# ---- design 1 ----
**Design 1: cell outlines without signal wires**

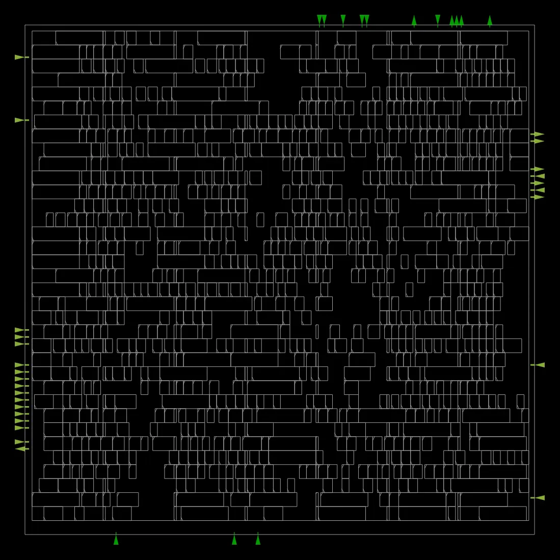

==> config.mk <==
export PLATFORM = sky130hd
export DESIGN_NAME = issue_sched_flat
export DESIGN_NICKNAME = d
export VERILOG_FILES = /design/src/rtl/issue_sched_if.sv /design/src/rtl/issue_sched.sv /design/src/flat_wrapper.sv
export SDC_FILE = /design/constraint.sdc
export NUM_CORES = 1
export LEC_CHECK = 0
export ABC_AREA = 1
export CAP_MARGIN = 20
export CORE_UTILIZATION = 56
export CTS_BUF_LIST = sky130_fd_sc_hd__clkbuf_8
export CTS_CLUSTER_SIZE = 12
export DETAILED_ROUTE_END_ITERATION = 16
export PLACE_DENSITY = 0.77
export RECOVER_POWER = 25
export SETUP_SLACK_MARGIN = 0.05
export SYNTH_ARGS = -nofsm -noshare
export SYNTH_HDL_FRONTEND = slang
export SYNTH_SLANG_ARGS = --single-unit
==> constraint.sdc <==
create_clock -name clk -period 6.35 [get_ports clk]
set_input_delay 0.635 -clock clk [delete_from_list [all_inputs] [get_ports clk]]
set_output_delay 0.635 -clock clk [all_outputs]
set_load 0.02 [all_outputs]
==> src/rtl/issue_sched_if.sv <==
// Dispatch/issue bundle between the reservation station and the issue scheduler.
// The master drives allocations, entry status and FU readiness; the slave returns picks.
interface issue_sched_if #(
  parameter int NUM_ENTRIES = 8,
  parameter int IDX_W       = 3
);
  logic [1:0]             alloc_we;
  logic [IDX_W-1:0]       alloc_idx0;
  logic [IDX_W-1:0]       alloc_idx1;
  logic [NUM_ENTRIES-1:0] entry_valid;
  logic [NUM_ENTRIES-1:0] entry_rdy;
  logic [1:0]             fu_rdy;
  logic [1:0]             issue_vld;
  logic [IDX_W-1:0]       issue_idx0;
  logic [IDX_W-1:0]       issue_idx1;
  logic [1:0]             issue_fire;
  logic                   alloc_err;

  modport master (
    output alloc_we, alloc_idx0, alloc_idx1, entry_valid, entry_rdy, fu_rdy,
    input  issue_vld, issue_idx0, issue_idx1, issue_fire, alloc_err
  );

  modport slave (
    input  alloc_we, alloc_idx0, alloc_idx1, entry_valid, entry_rdy, fu_rdy,
    output issue_vld, issue_idx0, issue_idx1, issue_fire, alloc_err
  );
endinterface

==> src/rtl/issue_sched.sv <==
// Two-port oldest-first issue scheduler built on an age matrix.
// Picks are registered per port and held until the port's functional unit accepts.
module issue_sched #(
  parameter int NUM_ENTRIES = 8,
  parameter int IDX_W       = 3
) (
  input  logic         clk,
  input  logic         rst,
  input  logic         flush,
  issue_sched_if.slave bus
);
  localparam int N = NUM_ENTRIES;

  logic [N-1:0]     r_age [N];
  logic [1:0]       r_vld;
  logic [IDX_W-1:0] r_idx0;
  logic [IDX_W-1:0] r_idx1;
  logic             r_err;

  logic [1:0]          w_fire;
  logic [1:0]          w_load;
  logic [N-1:0]        w_hit0;
  logic [N-1:0]        w_hit1;
  logic [N-1:0]        w_held;
  logic [N-1:0]        w_elig;
  logic [N-1:0]        w_elig2;
  logic [N-1:0]        w_first;
  logic [N-1:0]        w_second;
  logic [N-1:0]        w_first_oh;
  logic [IDX_W-1:0]    w_first_idx;
  logic [IDX_W-1:0]    w_second_idx;
  logic                w_first_any;
  logic                w_second_any;
  logic                w_bad;
  logic [N-1:0][N-1:0] w_age_next;

  assign w_fire = r_vld & bus.fu_rdy;
  assign w_load = ~r_vld | w_fire;

  genvar gi, gj;
  generate
    for (gi = 0; gi < N; gi++) begin : g_entry
      localparam logic [N-1:0] SELF = N'(1) << gi;
      assign w_hit0[gi] = bus.alloc_we[0] && (bus.alloc_idx0 == IDX_W'(gi));
      assign w_hit1[gi] = bus.alloc_we[1] && (bus.alloc_idx1 == IDX_W'(gi));
      assign w_held[gi] = (r_vld[0] && (r_idx0 == IDX_W'(gi))) ||
                          (r_vld[1] && (r_idx1 == IDX_W'(gi)));
      // Held entries (firing ones included) and this cycle's allocations never compete.
      assign w_elig[gi] = bus.entry_valid[gi] && bus.entry_rdy[gi] && !w_held[gi] &&
                          !w_hit0[gi] && !w_hit1[gi];
      assign w_first[gi]  = w_elig[gi]  && ((w_elig  & ~r_age[gi] & ~SELF) == '0);
      assign w_second[gi] = w_elig2[gi] && ((w_elig2 & ~r_age[gi] & ~SELF) == '0);

      for (gj = 0; gj < N; gj++) begin : g_col
        // Slot1's row is cleared last; slot0's row keeps only the bit for slot1's entry.
        assign w_age_next[gi][gj] = w_hit1[gi] ? 1'b0 :
                                    w_hit0[gi] ? w_hit1[gj] :
                                    (w_hit0[gj] || w_hit1[gj]) ? bus.entry_valid[gi] :
                                    r_age[gi][gj];
      end
    end
  endgenerate

  always_comb begin
    w_first_idx = '0;
    w_first_oh  = '0;
    for (int i = N - 1; i >= 0; i--) begin
      if (w_first[i]) begin
        w_first_idx   = IDX_W'(i);
        w_first_oh    = '0;
        w_first_oh[i] = 1'b1;
      end
    end
  end

  always_comb begin
    w_second_idx = '0;
    for (int i = N - 1; i >= 0; i--) begin
      if (w_second[i]) w_second_idx = IDX_W'(i);
    end
  end

  assign w_first_any  = |w_first;
  assign w_second_any = |w_second;
  assign w_elig2      = w_elig & ~w_first_oh;

  assign w_bad = (bus.alloc_we[0] && bus.entry_valid[bus.alloc_idx0]) ||
                 (bus.alloc_we[1] && bus.entry_valid[bus.alloc_idx1]) ||
                 ((&bus.alloc_we) && (bus.alloc_idx0 == bus.alloc_idx1));

  always_ff @(posedge clk or negedge rst) begin
    if (!rst) begin
      for (int i = 0; i < N; i++) r_age[i] <= '0;
    end else if (flush) begin
      for (int i = 0; i < N; i++) r_age[i] <= '0;
    end else begin
      for (int i = 0; i < N; i++) r_age[i] <= w_age_next[i];
    end
  end

  always_ff @(posedge clk or negedge rst) begin
    if (!rst) begin
      r_vld  <= 2'b00;
      r_idx0 <= '0;
      r_idx1 <= '0;
    end else if (flush) begin
      r_vld  <= 2'b00;
      r_idx0 <= '0;
      r_idx1 <= '0;
    end else begin
      if (w_load[0]) begin
        r_vld[0] <= w_first_any;
        r_idx0   <= w_first_idx;
      end
      // Port1 only gets the runner-up when port0 is also taking a pick.
      if (w_load[1]) begin
        if (w_load[0]) begin
          r_vld[1] <= w_second_any;
          r_idx1   <= w_second_idx;
        end else begin
          r_vld[1] <= w_first_any;
          r_idx1   <= w_first_idx;
        end
      end
    end
  end

  always_ff @(posedge clk or negedge rst) begin
    if (!rst) begin
      r_err <= 1'b0;
    end else if (w_bad) begin
      r_err <= 1'b1;
    end
  end

  assign bus.issue_vld  = r_vld;
  assign bus.issue_idx0 = r_idx0;
  assign bus.issue_idx1 = r_idx1;
  assign bus.issue_fire = w_fire;
  assign bus.alloc_err  = r_err;
endmodule

==> src/flat_wrapper.sv <==
// flat-port wrapper written by rule: the top's interface ports become plain ports
module issue_sched_flat 
#(
  parameter int NUM_ENTRIES = 8,
  parameter int IDX_W       = 3
)
  (clk, rst, flush, bus_alloc_we, bus_alloc_idx0, bus_alloc_idx1, bus_entry_valid, bus_entry_rdy, bus_fu_rdy, bus_issue_vld, bus_issue_idx0, bus_issue_idx1, bus_issue_fire, bus_alloc_err);
  issue_sched_if #(.NUM_ENTRIES(NUM_ENTRIES), .IDX_W(IDX_W)) bus_i ();
  input  logic clk;
  input  logic rst;
  input  logic flush;
  input wire logic [$bits(bus_i.alloc_we)-1:0] bus_alloc_we;
  input wire logic [$bits(bus_i.alloc_idx0)-1:0] bus_alloc_idx0;
  input wire logic [$bits(bus_i.alloc_idx1)-1:0] bus_alloc_idx1;
  input wire logic [$bits(bus_i.entry_valid)-1:0] bus_entry_valid;
  input wire logic [$bits(bus_i.entry_rdy)-1:0] bus_entry_rdy;
  input wire logic [$bits(bus_i.fu_rdy)-1:0] bus_fu_rdy;
  output wire logic [$bits(bus_i.issue_vld)-1:0] bus_issue_vld;
  output wire logic [$bits(bus_i.issue_idx0)-1:0] bus_issue_idx0;
  output wire logic [$bits(bus_i.issue_idx1)-1:0] bus_issue_idx1;
  output wire logic [$bits(bus_i.issue_fire)-1:0] bus_issue_fire;
  output wire logic [$bits(bus_i.alloc_err)-1:0] bus_alloc_err;
  assign bus_i.alloc_we = bus_alloc_we;
  assign bus_i.alloc_idx0 = bus_alloc_idx0;
  assign bus_i.alloc_idx1 = bus_alloc_idx1;
  assign bus_i.entry_valid = bus_entry_valid;
  assign bus_i.entry_rdy = bus_entry_rdy;
  assign bus_i.fu_rdy = bus_fu_rdy;
  assign bus_issue_vld = bus_i.issue_vld;
  assign bus_issue_idx0 = bus_i.issue_idx0;
  assign bus_issue_idx1 = bus_i.issue_idx1;
  assign bus_issue_fire = bus_i.issue_fire;
  assign bus_alloc_err = bus_i.alloc_err;
  issue_sched #(.NUM_ENTRIES(NUM_ENTRIES), .IDX_W(IDX_W)) u_core (.clk(clk), .rst(rst), .flush(flush), .bus(bus_i));
endmodule
# ---- design 2 ----
===== src/rtl/alu_seq_pkg.sv =====
// Shared types and widths for the ALU operation sequencer.
package alu_seq_pkg;

  localparam int DATA_W = 8;
  localparam int OP_W   = 4;

  typedef logic [OP_W-1:0] alu_op_t;

  typedef struct packed {
    logic [DATA_W-1:0] a;
    logic [DATA_W-1:0] b;
    alu_op_t           op;
  } alu_cmd_t;

  typedef enum logic [1:0] {
    IDLE = 2'd0,
    WAIT = 2'd1,
    RESP = 2'd2
  } seq_state_t;

endpackage


===== src/rtl/alu_op_sequencer_if.sv =====
// Command, ALU and response signals of the sequencer.
// The slave modport is the sequencer's view; master is the environment's view.
interface alu_op_sequencer_if;
  import alu_seq_pkg::*;

  logic              cmd_valid;
  logic              cmd_ready;
  logic [DATA_W-1:0] cmd_a;
  logic [DATA_W-1:0] cmd_b;
  alu_op_t           cmd_op;

  logic [DATA_W-1:0] alu_a_in;
  logic [DATA_W-1:0] alu_b_in;
  alu_op_t           alu_opcode_in;
  logic [DATA_W-1:0] alu_y_out;
  logic              alu_co_out;

  logic              rsp_valid;
  logic              rsp_ready;
  logic [DATA_W-1:0] rsp_y;
  logic              rsp_co;
  alu_op_t           rsp_op;

  modport slave (
    input  cmd_valid, cmd_a, cmd_b, cmd_op, alu_y_out, alu_co_out, rsp_ready,
    output cmd_ready, alu_a_in, alu_b_in, alu_opcode_in, rsp_valid, rsp_y, rsp_co, rsp_op
  );

  modport master (
    output cmd_valid, cmd_a, cmd_b, cmd_op, alu_y_out, alu_co_out, rsp_ready,
    input  cmd_ready, alu_a_in, alu_b_in, alu_opcode_in, rsp_valid, rsp_y, rsp_co, rsp_op
  );

endinterface


===== src/rtl/alu_cmd_fifo.sv =====
// Synchronous command FIFO. Pointers wrap modulo DEPTH (power of 2).
// A push while full is dropped; the caller gates push with !full.
module alu_cmd_fifo
  import alu_seq_pkg::*;
#(
  parameter int DEPTH = 4
) (
  input  logic                         clk,
  input  logic                         reset,
  input  logic                         push_i,
  input  alu_cmd_t                     din_i,
  input  logic                         pop_i,
  output alu_cmd_t                     dout_o,
  output logic                         full_o,
  output logic                         empty_o,
  output logic [$clog2(DEPTH+1)-1:0]   count_o
);

  localparam int PW = $clog2(DEPTH);
  localparam int CW = $clog2(DEPTH + 1);

  alu_cmd_t        mem_q [DEPTH];
  logic [PW-1:0]   wr_ptr_q;
  logic [PW-1:0]   rd_ptr_q;
  logic [CW-1:0]   count_q;
  logic            do_push;
  logic            do_pop;

  assign full_o  = (count_q == CW'(DEPTH));
  assign empty_o = (count_q == '0);
  assign count_o = count_q;
  assign dout_o  = mem_q[rd_ptr_q];
  assign do_push = push_i && !full_o;
  assign do_pop  = pop_i && !empty_o;

  // Storage write; contents need no reset since count gates visibility.
  always_ff @(posedge clk) begin
    if (do_push) mem_q[wr_ptr_q] <= din_i;
  end

  // Pointer and occupancy tracking.
  always_ff @(posedge clk) begin
    if (reset) begin
      wr_ptr_q <= '0;
      rd_ptr_q <= '0;
      count_q  <= '0;
    end else begin
      if (do_push) wr_ptr_q <= wr_ptr_q + PW'(1);
      if (do_pop)  rd_ptr_q <= rd_ptr_q + PW'(1);
      case ({do_push, do_pop})
        2'b10:   count_q <= count_q + CW'(1);
        2'b01:   count_q <= count_q - CW'(1);
        default: count_q <= count_q;
      endcase
    end
  end

endmodule


===== src/rtl/alu_op_sequencer.sv =====
// ALU operation sequencer: queues commands, issues one at a time to the ALU,
// waits ALU_LAT cycles, captures the result and returns it on valid/ready.
// Optional feature macro: ALU_SEQ_STATS_EN adds saturating stat_ops/stat_carries.
module alu_op_sequencer
  import alu_seq_pkg::*;
#(
  parameter int DEPTH   = 4,
  parameter int ALU_LAT = 1
) (
  input  logic                        clk,
  input  logic                        reset,
  alu_op_sequencer_if.slave           bus,
  output logic [$clog2(DEPTH+1)-1:0]  fifo_count
`ifdef ALU_SEQ_STATS_EN
  ,
  output logic [15:0]                 stat_ops,
  output logic [15:0]                 stat_carries
`endif
);

  localparam int                CNT_W    = (ALU_LAT > 1) ? $clog2(ALU_LAT) : 1;
  localparam logic [CNT_W-1:0]  CNT_LOAD = CNT_W'(ALU_LAT - 1);

  seq_state_t         state_q, state_d;
  logic [CNT_W-1:0]   cnt_q, cnt_d;
  logic [DATA_W-1:0]  a_q, b_q, rsp_y_q;
  alu_op_t            op_q, rsp_op_q;
  logic               rsp_valid_q, rsp_co_q;

  alu_cmd_t           cmd_in, head;
  logic               full, empty, push, pop, capture, xfer;

  assign cmd_in = '{a: bus.cmd_a, b: bus.cmd_b, op: bus.cmd_op};
  assign push   = bus.cmd_valid && !full;
  assign xfer   = rsp_valid_q && bus.rsp_ready;

  alu_cmd_fifo #(.DEPTH(DEPTH)) u_fifo (
    .clk     (clk),
    .reset   (reset),
    .push_i  (push),
    .din_i   (cmd_in),
    .pop_i   (pop),
    .dout_o  (head),
    .full_o  (full),
    .empty_o (empty),
    .count_o (fifo_count)
  );

  assign bus.cmd_ready     = !full;
  assign bus.alu_a_in      = a_q;
  assign bus.alu_b_in      = b_q;
  assign bus.alu_opcode_in = op_q;
  assign bus.rsp_valid     = rsp_valid_q;
  assign bus.rsp_y         = rsp_y_q;
  assign bus.rsp_co        = rsp_co_q;
  assign bus.rsp_op        = rsp_op_q;

  // FSM state and wait counter register.
  always_ff @(posedge clk) begin
    if (reset) begin
      state_q <= IDLE;
      cnt_q   <= '0;
    end else begin
      state_q <= state_d;
      cnt_q   <= cnt_d;
    end
  end

  // Next state, pop/issue and capture decisions.
  always_comb begin
    state_d = state_q;
    cnt_d   = cnt_q;
    pop     = 1'b0;
    capture = 1'b0;
    case (state_q)
      IDLE: begin
        if (!empty) begin
          pop     = 1'b1;
          cnt_d   = CNT_LOAD;
          state_d = WAIT;
        end
      end
      WAIT: begin
        if (cnt_q == '0) begin
          capture = 1'b1;
          state_d = RESP;
        end else begin
          cnt_d = cnt_q - CNT_W'(1);
        end
      end
      RESP: begin
        if (xfer) begin
          if (!empty) begin
            pop     = 1'b1;
            cnt_d   = CNT_LOAD;
            state_d = WAIT;
          end else begin
            state_d = IDLE;
          end
        end
      end
      default: state_d = IDLE;
    endcase
  end

  // Operand registers load only on pop; response registers load on capture.
  always_ff @(posedge clk) begin
    if (reset) begin
      a_q         <= '0;
      b_q         <= '0;
      op_q        <= '0;
      rsp_valid_q <= 1'b0;
      rsp_y_q     <= '0;
      rsp_co_q    <= 1'b0;
      rsp_op_q    <= '0;
    end else begin
      if (pop) begin
        a_q  <= head.a;
        b_q  <= head.b;
        op_q <= head.op;
      end
      if (capture) begin
        rsp_valid_q <= 1'b1;
        rsp_y_q     <= bus.alu_y_out;
        rsp_co_q    <= bus.alu_co_out;
        rsp_op_q    <= op_q;
      end else if (xfer) begin
        rsp_valid_q <= 1'b0;
      end
    end
  end

`ifdef ALU_SEQ_STATS_EN
  logic [15:0] stat_ops_q, stat_carries_q;

  function automatic logic [15:0] sat_inc(input logic [15:0] v);
    return (v == 16'hFFFF) ? v : v + 16'd1;
  endfunction

  // Saturating counters of delivered responses and of those with carry.
  always_ff @(posedge clk) begin
    if (reset) begin
      stat_ops_q     <= '0;
      stat_carries_q <= '0;
    end else if (xfer) begin
      stat_ops_q <= sat_inc(stat_ops_q);
      if (rsp_co_q) stat_carries_q <= sat_inc(stat_carries_q);
    end
  end

  assign stat_ops     = stat_ops_q;
  assign stat_carries = stat_carries_q;
`endif

endmodule


===== src/flat_wrapper.sv =====
// flat-port wrapper written by rule: the top's interface ports become plain ports
module alu_op_sequencer_flat import alu_seq_pkg::*;
#(
  parameter int DEPTH   = 4,
  parameter int ALU_LAT = 1
)
  (clk, reset, fifo_count, bus_cmd_valid, bus_cmd_a, bus_cmd_b, bus_cmd_op, bus_alu_y_out, bus_alu_co_out, bus_rsp_ready, bus_cmd_ready, bus_alu_a_in, bus_alu_b_in, bus_alu_opcode_in, bus_rsp_valid, bus_rsp_y, bus_rsp_co, bus_rsp_op);
  alu_op_sequencer_if bus_i ();
  input  logic clk;
  input  logic reset;
  output logic [$clog2(DEPTH+1)-1:0] fifo_count;
  input wire logic [$bits(bus_i.cmd_valid)-1:0] bus_cmd_valid;
  input wire logic [$bits(bus_i.cmd_a)-1:0] bus_cmd_a;
  input wire logic [$bits(bus_i.cmd_b)-1:0] bus_cmd_b;
  input wire logic [$bits(bus_i.cmd_op)-1:0] bus_cmd_op;
  input wire logic [$bits(bus_i.alu_y_out)-1:0] bus_alu_y_out;
  input wire logic [$bits(bus_i.alu_co_out)-1:0] bus_alu_co_out;
  input wire logic [$bits(bus_i.rsp_ready)-1:0] bus_rsp_ready;
  output wire logic [$bits(bus_i.cmd_ready)-1:0] bus_cmd_ready;
  output wire logic [$bits(bus_i.alu_a_in)-1:0] bus_alu_a_in;
  output wire logic [$bits(bus_i.alu_b_in)-1:0] bus_alu_b_in;
  output wire logic [$bits(bus_i.alu_opcode_in)-1:0] bus_alu_opcode_in;
  output wire logic [$bits(bus_i.rsp_valid)-1:0] bus_rsp_valid;
  output wire logic [$bits(bus_i.rsp_y)-1:0] bus_rsp_y;
  output wire logic [$bits(bus_i.rsp_co)-1:0] bus_rsp_co;
  output wire logic [$bits(bus_i.rsp_op)-1:0] bus_rsp_op;
  assign bus_i.cmd_valid = bus_cmd_valid;
  assign bus_i.cmd_a = bus_cmd_a;
  assign bus_i.cmd_b = bus_cmd_b;
  assign bus_i.cmd_op = bus_cmd_op;
  assign bus_i.alu_y_out = bus_alu_y_out;
  assign bus_i.alu_co_out = bus_alu_co_out;
  assign bus_i.rsp_ready = bus_rsp_ready;
  assign bus_cmd_ready = bus_i.cmd_ready;
  assign bus_alu_a_in = bus_i.alu_a_in;
  assign bus_alu_b_in = bus_i.alu_b_in;
  assign bus_alu_opcode_in = bus_i.alu_opcode_in;
  assign bus_rsp_valid = bus_i.rsp_valid;
  assign bus_rsp_y = bus_i.rsp_y;
  assign bus_rsp_co = bus_i.rsp_co;
  assign bus_rsp_op = bus_i.rsp_op;
  alu_op_sequencer #(.DEPTH(DEPTH), .ALU_LAT(ALU_LAT)) u_core (.clk(clk), .reset(reset), .bus(bus_i), .fifo_count(fifo_count));
endmodule

===== config.mk =====
export PLATFORM = sky130hd
export DESIGN_NAME = alu_op_sequencer_flat
export DESIGN_NICKNAME = d
export VERILOG_FILES = /design/src/rtl/alu_seq_pkg.sv /design/src/rtl/alu_op_sequencer_if.sv /design/src/rtl/alu_cmd_fifo.sv /design/src/rtl/alu_op_sequencer.sv /design/src/flat_wrapper.sv
export SDC_FILE = /design/constraint.sdc
export NUM_CORES = 1
export LEC_CHECK = 0
export CAP_MARGIN = 20
export CORE_UTILIZATION = 45
export CTS_CLUSTER_DIAMETER = 80
export DETAILED_ROUTE_END_ITERATION = 10
export PLACE_DENSITY = 0.79
export SYNTH_ARGS = -nofsm -noshare
export SYNTH_HDL_FRONTEND = slang
export SYNTH_HIERARCHICAL = 1
export SYNTH_SLANG_ARGS = --single-unit

===== constraint.sdc =====
create_clock -name clk -period 6.5 [get_ports clk]
set_input_delay 1.3 -clock clk [delete_from_list [all_inputs] [get_ports clk]]
set_output_delay 1.3 -clock clk [all_outputs]
set_load 0.02 [all_outputs]

**Design 2: cells by drive strength**

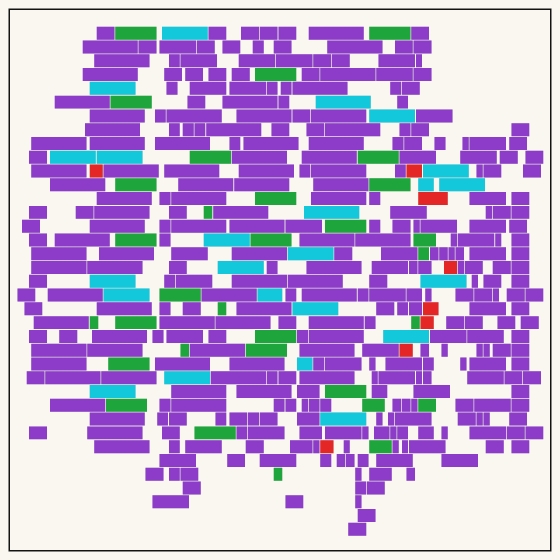
legend:
  green:
    size: _2 cells
    cells: 31
    share: 7.8%
  purple:
    size: _0 and _1 cells
    cells: 336
    share: 84%
  cyan:
    size: _6 and larger
    cells: 23
    share: 5.8%
  red:
    size: _3 and _4 cells
    cells: 8
    share: 2.0%
post-route cell area: 6300 sq um
final worst slack: 2690 ps

==> flow_summary.json, design 2 <==
{
  "outcome": "finished, final reports clean",
  "num_rows": 37,
  "sw_frac_of_total": 0.2970,
  "hold_buffers": 0,
  "comb_cells": 158,
  "ff2ff_path_depth": 11,
  "leakage_uw": 0.002160,
  "max_slew_margin": 0.2690,
  "rsz0062_at_grt": "false",
  "ioPinCount": 71,
  "power.net_switching_uw": 856.9,
  "fin_skew_ps": 6.286,
  "wl_per_cell_microns": 16.14,
  "cts_tree": "done",
  "r2r_setup_slack_ps": 3290,
  "top_usage_layer": "met2",
  "drt_pass1_iterations": 4,
  "cp.required_ps": 6930,
  "top_layer_used": "met4",
  "cp_max_fo": 23,
  "lay_top_count": "edfxtp_1",
  "ff_count": 126,
  "htreeDepth": 4,
  "compound_area_frac": 0.01856,
  "r2r_start": "u_core/u_fifo/count_o[0]$_SDFFE_PP0P_",
  "cts_sinks": 126,
  "grtUsageMet3": 0.04802,
  "root_buffer": "clkbuf_8",
  "synth-xor-area-share": 0.005338,
  "postPlaceCellArea_sq_um": 5702,
  "synth_area_per_cell_sq_um": 15.93,
  "vdd_ir_drop_max_v": 0.0002365,
  "grt_use_met1": 0.1726,
  "largest_reg_flops": 80,
  "ys_top_logic_family": "multiplexers",
  "finalSetupViolCount": 0,
  "fin_nets": 424,
  "power_top_consumer": "sequential cells",
  "vias": 2730,
  "power_frac_seq": 0.386,
  "drv_cap": 0,
  "largest-register": "u_core/u_fifo/mem_q",
  "crit_start": "bus_rsp_ready",
  "powerClk_uw": 922,
  "hold_class": "reg -> reg",
  "cts_resized": 0,
  "min_path_cells": 2,
  "mux_share": 0.1607,
  "period_needed_ps": 3810,
  "cts_buffers": 17,
  "buffers_excl_clock": 72,
  "inv_count": 10
}
## design 2: synth_stat cells, drive strengths merged
library cell,instances,area (sq um)
inv,10,37.54
a21oi,9,56.31
nor3,1,10.01
mux2i,34,340.3
and2b,1,7.510
edfxtp,80,2402
and2,4,25.02
mux4,20,450.4
nor2,21,78.83
or2,2,15.02
clkbuf,5,18.77
a21o,1,7.510
o21ai,3,15.01
nand2,3,11.26
fa,1,20.02
nand2b,42,262.8
o31ai,1,12.51
nor2b,1,6.260
ha,5,62.56
buf,10,82.56
nor3b,2,25.02
dfxtp,46,920.9
nor4b,1,8.760
xor2,3,26.28
or3,3,18.77
## design 2: worst max-delay path by stage
| stage | endpoint | cells past startpoint |
|---|---|---|
| after floorplan | u_core/u_fifo/count_o[2]$_SDFFE_PP0P_ | 11 |
| after global placement | u_core/u_fifo/count_o[2]$_SDFFE_PP0P_ | 11 |
| after detailed placement | u_core/u_fifo/count_o[2]$_SDFFE_PP0P_ | 11 |
| after CTS | u_core/u_fifo/count_o[2]$_SDFFE_PP0P_ | 11 |
| after global routing | u_core/u_fifo/count_o[2]$_SDFFE_PP0P_ | 11 |
| final | u_core/u_fifo/count_o[2]$_SDFFE_PP0P_ | 11 |
**Design 1: port wiring**

Bar = 20 microns.
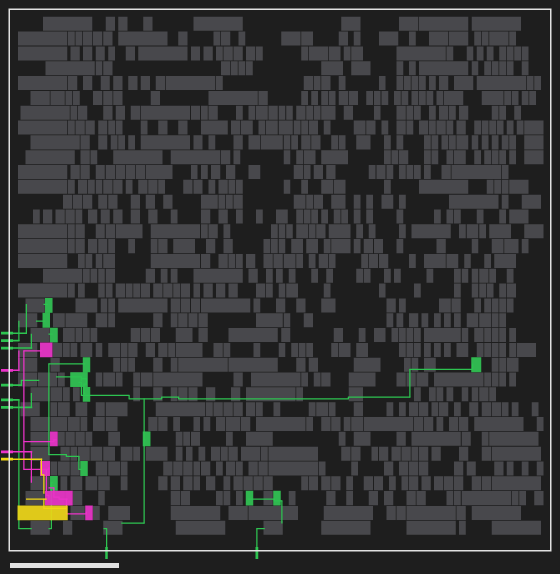
legend:
  green:
    port: `bus_entry_valid`
    direction: input
    end_cells: 12
    wire: 240 microns
  magenta:
    port: `bus_alloc_we`
    direction: input
    end_cells: 6
    wire: 68.1 microns
  yellow:
    port: `bus_alloc_err`
    direction: output
    end_cells: 1
    wire: 21.6 microns

**Design 1: wiring by layer**

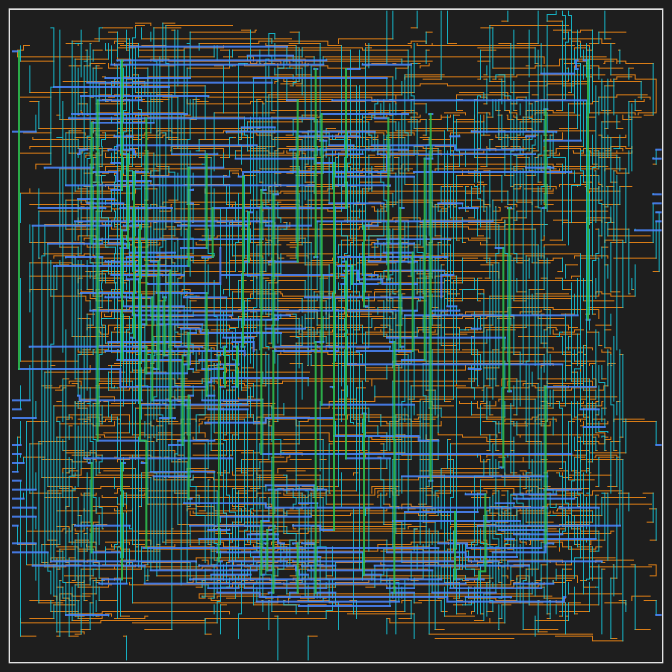
legend:
  blue:
    layer: metal 3
    wire_length: 2640 microns
  orange:
    layer: metal 1
    wire_length: 7820 microns
  cyan:
    layer: metal 2
    wire_length: 9030 microns
  green:
    layer: metal 4
    wire_length: 1290 microns

## Picture notes: 'cell outlines without signal wires' of design 1
tap cells: 111
Core ar.: 9196 sq um
flop count: 65
Seq area share: 0.2718
Non-Filler Instances: 1018

==> flow_summary.json, design 1 <==
{
  "violations": "capacitance limit, slew limit",
  "synth_top_area_share": 0.3081,
  "largest-register": "u_core.r_age",
  "fin_skew_ps": 10.12,
  "hold_buffers": 0,
  "max_slew_margin": -1.376,
  "gp_congestion": 1.130,
  "grt_usage": 0.4397,
  "drt_iter0_drc": 731,
  "layout_top_cells": "nand2_1 (187), inv_1 (140), nand3_1 (129)",
  "postSynthCellCount": 852,
  "p_per_area_nw_per_um2": 216.9,
  "ys_sh_adder": 0,
  "cts_buffers": 9,
  "cp.required_ps": 6610,
  "synth_area_per_cell_sq_um": 6.196,
  "dp_cells": 1002,
  "wl_microns": 20780,
  "ioPinCount": 40,
  "drive_gt1_frac": 0.1036,
  "drv_cap": 1,
  "ff2ff_path_depth": 22,
  "yosys_area_sq_um": 5279,
  "wl_per_cell_microns": 20.41,
  "area_leaders": "dfrtp_1 (31%), nand2_1 (13%), nand3_1 (12%)",
  "top_usage_layer": "met2",
  "synth_area_sq_um": 5279,
  "slew_violations": 66,
  "cp_max_fo": 10,
  "leakage_uw": 0.003120,
  "mux_share": 0,
  "period_needed_ps": 3631,
  "portBuffers": 39,
  "grt_pass1_wl_microns": 32140,
  "vdd_ir_drop_max_v": 0.0001316,
  "worstSetupEndpointType": "flop",
  "outcome": "finished, violations left",
  "finalSetupViolCount": 0,
  "wl_met2_microns": 9026,
  "crit_chain": "clkdlybuf4s50_1 > nand2_1 > inv_2 > nand2_2 > nand2_1 > nor2_2 > nand3_1 > nand2_1 > nor2_1 > nand3_2 > nand4_1 > nor2_4 > o22ai_1 > a21oi_1 > nand3_1 > nand2_1 > nor2_1 > nand2_1 > nand2_1 > nand2_1 > nand2_1"
}
==> design 1: final cells by class <==
| type | count | area [sq um] |
|---|---|---|
| repair buffers | 41 | 396.6 |
| fillers | 891 | 3212 |
| multi-input cells | 631 | 3067 |
| inverters | 154 | 578.1 |
| well taps | 111 | 138.9 |
| flip-flops and latches | 65 | 1627 |
| clock buffers | 9 | 123.9 |
| clock inverters | 7 | 53.80 |
==> design 1: critical path, delay by kind of cell <==
| family | cells | cell delay (ps) |
|---|---|---|
| simple gates | 17 | 2280 |
| compound gates | 2 | 370 |
| buf+inv | 2 | 600 |
==> design 1: per-stage QoR <==
stage	hold slack [ps]	instance area (sq um)	setup slack, ps	util	total power [uW]
2_1_floorplan	339.4	5279	3677	-	775.9
3_3_place_gp	475.6	5811	2398	0.6318	937.3
3_5_place_dp	463.8	5811	2417	0.6318	945.0
4_1_cts	476.0	5988	2811	0.6512	1274
5_1_grt	528.9	5984	2046	0.6507	1354
6_report	495.1	5984	2719	0.6507	1298
==> design 1: report_power, final <==
group / total (uW) / switching (uW) / internal [uW]
registers: 484 / 27.2 / 457
logic: 473 / 331 / 143
clock network: 340 / 195 / 145

# ---- design 3 ----
**Design 3: wiring by layer**

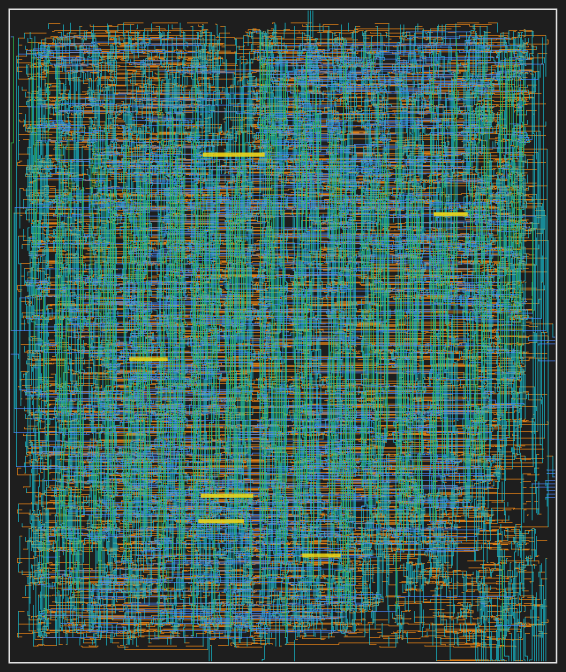

<file path="src/rtl/voxel_pkg.sv">
// Shared encodings for the voxel projector: view modes, FSM states and default colours.
package voxel_pkg;

    typedef logic [1:0] mode_t;
    typedef logic [1:0] state_t;

    localparam mode_t MODE_TOP   = 2'd0;
    localparam mode_t MODE_FRONT = 2'd1;
    localparam mode_t MODE_SIDE  = 2'd2;

    localparam state_t IDLE  = 2'd0;
    localparam state_t SCAN  = 2'd1;
    localparam state_t WRITE = 2'd2;
    localparam state_t DONE  = 2'd3;

    localparam logic [7:0] FG_DEFAULT = 8'hFF;
    localparam logic [7:0] BG_DEFAULT = 8'h00;

endpackage

</file>
<file path="src/rtl/voxel_mem.sv">
// N*N*N x 1-bit voxel occupancy store: async clear, one write port, combinational read.
module voxel_mem #(
    parameter int N = 8,
    localparam int CW = $clog2(N)
) (
    input  logic          clk,
    input  logic          reset,
    input  logic          we,
    input  logic [CW-1:0] wx,
    input  logic [CW-1:0] wy,
    input  logic [CW-1:0] wz,
    input  logic          wd,
    input  logic [CW-1:0] rx,
    input  logic [CW-1:0] ry,
    input  logic [CW-1:0] rz,
    output logic          rd
);

    // Flat bit vector indexed by {z, y, x}; N is a power of two so the concatenation is dense.
    logic [N*N*N-1:0] cells;

    always_ff @(posedge clk or posedge reset) begin
        if (reset) begin
            cells <= '0;
        end else if (we) begin
            cells[{wz, wy, wx}] <= wd;
        end
    end

    assign rd = cells[{rz, ry, rx}];

endmodule

</file>
<file path="src/rtl/voxel_projector.sv">
// Orthographic voxel projector: scans the voxel store per screen column and writes one
// pixel per column into the framebuffer during blanking. Optional: VOXEL_DEPTH_SHADE_EN.
module voxel_projector
    import voxel_pkg::*;
#(
    parameter int             N          = 8,
    parameter int             AW         = 12,
    parameter int             DW         = 8,
    parameter int             FB_STRIDE  = 16,
    parameter logic [DW-1:0]  FG_COLOR   = DW'(FG_DEFAULT),
    parameter logic [DW-1:0]  BG_COLOR   = DW'(BG_DEFAULT),
    parameter logic [DW-1:0]  SHADE_STEP = DW'(8'h10),
    localparam int            CW         = $clog2(N)
) (
    input  logic          clk,
    input  logic          reset,
    input  logic          start,
    input  logic [1:0]    mode,
    input  logic [AW-1:0] fb_base,
    input  logic          display_on,
    input  logic          vox_we,
    input  logic [CW-1:0] vox_x,
    input  logic [CW-1:0] vox_y,
    input  logic [CW-1:0] vox_z,
    input  logic          vox_d,
    output logic          busy,
    output logic          done,
    output logic          we,
    output logic [AW-1:0] addr,
    output logic [DW-1:0] ram_d
);

    localparam logic [CW-1:0] LAST = CW'(N - 1);

    state_t        state;
    mode_t         mode_q;
    logic [AW-1:0] base_q;
    logic [CW-1:0] u;
    logic [CW-1:0] v;
    logic [CW-1:0] d;
    logic [DW-1:0] colour;

    logic [CW-1:0] rx;
    logic [CW-1:0] ry;
    logic [CW-1:0] rz;
    logic          occupied;
    logic [DW-1:0] hit_colour;
    logic [AW-1:0] pix_addr;

    // Writes are blocked for the whole pass so the scan sees a stable snapshot.
    voxel_mem #(
        .N (N)
    ) u_mem (
        .clk   (clk),
        .reset (reset),
        .we    (vox_we & ~busy),
        .wx    (vox_x),
        .wy    (vox_y),
        .wz    (vox_z),
        .wd    (vox_d),
        .rx    (rx),
        .ry    (ry),
        .rz    (rz),
        .rd    (occupied)
    );

    always_comb begin
        rx = u;
        ry = v;
        rz = d;
        case (mode_q)
            MODE_FRONT: begin
                rx = u;
                ry = d;
                rz = v;
            end
            MODE_SIDE: begin
                rx = d;
                ry = u;
                rz = v;
            end
            default: begin
                rx = u;
                ry = v;
                rz = d;
            end
        endcase
    end

`ifdef VOXEL_DEPTH_SHADE_EN
    logic [DW+CW-1:0] drop;

    // Saturate at 1 so a far hit never reads back as the empty-column colour.
    always_comb begin
        drop = (DW+CW)'(d) * (DW+CW)'(SHADE_STEP);
        if (drop >= (DW+CW)'(FG_COLOR)) begin
            hit_colour = DW'(1);
        end else begin
            hit_colour = FG_COLOR - DW'(drop);
        end
    end
`else
    assign hit_colour = FG_COLOR;
`endif

    assign pix_addr = base_q + AW'(v) * AW'(FB_STRIDE) + AW'(u);

    always_ff @(posedge clk or posedge reset) begin
        if (reset) begin
            state  <= IDLE;
            busy   <= 1'b0;
            done   <= 1'b0;
            we     <= 1'b0;
            addr   <= '0;
            ram_d  <= '0;
            mode_q <= MODE_TOP;
            base_q <= '0;
            u      <= '0;
            v      <= '0;
            d      <= '0;
            colour <= '0;
        end else begin
            done <= 1'b0;
            we   <= 1'b0;
            case (state)
                IDLE: begin
                    if (start) begin
                        mode_q <= mode;
                        base_q <= fb_base;
                        u      <= '0;
                        v      <= '0;
                        d      <= '0;
                        busy   <= 1'b1;
                        state  <= SCAN;
                    end
                end
                SCAN: begin
                    if (occupied) begin
                        colour <= hit_colour;
                        state  <= WRITE;
                    end else if (d == LAST) begin
                        colour <= BG_COLOR;
                        state  <= WRITE;
                    end else begin
                        d <= d + CW'(1);
                    end
                end
                WRITE: begin
                    if (!display_on) begin
                        we    <= 1'b1;
                        addr  <= pix_addr;
                        ram_d <= colour;
                        d     <= '0;
                        if (u == LAST) begin
                            u <= '0;
                            if (v == LAST) begin
                                state <= DONE;
                            end else begin
                                v     <= v + CW'(1);
                                state <= SCAN;
                            end
                        end else begin
                            u     <= u + CW'(1);
                            state <= SCAN;
                        end
                    end
                end
                DONE: begin
                    done  <= 1'b1;
                    busy  <= 1'b0;
                    state <= IDLE;
                end
                default: state <= IDLE;
            endcase
        end
    end

endmodule
</file>
<file path="config.mk">
export PLATFORM = sky130hd
export DESIGN_NAME = voxel_projector
export DESIGN_NICKNAME = d
export VERILOG_FILES = /design/src/rtl/voxel_pkg.sv /design/src/rtl/voxel_mem.sv /design/src/rtl/voxel_projector.sv
export SDC_FILE = /design/constraint.sdc
export NUM_CORES = 2
export LEC_CHECK = 0
export CORE_ASPECT_RATIO = 1.2
export CORE_MARGIN = 3
export CORE_UTILIZATION = 55
export CTS_BUF_LIST = sky130_fd_sc_hd__clkbuf_8 sky130_fd_sc_hd__clkbuf_16
export DETAILED_ROUTE_END_ITERATION = 10
export GPL_TIMING_DRIVEN = 0
export PLACE_DENSITY = 0.72
export SETUP_SLACK_MARGIN = 0.15
export SLEW_MARGIN = 20
export SYNTH_ARGS = -nofsm -noshare
export SYNTH_HDL_FRONTEND = slang
export SYNTH_SLANG_ARGS = --single-unit
</file>
<file path="constraint.sdc">
create_clock -name clk -period 33.7 [get_ports clk]
set_clock_uncertainty 0.15 [all_clocks]
set_input_delay 5.055 -clock clk [delete_from_list [all_inputs] [get_ports clk]]
set_output_delay 5.055 -clock clk [all_outputs]
set_load 0.02 [all_outputs]
</file>
# ---- design 4 ----
File: config.mk
export PLATFORM = sky130hd
export DESIGN_NAME = inst_encoder
export DESIGN_NICKNAME = d
export VERILOG_FILES = /design/src/rtl/inst_encoder_pkg.sv /design/src/rtl/inst_pack.sv /design/src/rtl/inst_encoder.sv
export SDC_FILE = /design/constraint.sdc
export NUM_CORES = 1
export LEC_CHECK = 0
export CORE_MARGIN = 2
export CORE_UTILIZATION = 29
export DETAILED_ROUTE_END_ITERATION = 8
export GPL_ROUTABILITY_DRIVEN = 0
export SKIP_LAST_GASP = 1
export SYNTH_ARGS = -nofsm -noshare
export SYNTH_HDL_FRONTEND = slang
export SYNTH_SLANG_ARGS = --single-unit
File: constraint.sdc
create_clock -name clk_i -period 2.4 [get_ports clk_i]
set_input_delay 0.36 -clock clk_i [delete_from_list [all_inputs] [get_ports clk_i]]
set_output_delay 0.36 -clock clk_i [all_outputs]
set_load 0.01 [all_outputs]
File: src/rtl/inst_encoder_pkg.sv
// Shared types, opcodes and immediate-range helpers for the RV32I instruction encoder.
// No timing of its own: pure declarations and combinational helper functions.
// No flow control here; the encoder top handles valid/ready.
package inst_encoder_pkg;

   // Burst controller states
   typedef enum logic [1:0] {
      IDLE  = 2'd0,
      RUN   = 2'd1,
      DRAIN = 2'd2
   } state_e;

   // RV32I major opcodes, named after the immediate format the decoder uses
   localparam logic [6:0] OPC_I  = 7'b0010011; // OP-IMM
   localparam logic [6:0] OPC_IL = 7'b0000011; // LOAD
   localparam logic [6:0] OPC_IJ = 7'b1100111; // JALR
   localparam logic [6:0] OPC_IE = 7'b1110011; // SYSTEM
   localparam logic [6:0] OPC_S  = 7'b0100011; // STORE
   localparam logic [6:0] OPC_B  = 7'b1100011; // BRANCH
   localparam logic [6:0] OPC_J  = 7'b1101111; // JAL
   localparam logic [6:0] OPC_UL = 7'b0110111; // LUI
   localparam logic [6:0] OPC_UA = 7'b0010111; // AUIPC
   localparam logic [6:0] OPC_R  = 7'b0110011; // OP (register-register)

   // True when v is a sign-extension of its low (msb+1) bits, i.e. bits [31:msb] all equal
   function automatic logic fits_signed(input logic [31:0] v, input logic [4:0] msb);
      logic [31:0] t;
      t = $unsigned($signed(v) >>> msb);
      return (t == '0) || (t == '1);
   endfunction

   // True when v is a zero-extension of its low nbits bits
   function automatic logic fits_unsigned(input logic [31:0] v, input logic [4:0] nbits);
      return (v >> nbits) == '0;
   endfunction

endpackage

File: src/rtl/inst_pack.sv
// Packs decoded RV32I fields into a 32-bit word and range-checks the immediate.
// Latency: purely combinational.
// Backpressure: none; the caller decides when the result is consumed.
module inst_pack
   import inst_encoder_pkg::*;
#(
   parameter logic [31:0] NOP_WORD = 32'h0000_0013
) (
   input  logic [6:0]  opcode_i,
   input  logic [2:0]  funct3_i,
   input  logic [6:0]  funct7_i,
   input  logic [4:0]  rd_i,
   input  logic [4:0]  rs1_i,
   input  logic [4:0]  rs2_i,
   input  logic [31:0] imm_i,
   output logic [31:0] word_o,
   output logic        err_o
);

   // Select layout by opcode; the immediate must be exactly what the decoder would regenerate
   always_comb begin
      word_o = NOP_WORD;
      err_o  = 1'b0;
      unique case (opcode_i)
         OPC_R: begin
            word_o = {funct7_i, rs2_i, rs1_i, funct3_i, rd_i, opcode_i};
         end
         OPC_I: begin
            word_o = {imm_i[11:0], rs1_i, funct3_i, rd_i, opcode_i};
            // shifts and SLTIU see a zero-extended immediate in the decoder
            if (funct3_i == 3'd1 || funct3_i == 3'd3 || funct3_i == 3'd5)
               err_o = !fits_unsigned(imm_i, 5'd12);
            else
               err_o = !fits_signed(imm_i, 5'd11);
         end
         OPC_IL: begin
            word_o = {imm_i[11:0], rs1_i, funct3_i, rd_i, opcode_i};
            // LBU/LHU offsets are zero-extended by the decoder
            if (funct3_i == 3'd4 || funct3_i == 3'd5)
               err_o = !fits_unsigned(imm_i, 5'd12);
            else
               err_o = !fits_signed(imm_i, 5'd11);
         end
         OPC_IJ, OPC_IE: begin
            word_o = {imm_i[11:0], rs1_i, funct3_i, rd_i, opcode_i};
            err_o  = !fits_signed(imm_i, 5'd11);
         end
         OPC_S: begin
            word_o = {imm_i[11:5], rs2_i, rs1_i, funct3_i, imm_i[4:0], opcode_i};
            err_o  = !fits_signed(imm_i, 5'd11);
         end
         OPC_B: begin
            word_o = {imm_i[12], imm_i[10:5], rs2_i, rs1_i, funct3_i,
                      imm_i[4:1], imm_i[11], opcode_i};
            // BLTU/BGEU offsets are zero-extended by the decoder
            if (funct3_i == 3'd6 || funct3_i == 3'd7)
               err_o = imm_i[0] || !fits_unsigned(imm_i, 5'd13);
            else
               err_o = imm_i[0] || !fits_signed(imm_i, 5'd12);
         end
         OPC_J: begin
            word_o = {imm_i[20], imm_i[10:1], imm_i[11], imm_i[19:12], rd_i, opcode_i};
            err_o  = imm_i[0] || !fits_signed(imm_i, 5'd20);
         end
         OPC_UL, OPC_UA: begin
            word_o = {imm_i[31:12], rd_i, opcode_i};
            err_o  = (imm_i[11:0] != 12'd0);
         end
         default: begin
            word_o = NOP_WORD;
            err_o  = 1'b1;
         end
      endcase
   end

endmodule

File: src/rtl/inst_encoder.sv
// Streams encoded RV32I words into imem from a programmed base for a programmed count.
// Latency: one output register, accepted bundle appears on m_* the next cycle; 1 word/cycle.
// Backpressure: s_ready_o drops while the output word is stalled (m_valid_o & ~m_ready_i).
module inst_encoder
   import inst_encoder_pkg::*;
#(
   parameter int unsigned ADDR_W   = 10,
   parameter logic [31:0] NOP_WORD = 32'h0000_0013
) (
   input  logic              clk_i,
   input  logic              rst_i,
   input  logic              start_i,
   input  logic [ADDR_W-1:0] base_addr_i,
   input  logic [ADDR_W:0]   count_i,
   input  logic              s_valid_i,
   output logic              s_ready_o,
   input  logic [6:0]        s_opcode_i,
   input  logic [2:0]        s_funct3_i,
   input  logic [6:0]        s_funct7_i,
   input  logic [4:0]        s_rd_i,
   input  logic [4:0]        s_rs1_i,
   input  logic [4:0]        s_rs2_i,
   input  logic [31:0]       s_imm_i,
   output logic              m_valid_o,
   input  logic              m_ready_i,
   output logic [ADDR_W-1:0] m_addr_o,
   output logic [31:0]       m_data_o,
   output logic              busy_o,
   output logic              done_o,
   output logic              err_o,
   output logic [ADDR_W-1:0] err_addr_o
);

   state_e              state_q, state_d;
   logic [ADDR_W-1:0]   addr_q, addr_d;
   logic [ADDR_W:0]     rem_q, rem_d;
   logic                m_valid_q, m_valid_d;
   logic [ADDR_W-1:0]   m_addr_q, m_addr_d;
   logic [31:0]         m_data_q, m_data_d;
   logic                done_q, done_d;
   logic                err_q, err_d;
   logic [ADDR_W-1:0]   err_addr_q, err_addr_d;

   logic                s_ready;
   logic                accept;
   logic [31:0]         pack_word;
   logic                pack_err;

   inst_pack #(
      .NOP_WORD (NOP_WORD)
   ) u_pack (
      .opcode_i (s_opcode_i),
      .funct3_i (s_funct3_i),
      .funct7_i (s_funct7_i),
      .rd_i     (s_rd_i),
      .rs1_i    (s_rs1_i),
      .rs2_i    (s_rs2_i),
      .imm_i    (s_imm_i),
      .word_o   (pack_word),
      .err_o    (pack_err)
   );

   // Accept only in RUN with words left and the output slot free or draining this cycle
   assign s_ready = (state_q == RUN) && (rem_q != '0) && (!m_valid_q || m_ready_i);
   assign accept  = s_valid_i && s_ready;

   // Next-state, output register and error capture
   always_comb begin
      state_d    = state_q;
      addr_d     = addr_q;
      rem_d      = rem_q;
      m_valid_d  = m_valid_q;
      m_addr_d   = m_addr_q;
      m_data_d   = m_data_q;
      done_d     = 1'b0;
      err_d      = err_q;
      err_addr_d = err_addr_q;

      if (m_valid_q && m_ready_i)
         m_valid_d = 1'b0;

      if (accept) begin
         m_valid_d = 1'b1;
         m_addr_d  = addr_q;
         m_data_d  = pack_word;
         addr_d    = addr_q + ADDR_W'(1);
         rem_d     = rem_q - (ADDR_W+1)'(1);
         // only the first bad word of a burst is remembered
         if (pack_err && !err_q) begin
            err_d      = 1'b1;
            err_addr_d = addr_q;
         end
      end

      unique case (state_q)
         IDLE: begin
            if (start_i) begin
               addr_d  = base_addr_i;
               rem_d   = count_i;
               err_d   = 1'b0;
               state_d = (count_i == '0) ? DRAIN : RUN;
            end
         end
         RUN: begin
            if (rem_d == '0)
               state_d = DRAIN;
         end
         DRAIN: begin
            if (!m_valid_q || m_ready_i) begin
               done_d  = 1'b1;
               state_d = IDLE;
            end
         end
         default: state_d = IDLE;
      endcase
   end

   // State and output registers with synchronous reset
   always_ff @(posedge clk_i) begin
      if (rst_i) begin
         state_q    <= IDLE;
         addr_q     <= '0;
         rem_q      <= '0;
         m_valid_q  <= 1'b0;
         m_addr_q   <= '0;
         m_data_q   <= '0;
         done_q     <= 1'b0;
         err_q      <= 1'b0;
         err_addr_q <= '0;
      end else begin
         state_q    <= state_d;
         addr_q     <= addr_d;
         rem_q      <= rem_d;
         m_valid_q  <= m_valid_d;
         m_addr_q   <= m_addr_d;
         m_data_q   <= m_data_d;
         done_q     <= done_d;
         err_q      <= err_d;
         err_addr_q <= err_addr_d;
      end
   end

   assign s_ready_o  = s_ready;
   assign m_valid_o  = m_valid_q;
   assign m_addr_o   = m_addr_q;
   assign m_data_o   = m_data_q;
   assign busy_o     = (state_q != IDLE);
   assign done_o     = done_q;
   assign err_o      = err_q;
   assign err_addr_o = err_addr_q;

endmodule


## Gallery

Port wiring.
Plate I
Bar = 50 microns.
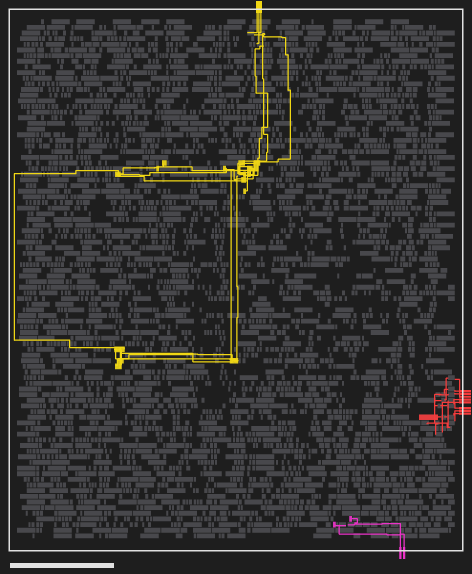
Plate II
Bar = 20 microns.
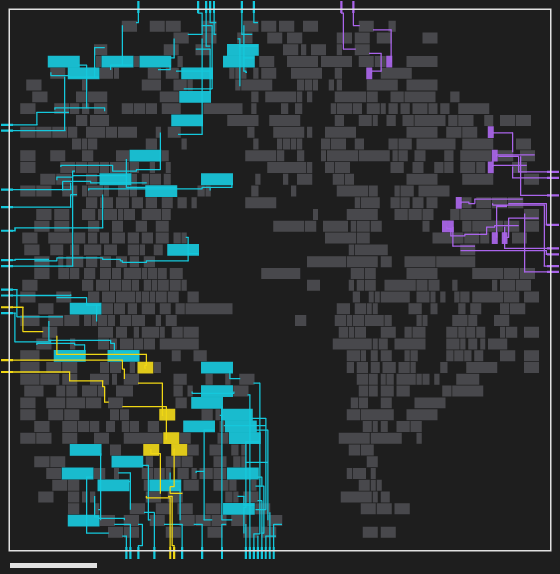
The one with the most cells is Plate I.
Plate I -> design 3
Plate II -> design 4

**Design 3: cell classes on the final placement**

Fill, decap, tap and diode cells in grey.
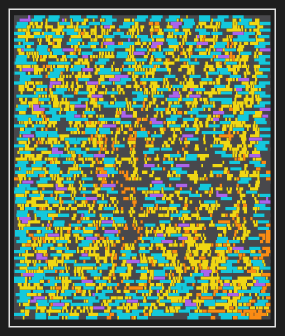
legend:
  orange:
    class: other buffers and delay cells
    cells: 399
    share_of_their_area: 6.6%
  yellow:
    class: combinational and other logic
    cells: 2653
    share_of_their_area: 44%
  purple:
    class: clock drivers and dummy loads
    cells: 106
    share_of_their_area: 6.4%
  cyan:
    class: flops
    cells: 554
    share_of_their_area: 43%

About 'wiring by layer' of design 3:
legend:
  green:
    layer: metal 4
    wire_length: 15000 microns
  orange:
    layer: metal 1
    wire_length: 46.8 mm
  cyan:
    layer: metal 2
    wire_length: 59.1 mm
  yellow:
    layer: metal 5
    wire_length: 98.4 microns
  blue:
    layer: metal 3
    wire_length: 21.3 mm
GRT Overall Usage: 0.4957
WL/cell: 32.14 microns

==> flow_summary.json, design 3 <==
{
  "wl_met1_microns": 46800,
  "timing.fmax_ghz": 0.1273,
  "slew_violations": 0,
  "fin_nets": 3710,
  "ioPinCount": 52,
  "ys_top_logic_family": "simple AND/OR/NAND/NOR gates",
  "synth_seq_share": 0.4690,
  "synth_area_per_cell_sq_um": 8.337,
  "vias": 31796,
  "root_buffer": "clkbuf_16",
  "portBuffers": 50,
  "gp_congestion": 1.053,
  "postPlaceCellArea_sq_um": 31200,
  "outcome": "finished, final reports clean",
  "leakage_uw": 0.01613,
  "fin_cells": 4428,
  "postSynthCellCount": 3546,
  "area_growth_pct": 12.73,
  "yosys_cells": 3546,
  "largest_cell_class": "logic gates",
  "chipWidth_microns": 217.6,
  "ff2ff_path_depth": 14,
  "start_kind": "primary input",
  "mux_share": 0.05159,
  "htreeDepth": 2,
  "cts_tree": "done",
  "wl_microns": 142300,
  "inv_count": 26
}
[design 3: worst max-delay path, delay by kind of cell]
| family | cells | cell delay, ps |
|---|---|---|
| buffers and inverters | 3 | 1870 |
| and+or+nand+nor | 4 | 1330 |
[design 3: cell usage after synthesis, types with 7 or more instances]
cell type / instances
nand2_1: 748
nand3_1: 607
o21ai_0: 587
dfrtp_1: 554
clkbuf_1: 272
nor2_1: 107
o211ai_1: 60
mux2i_1: 48
nor2b_1: 44
o22ai_1: 42
buf_2: 40
mux4_2: 33
a21oi_1: 31
a22oi_1: 30
inv_1: 23
a31oi_1: 20
mux2_2: 19
buf_4: 16
a211oi_1: 15
a21boi_0: 15
nor3_1: 15
ha_1: 14
nand2b_1: 11
a22o_1: 10
and3_1: 10
a2111oi_0: 9
a21o_1: 9
nor4_1: 9
a221oi_1: 7
a41oi_1: 7
nand4_1: 7
[design 3: registers in the layout, indices dropped and copies added (netlist names)]
name,cells
u_mem.cells,512
addr,12
base_q,12
d,3
u,3
v,3
mode_q,2
state,2
busy,1
colour,1
done,1
ram_d,1
we,1
[design 3: power breakdown]
group	switching (uW)	internal, uW
logic	754	269
registers	27.7	698
clock network	294	417
total	1080	1380
**Design 4: cells by drive strength**

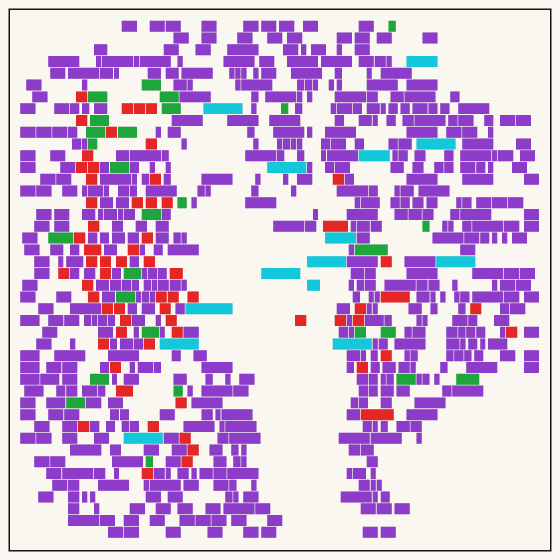
legend:
  red:
    size: _3 and _4 cells
    cells: 64
    share: 9.3%
  green:
    size: _2 cells
    cells: 27
    share: 3.9%
  cyan:
    size: _6 and larger
    cells: 14
    share: 2.0%
  purple:
    size: _0 and _1 cells
    cells: 582
    share: 85%
Area growth, synth to finish: 54.91%
non-clock buffer count in the final layout: 206
post-route cell area: 6555 sq um

**Design 4: cell outlines without signal wires**

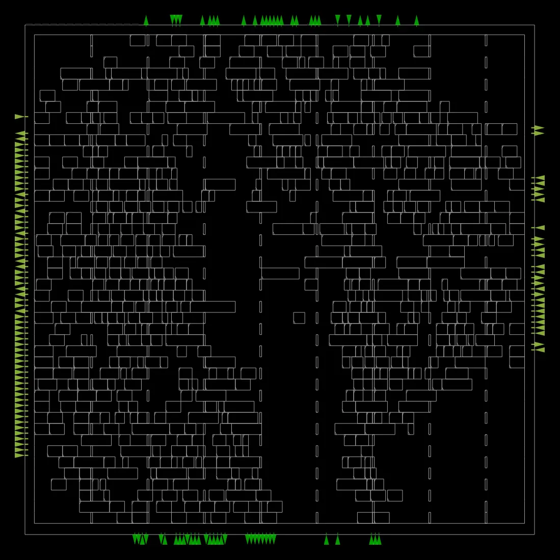
Util after Layout: 0.4562
Non-Filler Instances: 871

==> flow_summary.json, design 4 <==
{
  "outcome": "finished, final reports clean",
  "powerClk_uw": 1330,
  "ys_top_logic_family": "simple AND/OR/NAND/NOR gates",
  "crit_arrival_ps": 2600,
  "core_sq_um": 14370,
  "fin_skew_ps": 11.64,
  "drt_pass1_iterations": 6,
  "clk_share": 0.04371,
  "chip_area_sq_um": 15570,
  "power.total_uw": 3612,
  "grtUsageMet3": 0.05241,
  "pwr.group.sequential_uw": 1460,
  "grt-ovfl-total": 0,
  "dp_cells": 852,
  "die_height_microns": 124.8,
  "max_stage_delay_ps": 460,
  "hpwl_microns": 10640,
  "common_cells": "dfxtp_1 (78), nor2_1 (66), nand2_1 (50), a211oi_1 (28), nand2b_1 (24)",
  "clockPowerShare": 0.368,
  "drt_iter0_drc": 226,
  "ff_count": 78,
  "antenna_found_initial": 0,
  "syn_nets": 598,
  "r2r_start": "rem_q[4]$_SDFF_PP0_",
  "ioPinCount": 147,
  "timing.fmax_ghz": 0.4210,
  "mux_share": 0.02868,
  "yosysTopAreaCell": "dfxtp_1",
  "viasPerCell": 5.195,
  "slew_violations": 0,
  "vias": 4525,
  "leakage_uw": 0.002382,
  "fin_nets": 775,
  "postSynthCellCount": 506,
  "cts_tree": "done",
  "ff2ff_path_depth": 8,
  "grt_max_degree": 71,
  "drc": 0,
  "fp-utilization": 0.2945,
  "start_kind": "primary input",
  "dr_wl_met3_microns": 864,
  "area_leaders": "dfxtp_1 (37%), nor2_1 (5.9%), a211oi_1 (5.0%)"
}
design 4: layout by cell type, fill, tap and decap left out, types with 4 or more instances in the layout:
cell	count
clkdlybuf4s50_1	137
dfxtp_1	77
nor2_1	66
buf_4	57
nand2_1	50
a211oi_1	28
nand2b_1	24
a21oi_1	22
xor2_1	12
nor3_1	11
nand4_1	11
nor4_1	11
mux2i_1	11
a222oi_1	11
and3_1	10
nand3_1	9
clkbuf_16	9
xnor2_1	8
a22oi_2	8
a2bb2oi_1	8
dlymetal6s2s_1	8
nor2b_1	6
o21ai_0	6
inv_1	5
and2_1	5
a221oi_1	5
a31oi_1	4
design 4: through the flow:
stage | worst slack (ps) | instance area, sq um | util | hold slack (ps) | TNS [ps]
5_1_grt | -50.99 | 6555 | 0.4562 | 463.8 | -368.5
3_3_place_gp | -567.5 | 6163 | 0.4289 | 451.5 | -8312
3_5_place_dp | -691.6 | 6163 | 0.4289 | 450.7 | -10100
2_1_floorplan | 344.7 | 4232 | - | 457.0 | 0
6_report | 24.44 | 6555 | 0.4562 | 433.0 | 0
4_1_cts | 8.558 | 6489 | 0.4516 | 418.8 | 0

# ---- design 5 ----
**Design 5: port wiring**

Bar = 20 microns.
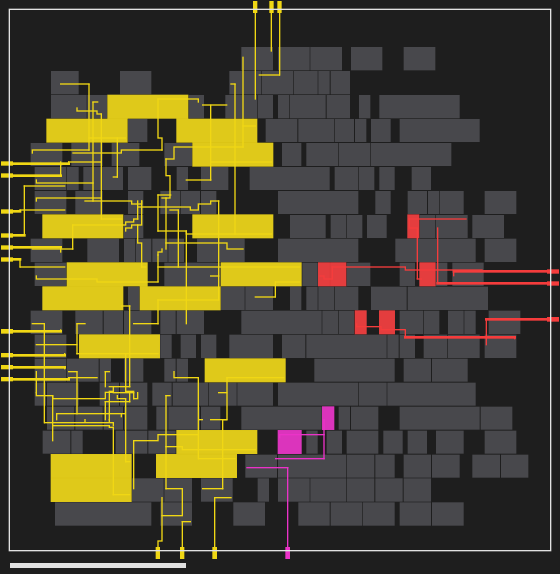

[config.mk]
export PLATFORM = sky130hd
export DESIGN_NAME = pipe_hazard_ctrl
export DESIGN_NICKNAME = d
export VERILOG_FILES = /design/src/rtl/pipe_ctrl_pkg.sv /design/src/rtl/pipe_scoreboard.sv /design/src/rtl/pipe_hazard_ctrl.sv
export SDC_FILE = /design/constraint.sdc
export NUM_CORES = 1
export LEC_CHECK = 0
export CORE_MARGIN = 2
export CORE_UTILIZATION = 53
export DETAILED_ROUTE_END_ITERATION = 16
export GPL_ROUTABILITY_DRIVEN = 0
export PLACE_DENSITY = 0.94
export SYNTH_ARGS = -nofsm -noshare
export SYNTH_HDL_FRONTEND = slang
export SYNTH_SLANG_ARGS = --single-unit
export TNS_END_PERCENT = 30
[constraint.sdc]
create_clock -name clk -period 4.1 [get_ports clk]
set_input_delay 0.41 -clock clk [delete_from_list [all_inputs] [get_ports clk]]
set_output_delay 0.41 -clock clk [all_outputs]
set_load 0.01 [all_outputs]
[src/rtl/pipe_ctrl_pkg.sv]
// Shared types and constants for the 5-stage pipeline sequencing controller.
package pipe_ctrl_pkg;

    localparam int REG_IDX_W = 3;
    localparam int SB_DEPTH  = 3;

    // Scoreboard slot order: 0 is the youngest (ID/EX), SB_DEPTH-1 the oldest (MEM/WB)
    localparam int SB_EX  = 0;
    localparam int SB_MEM = 1;
    localparam int SB_WB  = 2;

    typedef enum logic [1:0] {
        RUN    = 2'd0,
        DRAIN  = 2'd1,
        HALTED = 2'd2
    } state_t;

    typedef struct packed {
        logic                 valid;
        logic [REG_IDX_W-1:0] rd;
        logic                 is_load;
        logic                 is_halt;
    } sb_entry_t;

    function automatic sb_entry_t make_entry(
        input logic                 reg_w_en,
        input logic [REG_IDX_W-1:0] rd,
        input logic                 is_load,
        input logic                 is_halt
    );
        sb_entry_t e;
        e.valid   = reg_w_en;
        e.rd      = rd;
        e.is_load = is_load;
        e.is_halt = is_halt;
        return e;
    endfunction

endpackage

[src/rtl/pipe_scoreboard.sv]
// Destination scoreboard: a shift register of in-flight writers, one slot per
// stage after decode, advancing whenever ID/EX is enabled.
module pipe_scoreboard
    import pipe_ctrl_pkg::*;
(
    input  logic                        clk,
    input  logic                        rst,
    input  logic                        i_advance,
    input  sb_entry_t                   i_id_entry,
    output sb_entry_t [SB_DEPTH-1:0]    o_sb
);

    sb_entry_t r_sb [SB_DEPTH];

    generate
        for (genvar gi = 0; gi < SB_DEPTH; gi++) begin : g_slot
            if (gi == 0) begin : g_head
                always_ff @(posedge clk or posedge rst) begin
                    if (rst) begin
                        r_sb[gi] <= '0;
                    end else if (i_advance) begin
                        r_sb[gi] <= i_id_entry;
                    end
                end
            end else begin : g_tail
                always_ff @(posedge clk or posedge rst) begin
                    if (rst) begin
                        r_sb[gi] <= '0;
                    end else if (i_advance) begin
                        r_sb[gi] <= r_sb[gi-1];
                    end
                end
            end
            assign o_sb[gi] = r_sb[gi];
        end
    endgenerate

endmodule

[src/rtl/pipe_hazard_ctrl.sv]
// Pipeline sequencing controller: RAW stall, taken-branch flush, memory-wait
// freeze and halt drain. Define PIPE_FWD_EN when EX/MEM forwarding exists.
module pipe_hazard_ctrl
    import pipe_ctrl_pkg::*;
#(
    parameter int WB_BYPASS   = 1,
    parameter int STALL_CNT_W = 16
) (
    input  logic                    clk,
    input  logic                    rst,
    input  logic                    i_id_valid,
    input  logic [REG_IDX_W-1:0]    i_id_rs,
    input  logic                    i_id_rs_used,
    input  logic [REG_IDX_W-1:0]    i_id_rt,
    input  logic                    i_id_rt_used,
    input  logic [REG_IDX_W-1:0]    i_id_rd,
    input  logic                    i_id_reg_w_en,
    input  logic                    i_id_read_mem,
    input  logic                    i_id_halt,
    input  logic                    i_ex_branch_taken,
    input  logic                    i_mem_busy,
    output logic                    o_pc_en,
    output logic                    o_if_id_en,
    output logic                    o_if_id_flush,
    output logic                    o_id_ex_en,
    output logic                    o_id_ex_bubble,
    output logic                    o_ex_mem_en,
    output logic                    o_mem_wb_en,
    output logic                    o_halted,
    output logic [STALL_CNT_W-1:0]  o_stall_cnt
);

    state_t                   r_state;
    state_t                   w_state_next;
    logic                     r_branch_pend;
    logic [STALL_CNT_W-1:0]   r_stall_cnt;

    sb_entry_t [SB_DEPTH-1:0] w_sb;
    sb_entry_t                w_id_entry;
    logic [SB_DEPTH-1:0]      w_rs_hit;
    logic [SB_DEPTH-1:0]      w_rt_hit;
    logic [SB_DEPTH-1:0]      w_unused_flags;
    logic                     w_hazard;
    logic                     w_branch;
    logic                     w_stall_inc;

    logic w_pc_en, w_if_id_en, w_if_id_flush, w_id_ex_en;
    logic w_id_ex_bubble, w_ex_mem_en, w_mem_wb_en, w_halted;

    generate
        for (genvar gi = 0; gi < SB_DEPTH; gi++) begin : g_cmp
            logic w_checked;
`ifdef PIPE_FWD_EN
            // Forwarding covers everything except a load still in EX
            assign w_checked = (gi == SB_EX) && w_sb[gi].is_load;
`else
            assign w_checked = (gi != SB_WB) || (WB_BYPASS == 0);
`endif
            assign w_rs_hit[gi] = w_checked && w_sb[gi].valid && (w_sb[gi].rd == i_id_rs);
            assign w_rt_hit[gi] = w_checked && w_sb[gi].valid && (w_sb[gi].rd == i_id_rt);
            assign w_unused_flags[gi] = w_sb[gi].is_load ^ w_sb[gi].is_halt;
        end
    endgenerate

    assign w_hazard = i_id_valid && ((i_id_rs_used && (|w_rs_hit)) ||
                                     (i_id_rt_used && (|w_rt_hit)));

    // A branch seen while frozen is held until the pipeline can move again
    assign w_branch = i_ex_branch_taken || r_branch_pend;

    always_comb begin
        w_pc_en        = 1'b1;
        w_if_id_en     = 1'b1;
        w_if_id_flush  = 1'b0;
        w_id_ex_en     = 1'b1;
        w_id_ex_bubble = 1'b0;
        w_ex_mem_en    = 1'b1;
        w_mem_wb_en    = 1'b1;
        w_halted       = 1'b0;
        w_stall_inc    = 1'b0;
        w_state_next   = r_state;
        unique case (r_state)
            RUN: begin
                if (i_mem_busy) begin
                    w_pc_en     = 1'b0;
                    w_if_id_en  = 1'b0;
                    w_id_ex_en  = 1'b0;
                    w_ex_mem_en = 1'b0;
                    w_mem_wb_en = 1'b0;
                end else if (w_branch) begin
                    w_if_id_flush  = 1'b1;
                    w_id_ex_bubble = 1'b1;
                end else if (w_hazard) begin
                    w_pc_en        = 1'b0;
                    w_if_id_en     = 1'b0;
                    w_id_ex_bubble = 1'b1;
                    w_stall_inc    = 1'b1;
                end else if (i_id_valid && i_id_halt) begin
                    w_state_next = DRAIN;
                end
            end
            DRAIN: begin
                if (i_mem_busy) begin
                    w_pc_en     = 1'b0;
                    w_if_id_en  = 1'b0;
                    w_id_ex_en  = 1'b0;
                    w_ex_mem_en = 1'b0;
                    w_mem_wb_en = 1'b0;
                end else if (w_branch) begin
                    // The halt sat on a mispredicted path; resume normal fetch
                    w_if_id_flush  = 1'b1;
                    w_id_ex_bubble = 1'b1;
                    w_state_next   = RUN;
                end else begin
                    // Everything younger than the halt is discarded, not executed
                    w_pc_en        = 1'b0;
                    w_if_id_flush  = 1'b1;
                    w_id_ex_bubble = 1'b1;
                    if (w_sb[SB_WB].is_halt) begin
                        w_state_next = HALTED;
                    end
                end
            end
            HALTED: begin
                w_pc_en     = 1'b0;
                w_if_id_en  = 1'b0;
                w_id_ex_en  = 1'b0;
                w_ex_mem_en = 1'b0;
                w_mem_wb_en = 1'b0;
                w_halted    = 1'b1;
            end
            default: begin
                w_state_next = RUN;
            end
        endcase
    end

    assign w_id_entry = (!i_id_valid || w_id_ex_bubble)
                      ? '0
                      : make_entry(i_id_reg_w_en, i_id_rd, i_id_read_mem, i_id_halt);

    pipe_scoreboard u_scoreboard (
        .clk        (clk),
        .rst        (rst),
        .i_advance  (w_id_ex_en),
        .i_id_entry (w_id_entry),
        .o_sb       (w_sb)
    );

    always_ff @(posedge clk or posedge rst) begin
        if (rst) begin
            r_state <= RUN;
        end else begin
            r_state <= w_state_next;
        end
    end

    always_ff @(posedge clk or posedge rst) begin
        if (rst) begin
            r_branch_pend <= 1'b0;
        end else if (i_mem_busy) begin
            r_branch_pend <= r_branch_pend || i_ex_branch_taken;
        end else begin
            r_branch_pend <= 1'b0;
        end
    end

    always_ff @(posedge clk or posedge rst) begin
        if (rst) begin
            r_stall_cnt <= '0;
        end else if (w_stall_inc && (r_stall_cnt != {STALL_CNT_W{1'b1}})) begin
            r_stall_cnt <= r_stall_cnt + 1'b1;
        end
    end

    assign o_pc_en        = w_pc_en;
    assign o_if_id_en     = w_if_id_en;
    assign o_if_id_flush  = w_if_id_flush;
    assign o_id_ex_en     = w_id_ex_en;
    assign o_id_ex_bubble = w_id_ex_bubble;
    assign o_ex_mem_en    = w_ex_mem_en;
    assign o_mem_wb_en    = w_mem_wb_en;
    assign o_halted       = w_halted;
    assign o_stall_cnt    = r_stall_cnt;

endmodule

# ---- design 6 ----
$ cat src/rtl/mdl_pg_mc.sv
// Time-multiplexed pitch/phase generator: LFO vibrato, DT2 detune,
// pitch-to-increment conversion and a per-slot phase accumulator.
// Five enable-stage pipeline; one slot is served per phi1 enable.
module mdl_pg_mc #(
    parameter int unsigned CH        = 32,
    parameter int unsigned PHASE_W   = 20,
    parameter logic [12:0] PITCH_MAX = 13'h1FBF
) (
    input  logic                  i_EMUCLK,
    input  logic                  i_MRST_n,
    input  logic                  i_phi1_NCEN_n,
    output logic [$clog2(CH)-1:0] o_SLOT_REQ,
    input  logic [6:0]            i_KC,
    input  logic [5:0]            i_KF,
    input  logic [2:0]            i_PMS,
    input  logic [1:0]            i_DT2,
    input  logic [7:0]            i_LFP,
    input  logic                  i_PHASE_RST,
    output logic                  o_VALID,
    output logic [$clog2(CH)-1:0] o_SLOT,
    output logic [12:0]           o_PITCH,
    output logic [17:0]           o_INC,
    output logic [PHASE_W-1:0]    o_PHASE
);

    localparam int unsigned SLOT_W  = $clog2(CH);
    localparam int unsigned PITCH_W = 13;
    localparam int unsigned DEV_W   = 12;
    localparam int unsigned INC_W   = 18;

    // A slot must not come back before its previous accumulator write lands
    if (CH < 8 || CH > 64) begin : g_ch_range
        $error("mdl_pg_mc: CH must be in 8..64");
    end
    if (PHASE_W < 18 || PHASE_W > 24) begin : g_phase_range
        $error("mdl_pg_mc: PHASE_W must be in 18..24");
    end

    logic w_en;
    assign w_en = ~i_phi1_NCEN_n;

    // ------------------------------------------------------------------
    // Slot counter
    // ------------------------------------------------------------------
    logic [SLOT_W-1:0] r_slot_req;

    // Round-robin request counter, wraps CH-1 -> 0
    always_ff @(posedge i_EMUCLK) begin
        if (!i_MRST_n) begin
            r_slot_req <= '0;
        end else if (w_en) begin
            if (r_slot_req == SLOT_W'(CH - 1)) begin
                r_slot_req <= '0;
            end else begin
                r_slot_req <= r_slot_req + SLOT_W'(1);
            end
        end
    end

    assign o_SLOT_REQ = r_slot_req;

    // ------------------------------------------------------------------
    // S1: sample inputs and compute LFO deviance
    // ------------------------------------------------------------------
    logic [13:0]        w_dev_shift;
    logic [DEV_W-1:0]   w_dev;
    logic               w_dev_neg;

    // Deviance = (mag << (PMS-1)) >> 2, zero when PMS is 0
    always_comb begin
        w_dev_shift = '0;
        if (i_PMS != 3'd0) begin
            w_dev_shift = 14'(i_LFP[6:0]) << (i_PMS - 3'd1);
        end
        w_dev     = DEV_W'(w_dev_shift >> 2);
        w_dev_neg = i_LFP[7] & (i_PMS != 3'd0);
    end

    logic                 r_s1_vld;
    logic [SLOT_W-1:0]    r_s1_slot;
    logic [PITCH_W-1:0]   r_s1_kcf;
    logic [DEV_W-1:0]     r_s1_dev;
    logic                 r_s1_neg;
    logic [1:0]           r_s1_dt2;
    logic                 r_s1_prst;

    // Stage-1 register: tag sampled inputs with the requested slot
    always_ff @(posedge i_EMUCLK) begin
        if (!i_MRST_n) begin
            r_s1_vld  <= 1'b0;
            r_s1_slot <= '0;
            r_s1_kcf  <= '0;
            r_s1_dev  <= '0;
            r_s1_neg  <= 1'b0;
            r_s1_dt2  <= '0;
            r_s1_prst <= 1'b0;
        end else if (w_en) begin
            r_s1_vld  <= 1'b1;
            r_s1_slot <= r_slot_req;
            r_s1_kcf  <= {i_KC, i_KF};
            r_s1_dev  <= w_dev;
            r_s1_neg  <= w_dev_neg;
            r_s1_dt2  <= i_DT2;
            r_s1_prst <= i_PHASE_RST;
        end
    end

    // ------------------------------------------------------------------
    // S2: apply vibrato and clamp to [0, PITCH_MAX]
    // ------------------------------------------------------------------
    logic signed [14:0]   w_s2_sum;
    logic [PITCH_W-1:0]   w_s2_pitch;

    // One spare bit so maximum pitch plus maximum deviance cannot wrap
    always_comb begin
        if (r_s1_neg) begin
            w_s2_sum = $signed({2'b00, r_s1_kcf}) - $signed({3'b000, r_s1_dev});
        end else begin
            w_s2_sum = $signed({2'b00, r_s1_kcf}) + $signed({3'b000, r_s1_dev});
        end
        if (w_s2_sum < 15'sd0) begin
            w_s2_pitch = '0;
        end else if (w_s2_sum > $signed({2'b00, PITCH_MAX})) begin
            w_s2_pitch = PITCH_MAX;
        end else begin
            w_s2_pitch = w_s2_sum[PITCH_W-1:0];
        end
    end

    logic                 r_s2_vld;
    logic [SLOT_W-1:0]    r_s2_slot;
    logic [PITCH_W-1:0]   r_s2_pitch;
    logic [1:0]           r_s2_dt2;
    logic                 r_s2_prst;

    // Stage-2 register
    always_ff @(posedge i_EMUCLK) begin
        if (!i_MRST_n) begin
            r_s2_vld   <= 1'b0;
            r_s2_slot  <= '0;
            r_s2_pitch <= '0;
            r_s2_dt2   <= '0;
            r_s2_prst  <= 1'b0;
        end else if (w_en) begin
            r_s2_vld   <= r_s1_vld;
            r_s2_slot  <= r_s1_slot;
            r_s2_pitch <= w_s2_pitch;
            r_s2_dt2   <= r_s1_dt2;
            r_s2_prst  <= r_s1_prst;
        end
    end

    // ------------------------------------------------------------------
    // S3: DT2 detune and upper clamp
    // ------------------------------------------------------------------
    logic [9:0]           w_dt2_add;
    logic [13:0]          w_s3_sum;
    logic [PITCH_W-1:0]   w_s3_pitch;

    // DT2 offset table followed by clamp to PITCH_MAX
    always_comb begin
        w_dt2_add = 10'd0;
        case (r_s2_dt2)
            2'd1:    w_dt2_add = 10'd384;
            2'd2:    w_dt2_add = 10'd500;
            2'd3:    w_dt2_add = 10'd608;
            default: w_dt2_add = 10'd0;
        endcase
        w_s3_sum = {1'b0, r_s2_pitch} + 14'(w_dt2_add);
        if (w_s3_sum > {1'b0, PITCH_MAX}) begin
            w_s3_pitch = PITCH_MAX;
        end else begin
            w_s3_pitch = w_s3_sum[PITCH_W-1:0];
        end
    end

    logic                 r_s3_vld;
    logic [SLOT_W-1:0]    r_s3_slot;
    logic [PITCH_W-1:0]   r_s3_pitch;
    logic                 r_s3_prst;

    // Stage-3 register
    always_ff @(posedge i_EMUCLK) begin
        if (!i_MRST_n) begin
            r_s3_vld   <= 1'b0;
            r_s3_slot  <= '0;
            r_s3_pitch <= '0;
            r_s3_prst  <= 1'b0;
        end else if (w_en) begin
            r_s3_vld   <= r_s2_vld;
            r_s3_slot  <= r_s2_slot;
            r_s3_pitch <= w_s3_pitch;
            r_s3_prst  <= r_s2_prst;
        end
    end

    // ------------------------------------------------------------------
    // S4: pitch to phase increment
    // ------------------------------------------------------------------
    logic [INC_W-1:0] w_inc;

    // Octave shifts the implicit-one mantissa; oct <= 7 keeps it within 18 bits
    always_comb begin
        w_inc = INC_W'({1'b1, r_s3_pitch[9:0]}) << r_s3_pitch[12:10];
    end

    logic                 r_s4_vld;
    logic [SLOT_W-1:0]    r_s4_slot;
    logic [PITCH_W-1:0]   r_s4_pitch;
    logic [INC_W-1:0]     r_s4_inc;
    logic                 r_s4_prst;

    // Stage-4 register
    always_ff @(posedge i_EMUCLK) begin
        if (!i_MRST_n) begin
            r_s4_vld   <= 1'b0;
            r_s4_slot  <= '0;
            r_s4_pitch <= '0;
            r_s4_inc   <= '0;
            r_s4_prst  <= 1'b0;
        end else if (w_en) begin
            r_s4_vld   <= r_s3_vld;
            r_s4_slot  <= r_s3_slot;
            r_s4_pitch <= r_s3_pitch;
            r_s4_inc   <= w_inc;
            r_s4_prst  <= r_s3_prst;
        end
    end

    // ------------------------------------------------------------------
    // S5: phase accumulator and output register
    // ------------------------------------------------------------------
    logic [PHASE_W-1:0] r_acc [CH];
    logic [PHASE_W-1:0] w_acc_rd;
    logic [PHASE_W-1:0] w_acc_nx;

    // Next phase for the slot leaving S4; key-on forces zero
    always_comb begin
        w_acc_rd = r_acc[r_s4_slot];
        if (r_s4_prst) begin
            w_acc_nx = '0;
        end else begin
            w_acc_nx = w_acc_rd + PHASE_W'(r_s4_inc);
        end
    end

    // Accumulator array; reset clears every slot in one edge
    always_ff @(posedge i_EMUCLK) begin
        if (!i_MRST_n) begin
            for (int i = 0; i < int'(CH); i++) begin
                r_acc[i] <= '0;
            end
        end else if (w_en && r_s4_vld) begin
            r_acc[r_s4_slot] <= w_acc_nx;
        end
    end

    logic                 r_valid;
    logic [SLOT_W-1:0]    r_slot;
    logic [PITCH_W-1:0]   r_pitch;
    logic [INC_W-1:0]     r_inc;
    logic [PHASE_W-1:0]   r_phase;

    // Output register; holds the last result between enables
    always_ff @(posedge i_EMUCLK) begin
        if (!i_MRST_n) begin
            r_valid <= 1'b0;
            r_slot  <= '0;
            r_pitch <= '0;
            r_inc   <= '0;
            r_phase <= '0;
        end else if (w_en && r_s4_vld) begin
            r_valid <= 1'b1;
            r_slot  <= r_s4_slot;
            r_pitch <= r_s4_pitch;
            r_inc   <= r_s4_inc;
            r_phase <= w_acc_nx;
        end
    end

    assign o_VALID = r_valid;
    assign o_SLOT  = r_slot;
    assign o_PITCH = r_pitch;
    assign o_INC   = r_inc;
    assign o_PHASE = r_phase;

endmodule
$ cat config.mk
export PLATFORM = sky130hd
export DESIGN_NAME = mdl_pg_mc
export DESIGN_NICKNAME = d
export VERILOG_FILES = /design/src/rtl/mdl_pg_mc.sv
export SDC_FILE = /design/constraint.sdc
export NUM_CORES = 1
export LEC_CHECK = 0
export ABC_AREA = 1
export ABC_CLOCK_PERIOD_IN_PS = 10400
export CAP_MARGIN = 30
export CORE_MARGIN = 8
export CORE_UTILIZATION = 45
export CTS_CLUSTER_SIZE = 28
export DETAILED_ROUTE_END_ITERATION = 7
export PLACE_DENSITY = 0.58
export REMOVE_ABC_BUFFERS = 1
export SLEW_MARGIN = 25
export SYNTH_ARGS = -nofsm -noshare
export SYNTH_HDL_FRONTEND = slang
export SYNTH_SLANG_ARGS = --single-unit
$ cat constraint.sdc
create_clock -name i_EMUCLK -period 10.4 [get_ports i_EMUCLK]
set_input_delay 1.56 -clock i_EMUCLK [delete_from_list [all_inputs] [get_ports i_EMUCLK]]
set_output_delay 1.56 -clock i_EMUCLK [all_outputs]
set_load 0.1 [all_outputs]
# ---- design 7 ----
<file path="config.mk">
export PLATFORM = sky130hd
export DESIGN_NAME = mem_port_arbiter
export DESIGN_NICKNAME = d
export VERILOG_FILES = /design/src/rtl/mem_port_arbiter.sv
export SDC_FILE = /design/constraint.sdc
export NUM_CORES = 1
export LEC_CHECK = 0
export ABC_CLOCK_PERIOD_IN_PS = 1400
export CAP_MARGIN = 0
export CORE_AREA = 3 3 289 291
export CTS_BUF_LIST = sky130_fd_sc_hd__clkbuf_8
export CTS_CLUSTER_DIAMETER = 200
export CTS_CLUSTER_SIZE = 8
export DETAILED_ROUTE_END_ITERATION = 16
export DIE_AREA = 0 0 292 294
export PLACE_DENSITY_LB_ADDON = 0.05
export SYNTH_ARGS = -nofsm -noshare
export SYNTH_HDL_FRONTEND = slang
export SYNTH_SLANG_ARGS = --single-unit
</file>
<file path="constraint.sdc">
create_clock -name CLK -period 1.4 [get_ports CLK]
set_input_delay 0.35 -clock CLK [delete_from_list [all_inputs] [get_ports CLK]]
set_output_delay 0.35 -clock CLK [all_outputs]
set_load 0.01 [all_outputs]
</file>
<file path="src/rtl/mem_port_arbiter.sv">
// mem_port_arbiter: shares one 128-bit memory port between icache reads and dcache reads/write-backs
module mem_port_arbiter #(
  parameter int PRIORITY_MODE  = 0,
  parameter int TIMEOUT_CYCLES = 0,
  parameter int CNT_W          = 8
) (
  input  logic         CLK,
  input  logic         RESET,
  input  logic         I_READ,
  input  logic [27:0]  I_ADDR,
  output logic [127:0] I_READDATA,
  output logic         I_BUSYWAIT,
  input  logic         D_READ,
  input  logic         D_WRITE,
  input  logic [27:0]  D_ADDR,
  input  logic [127:0] D_WRITEDATA,
  output logic [127:0] D_READDATA,
  output logic         D_BUSYWAIT,
  output logic         MEM_READ,
  output logic         MEM_WRITE,
  output logic [27:0]  MEM_ADDR,
  output logic [127:0] MEM_WRITEDATA,
  input  logic [127:0] MEM_READDATA,
  input  logic         MEM_BUSYWAIT,
  output logic         ERR
);
  typedef enum logic [1:0] {IDLE, ISSUE, WAIT, RELEASE} state_t;
  state_t state, state_n;
  logic grant, last_grant, ack, i_req, d_req, pick_d, done, timed_out;
  logic [CNT_W-1:0] cnt;
  assign i_req = I_READ;
  assign d_req = D_READ | D_WRITE;
  // grant/last_grant: 1 = data cache, 0 = instruction cache
  assign pick_d = d_req & (~i_req | (PRIORITY_MODE == 0) | ~last_grant);
  assign done = (state == WAIT) & ~MEM_BUSYWAIT;
  assign timed_out = (state == WAIT) & MEM_BUSYWAIT & (TIMEOUT_CYCLES != 0) &
                     (cnt == CNT_W'(TIMEOUT_CYCLES - 1));
  always_comb begin
    ack = state == RELEASE;
    state_n = state == IDLE  ? ((i_req | d_req) ? ISSUE : IDLE) :
              state == ISSUE ? WAIT :
              state == WAIT  ? ((done | timed_out) ? RELEASE : WAIT) : IDLE;
    I_BUSYWAIT = i_req & ~(ack & ~grant);
    D_BUSYWAIT = d_req & ~(ack & grant);
  end
  always_ff @(posedge CLK) begin
    if (RESET) state <= IDLE;
    else state <= state_n;
  end
  always_ff @(posedge CLK) begin
    if (RESET) begin
      grant <= 1'b0;
      last_grant <= 1'b0;
      cnt <= '0;
      MEM_READ <= 1'b0;
      MEM_WRITE <= 1'b0;
      MEM_ADDR <= '0;
      MEM_WRITEDATA <= '0;
      I_READDATA <= '0;
      D_READDATA <= '0;
      ERR <= 1'b0;
    end else begin
      cnt <= (state == WAIT) ? cnt + 1'b1 : '0;
      if (state == IDLE && D_READ && D_WRITE) ERR <= 1'b1;
      // a simultaneous D read+write is serviced as the write first
      if (state == IDLE && (i_req | d_req)) begin
        grant <= pick_d;
        MEM_ADDR <= pick_d ? D_ADDR : I_ADDR;
        MEM_READ <= ~(pick_d & D_WRITE);
        MEM_WRITE <= pick_d & D_WRITE;
        if (pick_d & D_WRITE) MEM_WRITEDATA <= D_WRITEDATA;
      end
      if (done) begin
        MEM_READ <= 1'b0;
        MEM_WRITE <= 1'b0;
        last_grant <= grant;
        if (MEM_READ & grant) D_READDATA <= MEM_READDATA;
        if (MEM_READ & ~grant) I_READDATA <= MEM_READDATA;
      end
      if (timed_out) begin
        MEM_READ <= 1'b0;
        MEM_WRITE <= 1'b0;
        ERR <= 1'b1;
      end
    end
  end
endmodule

</file>
# ---- design 8 ----
`src/rtl/apu_reg_writer.sv`:
```
// apu_reg_writer: parses two-byte write frames into the pulse-channel registers and raises the side-effect requests each write needs
module apu_reg_writer #(
    parameter logic [5:0] HDR_TAG = 6'b101000,
    parameter int         TIMEOUT = 1024
) (
    input  logic       apu_clk,
    input  logic       rst,
    input  logic [7:0] rx_data,
    input  logic       rx_valid,
    input  logic       qtr_tick,
    input  logic       hlf_tick,
    output logic [7:0] reg_0,
    output logic [7:0] reg_1,
    output logic [7:0] reg_2,
    output logic [7:0] reg_3,
    output logic       length_reload,
    output logic       env_restart,
    output logic       sweep_reload,
    output logic       seq_reset,
    output logic [7:0] frame_err
);
    typedef enum logic {IDLE, WAIT_DATA} state_t;
    localparam logic [15:0] TO_LAST = 16'(TIMEOUT - 1);
    state_t      state, state_nx;
    logic [1:0]  idx, idx_nx;
    logic [15:0] cnt, cnt_nx;
    logic [7:0]  regs [4];
    logic        wr, err, wr3;
    // frame parser: header latches the index, next byte is data, silence past the timeout is an error
    always_comb begin
        state_nx = state;
        idx_nx   = idx;
        cnt_nx   = cnt;
        wr       = 1'b0;
        err      = 1'b0;
        if (state == IDLE) begin
            if (rx_valid && rx_data[7:2] == HDR_TAG) begin
                idx_nx   = rx_data[1:0];
                cnt_nx   = '0;
                state_nx = WAIT_DATA;
            end else begin
                err = rx_valid;
            end
        end else if (rx_valid) begin
            wr       = 1'b1;
            state_nx = IDLE;
        end else if (cnt == TO_LAST) begin
            err      = 1'b1;
            state_nx = IDLE;
        end else begin
            cnt_nx = cnt + 16'd1;
        end
    end
    // parser state register
    always_ff @(posedge apu_clk) begin
        if (rst) begin
            state <= IDLE;
            idx   <= '0;
            cnt   <= '0;
        end else begin
            state <= state_nx;
            idx   <= idx_nx;
            cnt   <= cnt_nx;
        end
    end
    assign wr3 = wr && idx == 2'd3;
    // register file, request flags (set beats clear) and saturating error count
    always_ff @(posedge apu_clk) begin
        if (rst) begin
            regs          <= '{default: '0};
            length_reload <= 1'b0;
            env_restart   <= 1'b0;
            sweep_reload  <= 1'b0;
            seq_reset     <= 1'b0;
            frame_err     <= '0;
        end else begin
            if (wr) regs[idx] <= rx_data;
            seq_reset     <= wr3;
            length_reload <= wr3 || (length_reload && !hlf_tick);
            env_restart   <= wr3 || (env_restart && !qtr_tick);
            sweep_reload  <= (wr && idx == 2'd1) || (sweep_reload && !hlf_tick);
            frame_err     <= frame_err + 8'(err && frame_err != 8'hFF);
        end
    end
    assign reg_0 = regs[0];
    assign reg_1 = regs[1];
    assign reg_2 = regs[2];
    assign reg_3 = regs[3];
endmodule

```
`config.mk`:
```
export PLATFORM = sky130hd
export DESIGN_NAME = apu_reg_writer
export DESIGN_NICKNAME = d
export VERILOG_FILES = /design/src/rtl/apu_reg_writer.sv
export SDC_FILE = /design/constraint.sdc
export NUM_CORES = 1
export LEC_CHECK = 0
export CAP_MARGIN = 30
export CORE_MARGIN = 2
export CORE_UTILIZATION = 30
export CTS_BUF_LIST = sky130_fd_sc_hd__clkbuf_16
export CTS_CLUSTER_SIZE = 12
export DETAILED_ROUTE_END_ITERATION = 8
export PLACE_DENSITY = 0.57
export SLEW_MARGIN = 20
export SYNTH_ARGS = -nofsm -noshare
export SYNTH_HDL_FRONTEND = slang
export SYNTH_SLANG_ARGS = --single-unit
```
`constraint.sdc`:
```
create_clock -name apu_clk -period 3.8 [get_ports apu_clk]
set_clock_uncertainty 0.2 [all_clocks]
set_input_delay 0.57 -clock apu_clk [delete_from_list [all_inputs] [get_ports apu_clk]]
set_output_delay 0.57 -clock apu_clk [all_outputs]
set_load 0.05 [all_outputs]
```
**Design 8: port wiring**

Bar = 20 microns.
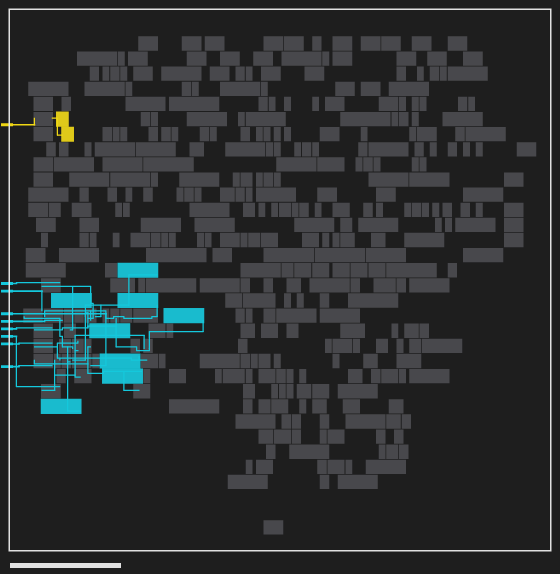
legend:
  cyan:
    port: `frame_err`
    direction: output
    end_cells: 8
    wire: 350 microns
  yellow:
    port: `hlf_tick`
    direction: input
    end_cells: 2
    wire: 10.0 microns

**Design 8: cell outlines without signal wires**

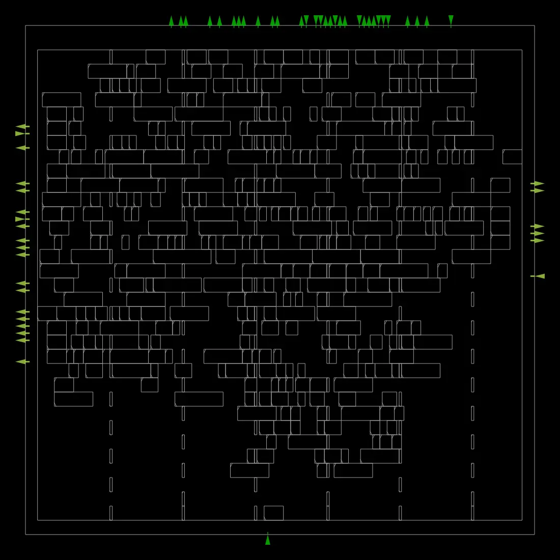
Seq area share: 0.3573
Cell Rows: 33
Fill cells: 833

==> flow_summary.json, design 8 <==
{
  "seqCellArea_sq_um": 1261,
  "grt_pass1_vias": 2202,
  "edf_count": 0,
  "cp_max_fo": 5,
  "die_height_microns": 97.14,
  "max_slew_margin": 0.6330,
  "outcome": "finished, final reports clean",
  "postSynthCellCount": 315,
  "period_needed_ps": 2762,
  "drc": 0,
  "holdCritStartpoint": "reg_0[7]$_SDFFE_PP0P_",
  "chip_area_sq_um": 9436,
  "antenna_found_initial": 0,
  "ff_count": 63,
  "grt-ovfl-total": 0
}
==> design 8: critical path: cells and delay by family <==
kind / cells / cell delay [ps]
AND-OR/OR-AND: 1 / 150
XOR/XNOR: 1 / 150
buffers and inverters: 1 / 510
adder cells (fa/ha/maj): 2 / 420
AND/OR/NAND/NOR: 6 / 950
==> design 8: metal layers <==
| metal | up-vias | routed length (microns) |
|---|---|---|
| met1 | 1097 | 3477 |
| met5 | - | 0 |
| met2 | 59 | 2928 |
| li1 | 1196 | - |
| met3 | 13 | 286 |
| met4 | 0 | 166 |
==> design 8: synth_stat cells (5+ instances only) <==
cell       n
a21oi_1   43
clkbuf_1   9
dfxtp_1   63
nand2_1   77
nand3_1   10
nor2_1    24
nor3_1     8
o21ai_0    5
or3_1      7
xor2_1     5
==> design 8: registers in the layout, indices dropped and copies added (netlist names), 2 cells and up <==
signal,cells
cnt,16
frame_err,8
idx,2
reg_0,8
reg_1,8
reg_2,8
reg_3,8
==> design 8: power by group <==
group          internal, uW  switching (uW)  leakage, uW  total, uW
clock network           508             305     0.000142        813
registers               663            3.03     0.000508        666
logic                  21.4            36.2     0.000547       57.6
**Design 5: cell outlines without signal wires**

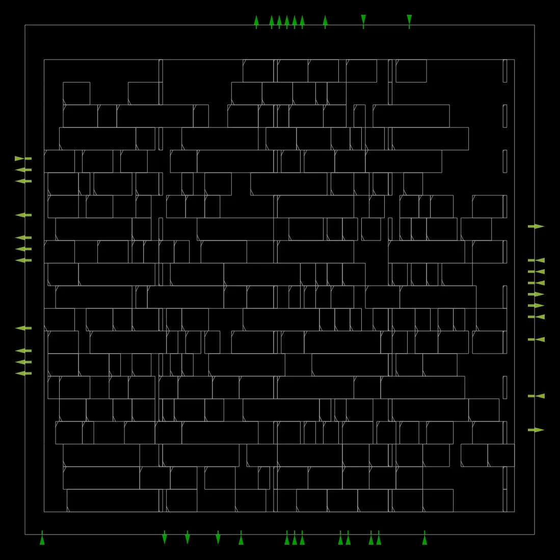
Non-Filler Instances: 256
Fill cells: 229
flop count: 30

**Design 5: wiring by layer**

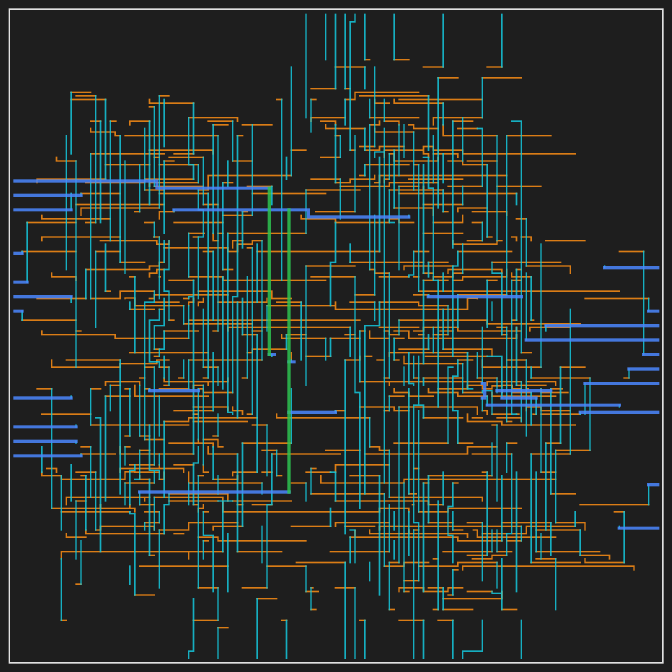
legend:
  orange:
    layer: metal 1
    wire_length: 1690 microns
  blue:
    layer: metal 3
    wire_length: 196 microns
  green:
    layer: metal 4
    wire_length: 42.2 microns
  cyan:
    layer: metal 2
    wire_length: 1910 microns

Notes on 'port wiring' of design 5 above:
legend:
  red:
    port: `i_id_rd`
    direction: input
    end_cells: 6
    wire: 94.1 microns
  yellow:
    port: `o_stall_cnt`
    direction: output
    end_cells: 16
    wire: 651 microns
  magenta:
    port: `i_id_rt_used`
    direction: input
    end_cells: 2
    wire: 28.9 microns
io pins: 43
IO Port Bufs: 41

==> flow_summary.json, design 5 <==
{
  "ys_ff": 30,
  "grt_pass1_vias": 1373,
  "num_rows": 20,
  "worstSetupEndpointType": "primary output",
  "timing.fmax_ghz": 0.3160,
  "dpl_worst_slack_ps": 953.1,
  "lay_top_count": "clkdlybuf4s50_1",
  "seqCellArea_sq_um": 750.7,
  "cp_max_fo": 19,
  "power_frac_comb": 0.142,
  "power.net_switching_uw": 159.3,
  "cts_buffer_depth": 2,
  "clk_share": 0.03623,
  "synth_top_area_share": 0.4317,
  "rsz0062_at_grt": "false",
  "top_cell": "dfrtp_1",
  "drc": 0,
  "comb_cells": 128,
  "ys.flop_type": "dfrtp_1",
  "slowest_stage": "a31oi_4",
  "path_common_cell": "clkdlybuf4s50_1",
  "grt-ovfl-total": 0,
  "outcome": "finished, final reports clean",
  "finalSetupViolCount": 0,
  "power_frac_seq": 0.487,
  "synth_area_sq_um": 1739,
  "synth_cell_types": 34,
  "hpwl_microns": 2768,
  "yosysTopAreaCell": "dfrtp_1",
  "crit_arrival_ps": 2750,
  "hold_buffers": 0,
  "leakage_uw": 0.0009987,
  "powerClk_uw": 243,
  "use_met2": 0.3632,
  "grt_use_met1": 0.2918,
  "tool_warnings": 27,
  "grt_usage": 0.2238,
  "root_buffer": "clkbuf_4",
  "slew_violations": 0,
  "powerComb_uw": 92.8,
  "antenna_found_initial": 0,
  "core_sq_um": 3078
}
design 5: worst max-delay path: cells and delay by family:
family          cells  cell delay (ps)
compound gates      3              860
xor+xnor            1              270
simple gates        1              150
buf+inv             2             1070
design 5: final timing paths:
path | from | to | slack [ps]
worst max-delay path | i_id_rs[2] | o_pc_en | 940
worst min-delay path | o_stall_cnt[14]$_DFFE_PP0P_ | o_stall_cnt[14]$_DFFE_PP0P_ | 500
worst max register to register | r_state[0]$_DFFE_PP0P_ | o_stall_cnt[1]$_DFFE_PP0P_ | 1860
worst min register to register | o_stall_cnt[14]$_DFFE_PP0P_ | o_stall_cnt[14]$_DFFE_PP0P_ | 500
max in group asynchronous | rst | o_stall_cnt[12]$_DFFE_PP0P_ | 2770
min in group asynchronous | rst | o_stall_cnt[3]$_DFFE_PP0P_ | 660
design 5: kinds of logic after synthesis:
logic type / synth area share
AOI/OAI and AO/OA: 0.1065
xor gates and xnor gates: 0.1360
adders and majority gates: 0.007193
buffers and inverters: 0.03885
DFF: 0.4317
muxes: 0.04533
and+or+nand+nor: 0.2345
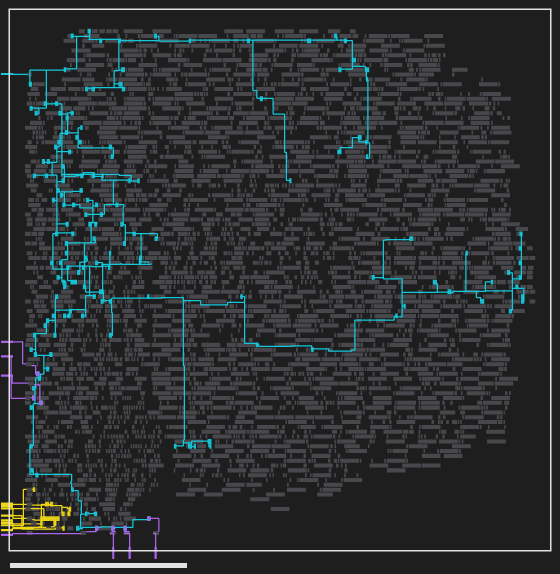
**Above:** design 6 (port wiring).
Bar = 100 microns.
legend:
  cyan:
    port: `i_MRST_n`
    direction: input
    end_cells: 157
    wire: 2240 microns
  purple:
    port: `i_KC`
    direction: input
    end_cells: 7
    wire: 193 microns
  yellow:
    port: `i_LFP`
    direction: input
    end_cells: 13
    wire: 233 microns
io pins: 92
IO Port Bufs: 91

==> flow_summary.json, design 6 <==
{
  "synth-xor-area-share": 0.003746,
  "dpl_worst_slack_ps": 4113,
  "fin_cells": 5022,
  "period_used_share": 0.6199,
  "area_leaders": "edfxtp_1 (51%), nor2_1 (12%), dfxtp_1 (9.7%)",
  "outcome": "finished, final reports clean",
  "crit_family": "buffers and inverters",
  "synth_top_area_share": 0.5137,
  "power.total_uw": 7995,
  "drt_pass1_iterations": 5,
  "n_antenna_cell": 0,
  "yosys_area_sq_um": 37410,
  "crit_arrival_ps": 6810,
  "holdCritStartpoint": "r_s1_slot[1]$_SDFFE_PN0N_",
  "power.net_switching_uw": 2333,
  "power_frac_comb": 0.152,
  "num_rows": 105,
  "cts_buffer_depth": 3,
  "dr_wl_met3_microns": 10250,
  "root_buffer": "clkbuf_16",
  "grt-ovfl-total": 0,
  "fin_nets": 3974,
  "grt_pass1_wl_microns": 176600,
  "hold_buffers": 0,
  "worstSetupPathType": "reg -> reg",
  "finalHoldViolCount": 0,
  "rsz0062_at_grt": "false",
  "compound_area_frac": 0.1399,
  "ff_count": 822,
  "fin_skew_ps": 25.47,
  "finalSetupViolCount": 0
}
## design 6: cell usage in the layout (no fill, tap or decap), drive strengths merged, types with 2 or more instances in the layout
cell,instances
dfxtp,182
a21o,3
nor2,1190
nand3,91
mux2i,5
edfxtp,640
nand2,335
nand4,9
o21bai,6
o21a,2
a21oi,144
xnor2,3
inv,152
a32oi,16
a31oi,28
clkinv,31
ha,56
xor2,13
a221oi,4
clkdlybuf4s50,89
clkinvlp,4
nor3,22
or2,10
o221ai,130
a22oi,3
fa,3
buf,94
o211ai,6
clkbuf,119
bufinv,2
o22ai,31
o21ai,523
nor4,3
## design 6: final timing paths
| path | slack [ps] | endpoint | depth (start not counted) |
|---|---|---|---|
| hold / removal | 460 | r_s1_slot[1]$_SDFFE_PN0N_ | 2 |
| hold reg to reg | 460 | r_s1_slot[1]$_SDFFE_PN0N_ | 2 |
| setup reg to reg | 3950 | r_acc[1][16]$_SDFFCE_PN0P_ | 24 |
| setup / recovery | 3950 | r_acc[1][16]$_SDFFCE_PN0P_ | 24 |
**Design 7: wiring by layer**

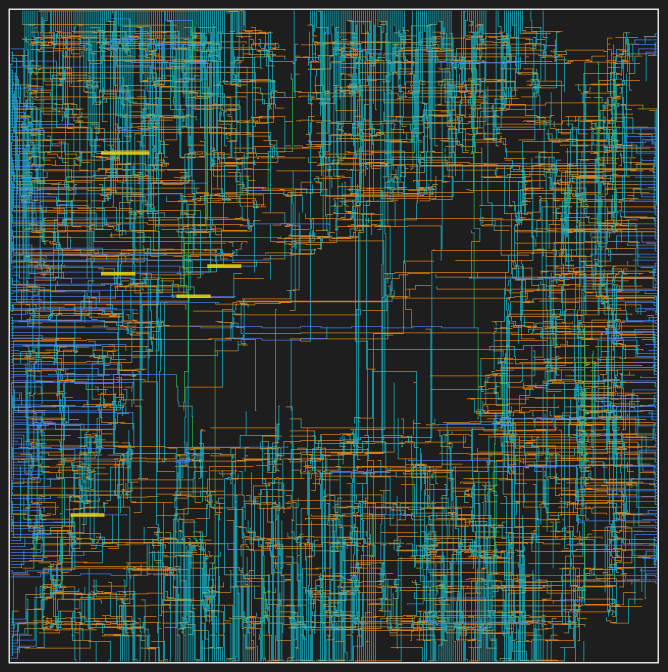
legend:
  orange:
    layer: metal 1
    wire_length: 32.4 mm
  yellow:
    layer: metal 5
    wire_length: 75.4 microns
  green:
    layer: metal 4
    wire_length: 1480 microns
  blue:
    layer: metal 3
    wire_length: 7330 microns
  cyan:
    layer: metal 2
    wire_length: 44.2 mm

**Design 7: cell outlines without signal wires**

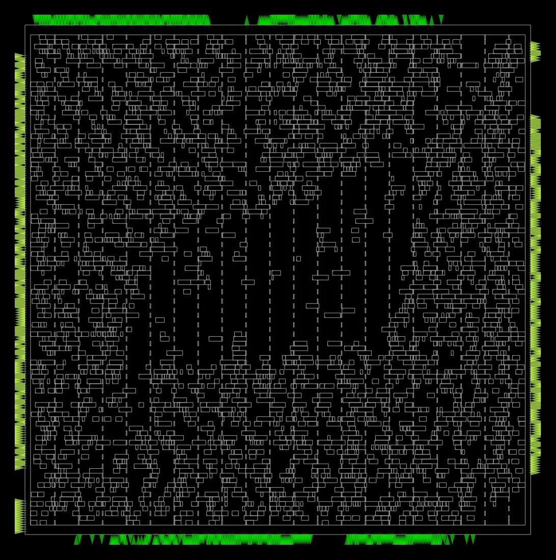
Core ar.: 80810 sq um
Fill cells: 8399
Seq area share: 0.3132

==> flow_summary.json, design 7 <==
{
  "drt_iter0_drc": 627,
  "cts_sinks": 418,
  "dr_wl_met3_microns": 7330,
  "drc": 0,
  "postPlaceCellArea_sq_um": 23970,
  "fp-utilization": 0.1822,
  "period_used_share": 1.268,
  "final.setup.worst_slack_ps": -374.8,
  "top_layer_used": "met5",
  "ys_sh_simple": 0.2173,
  "crit_family": "flip-flops",
  "r2r_start": "state[0]$_SDFF_PP0_",
  "use_met2": 0.3235,
  "cts_tree": "done",
  "finalSetupViolCount": 833,
  "final_antenna_net_count": 0,
  "wl_per_cell_microns": 22.68,
  "synth_seq_share": 0.5685,
  "async_flop_share": 0,
  "ys_ff": 418,
  "violations": "setup timing",
  "clockPowerShare": 0.339,
  "max_slew_margin": 0.7477,
  "outcome": "finished, violations left"
}
design 7: area by class of cell:
type,instances,area [sq um]
Tap cell,1060,1326
Timing Repair Buffer,921,11020
Sequential cell,418,8887
Antenna cell,10,25.02
Clock buffer,59,812.0
Multi-Input combinational cell,1295,6280
Fill cell,8399,52430
Inverter,3,13.76
Clock inverter,2,16.27
design 7: timing repair:
item                       4_1_cts  5_1_grt
resized                       2714      187
hold buffers                     1        0
setup endpoints to repair      833      834
gates cloned                    16       33
buffers inserted                26       21
hold endpoints to repair         4        0
pin swaps                       36       30
design 7: synthesized netlist by cell type, types with 3 or more instances:
library cell	n	share of area
buf_2	57	0.019
buf_4	7	0.0036
nor2_1	33	0.0084
clkbuf_1	63	0.016
a21oi_1	388	0.13
ha_1	4	0.0034
o21ai_0	28	0.0095
inv_1	3	0.00076
dfxtp_1	418	0.57
buf_6	12	0.0092
nand2_1	799	0.20
buf_1	7	0.0018
a311oi_1	28	0.017
design 7: sequential cells by signal (all words and copies together) (netlist names):
name	flops
ERR	1
D_READDATA	128
I_READDATA	128
state	2
MEM_WRITEDATA	128
MEM_ADDR	28
MEM_READ	1
MEM_WRITE	1
grant	1

## Gallery

Cell classes on the final placement.
Fill, decap, tap and diode cells in grey.
image #1
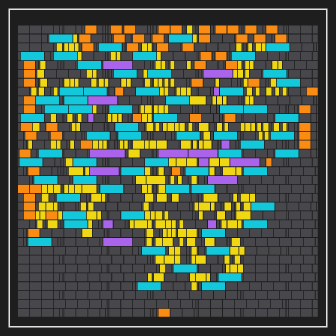
image #2
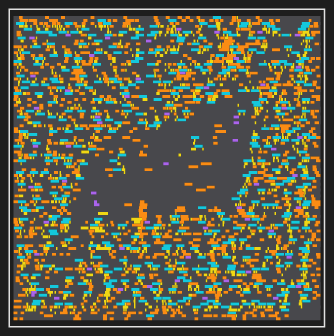
image #3
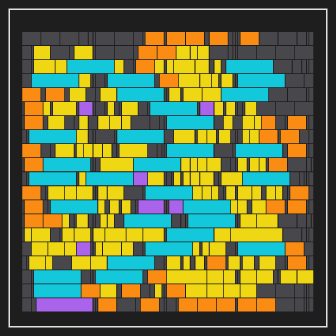
image #4
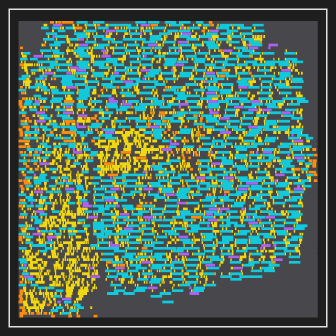
design 7: image #2
design 8: image #1
design 6: image #4
design 5: image #3


# ---- design 9 ----
**Design 9: port wiring**

Bar = 20 microns.
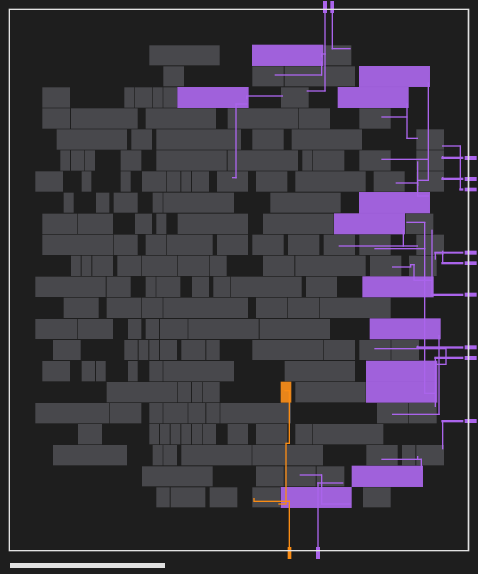
**Design 9: cell classes on the final placement**

Fill, decap, tap and diode cells in grey.
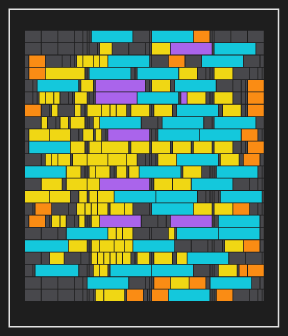
**Design 9: wiring by layer**

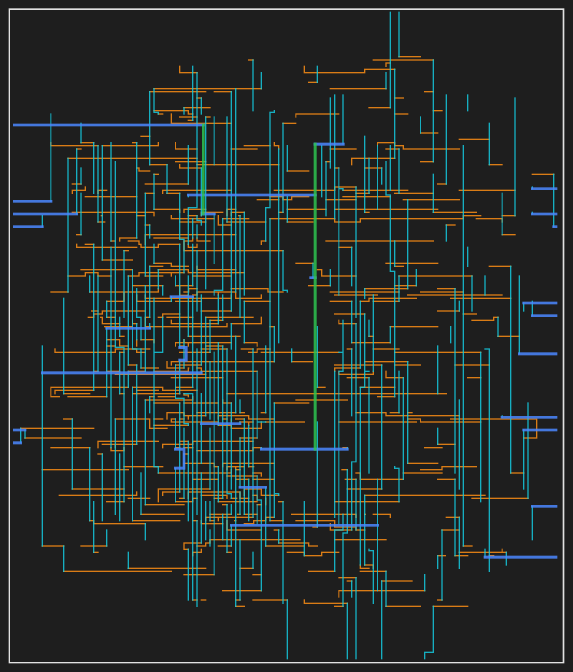
File: config.mk
export PLATFORM = sky130hd
export DESIGN_NAME = ad747x_multi_rx_flat
export DESIGN_NICKNAME = d
export VERILOG_FILES = /design/src/rtl/ad747x_pkg.sv /design/src/rtl/ad747x_multi_rx_if.sv /design/src/rtl/ad747x_chan_shift.sv /design/src/rtl/ad747x_multi_rx.sv /design/src/flat_wrapper.sv
export SDC_FILE = /design/constraint.sdc
export NUM_CORES = 1
export LEC_CHECK = 0
export CORE_ASPECT_RATIO = 1.2
export CORE_MARGIN = 3
export CORE_UTILIZATION = 55
export CTS_BUF_LIST = sky130_fd_sc_hd__clkbuf_16
export DETAILED_ROUTE_END_ITERATION = 12
export PLACE_DENSITY = 0.79
export SLEW_MARGIN = 30
export SYNTH_ARGS = -nofsm -noshare
export SYNTH_HDL_FRONTEND = slang
export SYNTH_SLANG_ARGS = --single-unit
File: constraint.sdc
create_clock -name Clk -period 3.9 [get_ports Clk]
set_input_delay 0.39 -clock Clk [delete_from_list [all_inputs] [get_ports Clk]]
set_output_delay 0.39 -clock Clk [all_outputs]
set_load 0.01 [all_outputs]
File: src/rtl/ad747x_pkg.sv
// rtl/ad747x_pkg.sv - shared types and elaboration helpers for the AD747x multi-channel reader
// Holds the FSM state type, counter sizing and the parameter legality check.
package ad747x_pkg;

  typedef enum logic [1:0] {
    S_IDLE,
    S_START,
    S_SHIFT,
    S_QUIET
  } state_e;

  // Width of a counter that must hold the values 0..n-1.
  function automatic int cnt_width(input int n);
    return (n <= 2) ? 1 : $clog2(n);
  endfunction

  function automatic bit params_ok(input int clk_divisor, input int data_width,
                                   input int lead_bits, input int frame_bits,
                                   input int num_ch, input int quiet_cycles);
    return (clk_divisor >= 4) && (clk_divisor % 2 == 0) &&
           (data_width >= 1) && (lead_bits >= 0) &&
           (frame_bits >= lead_bits + data_width) &&
           (num_ch >= 1) && (num_ch <= 8) &&
           (quiet_cycles >= 5);
  endfunction

endpackage

File: src/rtl/ad747x_multi_rx_if.sv
// rtl/ad747x_multi_rx_if.sv - pin and result-handshake bundle of the AD747x multi-channel reader
// The master modport is the reader itself; slave is the environment around it.
interface ad747x_multi_rx_if #(
  parameter int NUM_CH     = 1,
  parameter int DATA_WIDTH = 12
);

  logic                         Enable;
  logic                         Trigger;
  logic [NUM_CH-1:0]            Miso;
  logic                         Ss;
  logic                         Sck;
  logic [NUM_CH*DATA_WIDTH-1:0] Data;
  logic                         Valid;
  logic                         Ready;
  logic                         Busy;
  logic                         Overrun;

  modport master (
    input  Enable, Trigger, Miso, Ready,
    output Ss, Sck, Data, Valid, Busy, Overrun
  );

  modport slave (
    output Enable, Trigger, Miso, Ready,
    input  Ss, Sck, Data, Valid, Busy, Overrun
  );

endinterface

File: src/rtl/ad747x_chan_shift.sv
// rtl/ad747x_chan_shift.sv - per-ADC result shift register
// Shifts in the registered Miso bit MSB first, only while the bit index is inside the data window.
module ad747x_chan_shift #(
  parameter int DATA_WIDTH = 12,
  parameter int LEAD_BITS  = 4,
  parameter int BW         = 4
) (
  input  logic                  Clk,
  input  logic                  Rst_n,
  input  logic                  sample_en_i,
  input  logic [BW-1:0]         bit_idx_i,
  input  logic                  miso_i,
  output logic [DATA_WIDTH-1:0] data_o
);

  localparam logic [BW-1:0] FIRST_IDX = BW'(LEAD_BITS);
  localparam logic [BW-1:0] LAST_IDX  = BW'(LEAD_BITS + DATA_WIDTH - 1);

  logic [DATA_WIDTH-1:0] sr_q, sr_d;
  logic [DATA_WIDTH:0]   sr_ext;
  logic                  in_window;

  always_comb begin
    in_window = (bit_idx_i >= FIRST_IDX) && (bit_idx_i <= LAST_IDX);
    sr_ext    = {sr_q, miso_i};
    sr_d      = sr_q;
    if (sample_en_i && in_window) begin
      sr_d = sr_ext[DATA_WIDTH-1:0];
    end
  end

  always_ff @(posedge Clk or negedge Rst_n) begin
    if (!Rst_n) begin
      sr_q <= '0;
    end else begin
      sr_q <= sr_d;
    end
  end

  assign data_o = sr_q;

endmodule

File: src/rtl/ad747x_multi_rx.sv
// rtl/ad747x_multi_rx.sv - shared-CS/SCK reader for NUM_CH AD747x serial ADCs
// Owns the frame FSM, SCK divider, bit counter and the Valid/Ready result register.
module ad747x_multi_rx
  import ad747x_pkg::*;
#(
  parameter int CLK_DIVISOR  = 6,
  parameter int DATA_WIDTH   = 12,
  parameter int LEAD_BITS    = 4,
  parameter int FRAME_BITS   = 16,
  parameter int NUM_CH       = 1,
  parameter int QUIET_CYCLES = 6
) (
  input  logic              Clk,
  input  logic              Rst_n,
  ad747x_multi_rx_if.master bus
);

  localparam int HALF    = CLK_DIVISOR / 2;
  localparam int CNT_MAX = (CLK_DIVISOR > QUIET_CYCLES) ? CLK_DIVISOR : QUIET_CYCLES;
  localparam int CW      = cnt_width(CNT_MAX);
  localparam int BW      = cnt_width(FRAME_BITS);

  localparam logic [CW-1:0] HALF_LAST  = CW'(HALF - 1);
  localparam logic [CW-1:0] DIV_LAST   = CW'(CLK_DIVISOR - 1);
  localparam logic [CW-1:0] QUIET_LAST = CW'(QUIET_CYCLES - 1);
  localparam logic [BW-1:0] BIT_LAST   = BW'(FRAME_BITS - 1);

  if (!params_ok(CLK_DIVISOR, DATA_WIDTH, LEAD_BITS, FRAME_BITS, NUM_CH, QUIET_CYCLES))
  begin : g_param_err
    $fatal(1, "ad747x_multi_rx: illegal parameter combination");
  end

  state_e                       state_q, state_d;
  logic [CW-1:0]                cnt_q, cnt_d;
  logic [BW-1:0]                bit_q, bit_d;
  logic                         ss_q, ss_d;
  logic                         sck_q, sck_d;
  logic                         pending_q, pending_d;
  logic                         valid_q, valid_d;
  logic                         overrun_q;
  logic [NUM_CH-1:0]            miso_q;
  logic [NUM_CH*DATA_WIDTH-1:0] data_q;
  logic [NUM_CH*DATA_WIDTH-1:0] shift_data;
  logic                         sample_en;
  logic                         frame_done;

  always_comb begin
    state_d    = state_q;
    cnt_d      = cnt_q;
    bit_d      = bit_q;
    ss_d       = ss_q;
    sck_d      = sck_q;
    pending_d  = pending_q;
    sample_en  = 1'b0;
    frame_done = 1'b0;

    // One-deep request memory; entering START below overrides this.
    if (bus.Trigger && !bus.Enable && (state_q != S_IDLE)) begin
      pending_d = 1'b1;
    end

    unique case (state_q)
      S_IDLE: begin
        if (bus.Enable || bus.Trigger || pending_q) begin
          state_d   = S_START;
          cnt_d     = '0;
          ss_d      = 1'b0;
          sck_d     = 1'b1;
          pending_d = 1'b0;
        end
      end
      S_START: begin
        cnt_d = cnt_q + 1'b1;
        if (cnt_q == HALF_LAST) begin
          state_d = S_SHIFT;
          cnt_d   = '0;
          bit_d   = '0;
          sck_d   = 1'b0;
        end
      end
      S_SHIFT: begin
        cnt_d = cnt_q + 1'b1;
        // Sampling on the 0->1 SCK edge sees Miso settled for a full low half.
        if (cnt_q == HALF_LAST) begin
          sck_d     = 1'b1;
          sample_en = 1'b1;
        end
        if (cnt_q == DIV_LAST) begin
          cnt_d = '0;
          if (bit_q == BIT_LAST) begin
            state_d    = S_QUIET;
            ss_d       = 1'b1;
            sck_d      = 1'b1;
            frame_done = 1'b1;
          end else begin
            bit_d = bit_q + 1'b1;
            sck_d = 1'b0;
          end
        end
      end
      S_QUIET: begin
        cnt_d = cnt_q + 1'b1;
        if (cnt_q == QUIET_LAST) begin
          cnt_d = '0;
          if (bus.Enable || pending_q) begin
            state_d   = S_START;
            ss_d      = 1'b0;
            pending_d = 1'b0;
          end else begin
            state_d = S_IDLE;
          end
        end
      end
      default: state_d = S_IDLE;
    endcase

    // Accept-then-load when a result lands on the same edge as Ready.
    valid_d = frame_done | (valid_q & ~bus.Ready);
  end

  always_ff @(posedge Clk or negedge Rst_n) begin
    if (!Rst_n) begin
      state_q   <= S_IDLE;
      cnt_q     <= '0;
      bit_q     <= '0;
      ss_q      <= 1'b1;
      sck_q     <= 1'b1;
      pending_q <= 1'b0;
      valid_q   <= 1'b0;
      overrun_q <= 1'b0;
      miso_q    <= '0;
      data_q    <= '0;
    end else begin
      state_q   <= state_d;
      cnt_q     <= cnt_d;
      bit_q     <= bit_d;
      ss_q      <= ss_d;
      sck_q     <= sck_d;
      pending_q <= pending_d;
      valid_q   <= valid_d;
      overrun_q <= frame_done & valid_q & ~bus.Ready;
      miso_q    <= bus.Miso;
      if (frame_done) begin
        data_q <= shift_data;
      end
    end
  end

  for (genvar c = 0; c < NUM_CH; c++) begin : g_ch
    ad747x_chan_shift #(
      .DATA_WIDTH (DATA_WIDTH),
      .LEAD_BITS  (LEAD_BITS),
      .BW         (BW)
    ) u_shift (
      .Clk         (Clk),
      .Rst_n       (Rst_n),
      .sample_en_i (sample_en),
      .bit_idx_i   (bit_q),
      .miso_i      (miso_q[c]),
      .data_o      (shift_data[c*DATA_WIDTH +: DATA_WIDTH])
    );
  end

  assign bus.Ss      = ss_q;
  assign bus.Sck     = sck_q;
  assign bus.Data    = data_q;
  assign bus.Valid   = valid_q;
  assign bus.Busy    = (state_q != S_IDLE);
  assign bus.Overrun = overrun_q;

endmodule

File: src/flat_wrapper.sv
// flat-port wrapper written by rule: the top's interface ports become plain ports
module ad747x_multi_rx_flat import ad747x_pkg::*;
#(
  parameter int CLK_DIVISOR  = 6,
  parameter int DATA_WIDTH   = 12,
  parameter int LEAD_BITS    = 4,
  parameter int FRAME_BITS   = 16,
  parameter int NUM_CH       = 1,
  parameter int QUIET_CYCLES = 6
)
  (Clk, Rst_n, bus_Enable, bus_Trigger, bus_Miso, bus_Ready, bus_Ss, bus_Sck, bus_Data, bus_Valid, bus_Busy, bus_Overrun);
  ad747x_multi_rx_if #(.NUM_CH(NUM_CH), .DATA_WIDTH(DATA_WIDTH)) bus_i ();
  input  logic Clk;
  input  logic Rst_n;
  input wire logic [$bits(bus_i.Enable)-1:0] bus_Enable;
  input wire logic [$bits(bus_i.Trigger)-1:0] bus_Trigger;
  input wire logic [$bits(bus_i.Miso)-1:0] bus_Miso;
  input wire logic [$bits(bus_i.Ready)-1:0] bus_Ready;
  output wire logic [$bits(bus_i.Ss)-1:0] bus_Ss;
  output wire logic [$bits(bus_i.Sck)-1:0] bus_Sck;
  output wire logic [$bits(bus_i.Data)-1:0] bus_Data;
  output wire logic [$bits(bus_i.Valid)-1:0] bus_Valid;
  output wire logic [$bits(bus_i.Busy)-1:0] bus_Busy;
  output wire logic [$bits(bus_i.Overrun)-1:0] bus_Overrun;
  assign bus_i.Enable = bus_Enable;
  assign bus_i.Trigger = bus_Trigger;
  assign bus_i.Miso = bus_Miso;
  assign bus_i.Ready = bus_Ready;
  assign bus_Ss = bus_i.Ss;
  assign bus_Sck = bus_i.Sck;
  assign bus_Data = bus_i.Data;
  assign bus_Valid = bus_i.Valid;
  assign bus_Busy = bus_i.Busy;
  assign bus_Overrun = bus_i.Overrun;
  ad747x_multi_rx #(.CLK_DIVISOR(CLK_DIVISOR), .DATA_WIDTH(DATA_WIDTH), .LEAD_BITS(LEAD_BITS), .FRAME_BITS(FRAME_BITS), .NUM_CH(NUM_CH), .QUIET_CYCLES(QUIET_CYCLES)) u_core (.Clk(Clk), .Rst_n(Rst_n), .bus(bus_i));
endmodule
==> flow_summary.json <==
{
  "timing.fmax_ghz": 0.4646,
  "power_frac_comb": 0.016,
  "cts_buffers": 5,
  "post_cts_buffers": 0,
  "cp-endpoint": "u_core.g_ch[0].u_shift.data_o[9]$_DFFE_PN0P_",
  "cts_tree": "done",
  "n_antenna_cell": 0,
  "worstSetupEndpointType": "flop",
  "lay_top_count": "dfrtp_1",
  "tightest_slew_ps": 834.8,
  "synth_area_per_cell_sq_um": 12.35,
  "clk_share": 0.08389,
  "cp_max_fo": 13,
  "synth_seq_share": 0.5248,
  "dr_wl_met3_microns": 150,
  "outcome": "finished, final reports clean",
  "common_cells": "dfrtp_1 (37), mux2_2 (22), nand2_1 (11), nor2_1 (9)",
  "syn_nets": 163,
  "filler_cell_count": 226,
  "drc": 0,
  "top_cell": "dfrtp_1",
  "grtUsageMet3": 0.05214,
  "rr_endpoint": "u_core.g_ch[0].u_shift.data_o[9]$_DFFE_PN0P_",
  "vdd_ir_drop_max_v": 0.0003706,
  "r2r_setup_slack_ps": 1750,
  "viasPerCell": 5.867,
  "power.net_switching_uw": 166.5,
  "ys.flop_type": "dfrtp_1",
  "crit_start": "u_core.state_q[0]$_DFFE_PN0P_",
  "synth_top_area_share": 0.4966,
  "nonClkBufAreaFrac": 0.09556,
  "fin_skew_ps": 3.756
}
## Picture notes: 'port wiring' of design 9
legend:
  purple:
    port: `bus_Data`
    direction: output
    end_cells: 12
    wire: 247 microns
  orange:
    port: `bus_Ready`
    direction: input
    end_cells: 1
    wire: 27.5 microns
IO Port Bufs: 22
io pins: 23

## Picture notes: 'cell classes on the final placement' of design 9
legend:
  orange:
    class: other buffers and delay cells
    cells: 22
    share_of_their_area: 9.8%
  yellow:
    class: combinational and other logic
    cells: 105
    share_of_their_area: 37%
  purple:
    class: clock drivers and dummy loads
    cells: 8
    share_of_their_area: 8.6%
  cyan:
    class: flops
    cells: 39
    share_of_their_area: 44%
Util after Layout: 0.7115
post-route cell area: 2252 sq um
Core ar.: 3166 sq um
Cell Rows: 22
Seq area share: 0.4344

## Picture notes: 'wiring by layer' of design 9
legend:
  blue:
    layer: metal 3
    wire_length: 150 microns
  cyan:
    layer: metal 2
    wire_length: 1860 microns
  orange:
    layer: metal 1
    wire_length: 1400 microns
  green:
    layer: metal 4
    wire_length: 42.2 microns
Via Count: 1232
WL/cell: 16.43 microns
GRT Overall Usage: 0.1899

## cell families (layout without fill, tap and decap cells)
family | after synthesis | in the layout | share of synthesized area
adder cells (fa/ha/maj) | 6 | 6 | 0.04027
AND/OR/NAND/NOR | 42 | 42 | 0.1268
buffers and inverters | 12 | 35 | 0.04295
AND-OR/OR-AND | 25 | 25 | 0.1007
multiplexers | 27 | 27 | 0.1644
flip-flops | 39 | 39 | 0.5248
## per-stage QoR
stage               worst slack (ps)  instance area (sq um)  cells  total power (uW)
finish                          1748                   2252    210             943.6
global placement                1780                   2063    202             431.7
floorplan                       2153                   1864    151             418.1
detailed placement              1747                   2063    202             433.0
CTS                             1756                   2252    210             952.5
global route                    1599                   2252    210             972.7
## critical path, stage by stage (launching register included)
cell,delay (ps)
dfrtp_1,410
inv_1,140
ha_1,410
o21ai_0,190
nor2_2,480
mux2_2,400
## power groups by stage
stage,Combinational [uW],Sequential (uW),Clock (uW)
detailed placement,16.3,417,0
floorplan,2.27,416,0
global route,17.7,410,545
CTS,16.4,410,527
global placement,15.3,416,0
finish,15.3,410,519


==> layout pictures side by side <==
Cell outlines without signal wires.
(a)
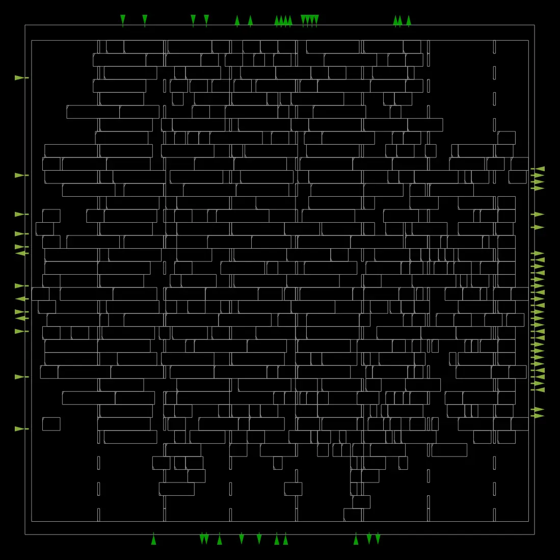
(b)
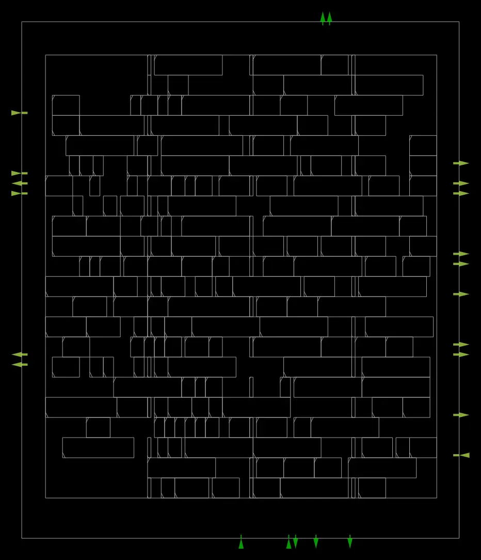
(c)
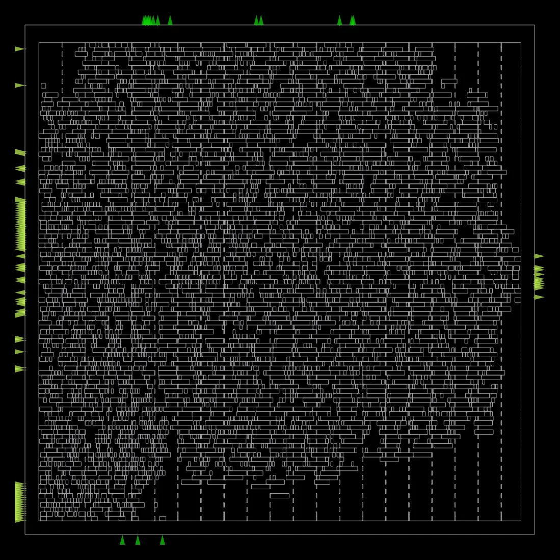
(d)
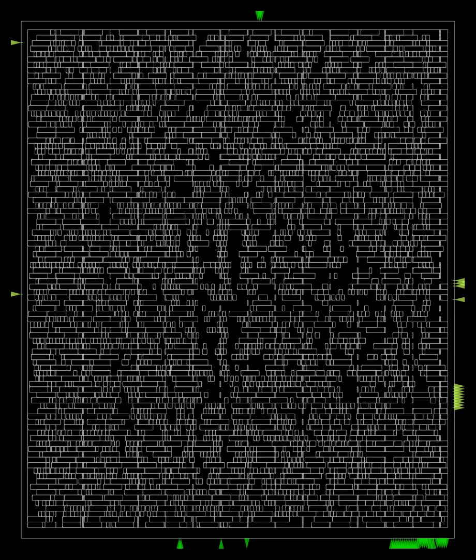
- fewest cells: (b)
- lowest utilization: (c)
design 9 -> (b)
design 2 -> (a)
design 3 -> (d)
design 6 -> (c)


==> layout pictures side by side <==
Wiring by layer.
picture 1
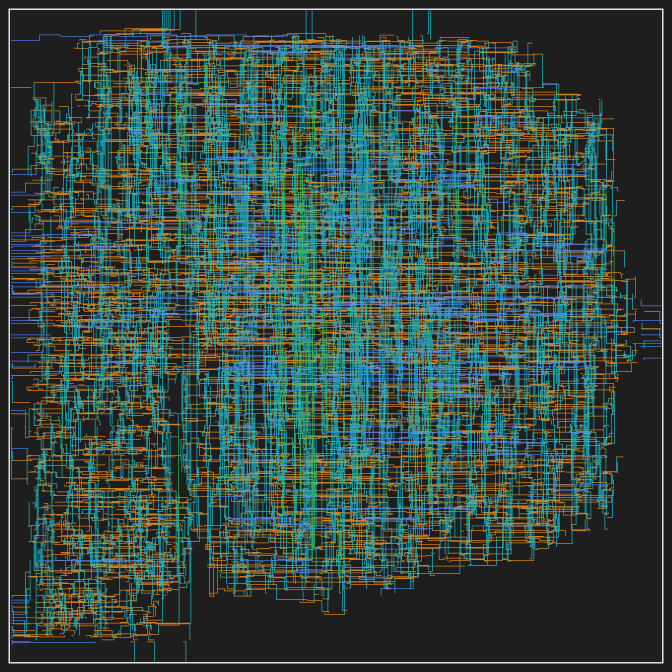
picture 2
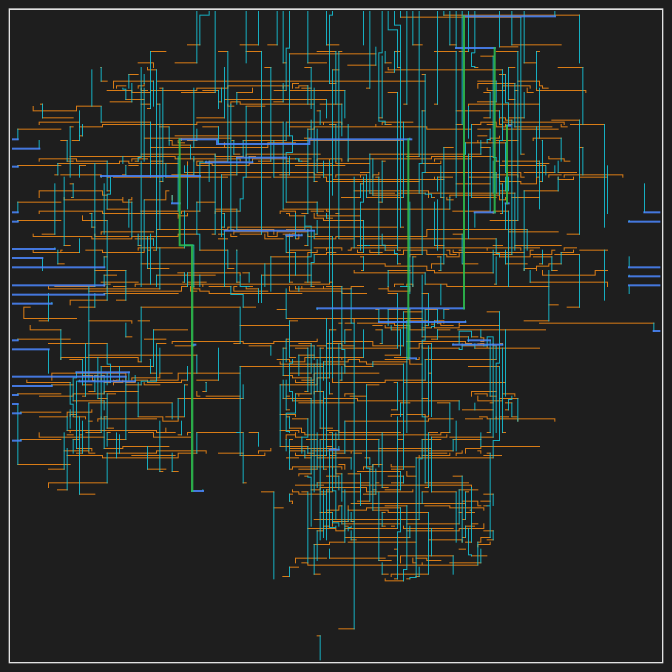
picture 3
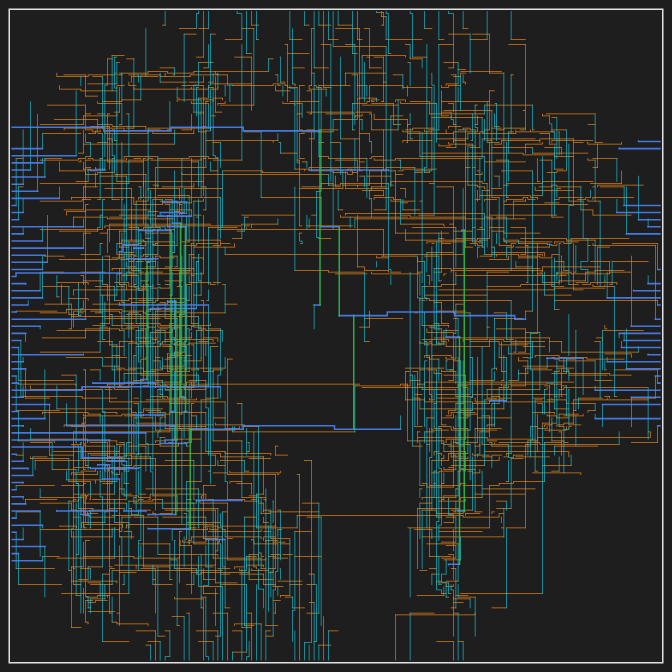
picture 4
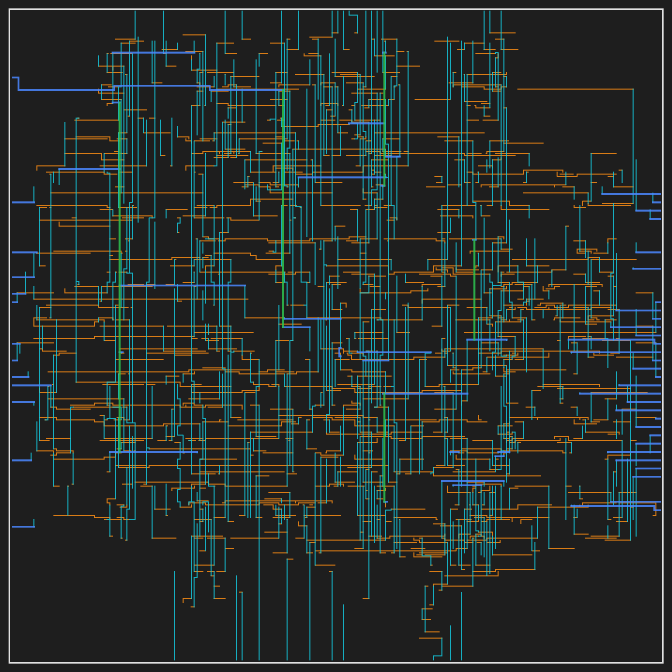
design 2 -> picture 4
design 4 -> picture 3
design 6 -> picture 1
design 8 -> picture 2
The one with the least wire is picture 2.
The one with the most wire is picture 1.

Key to picture 4:
legend:
  orange:
    layer: metal 1
    wire_length: 3400 microns
  cyan:
    layer: metal 2
    wire_length: 4660 microns
  blue:
    layer: metal 3
    wire_length: 406 microns
  green:
    layer: metal 4
    wire_length: 152 microns

Power is estimated from default activity; no workload was simulated.
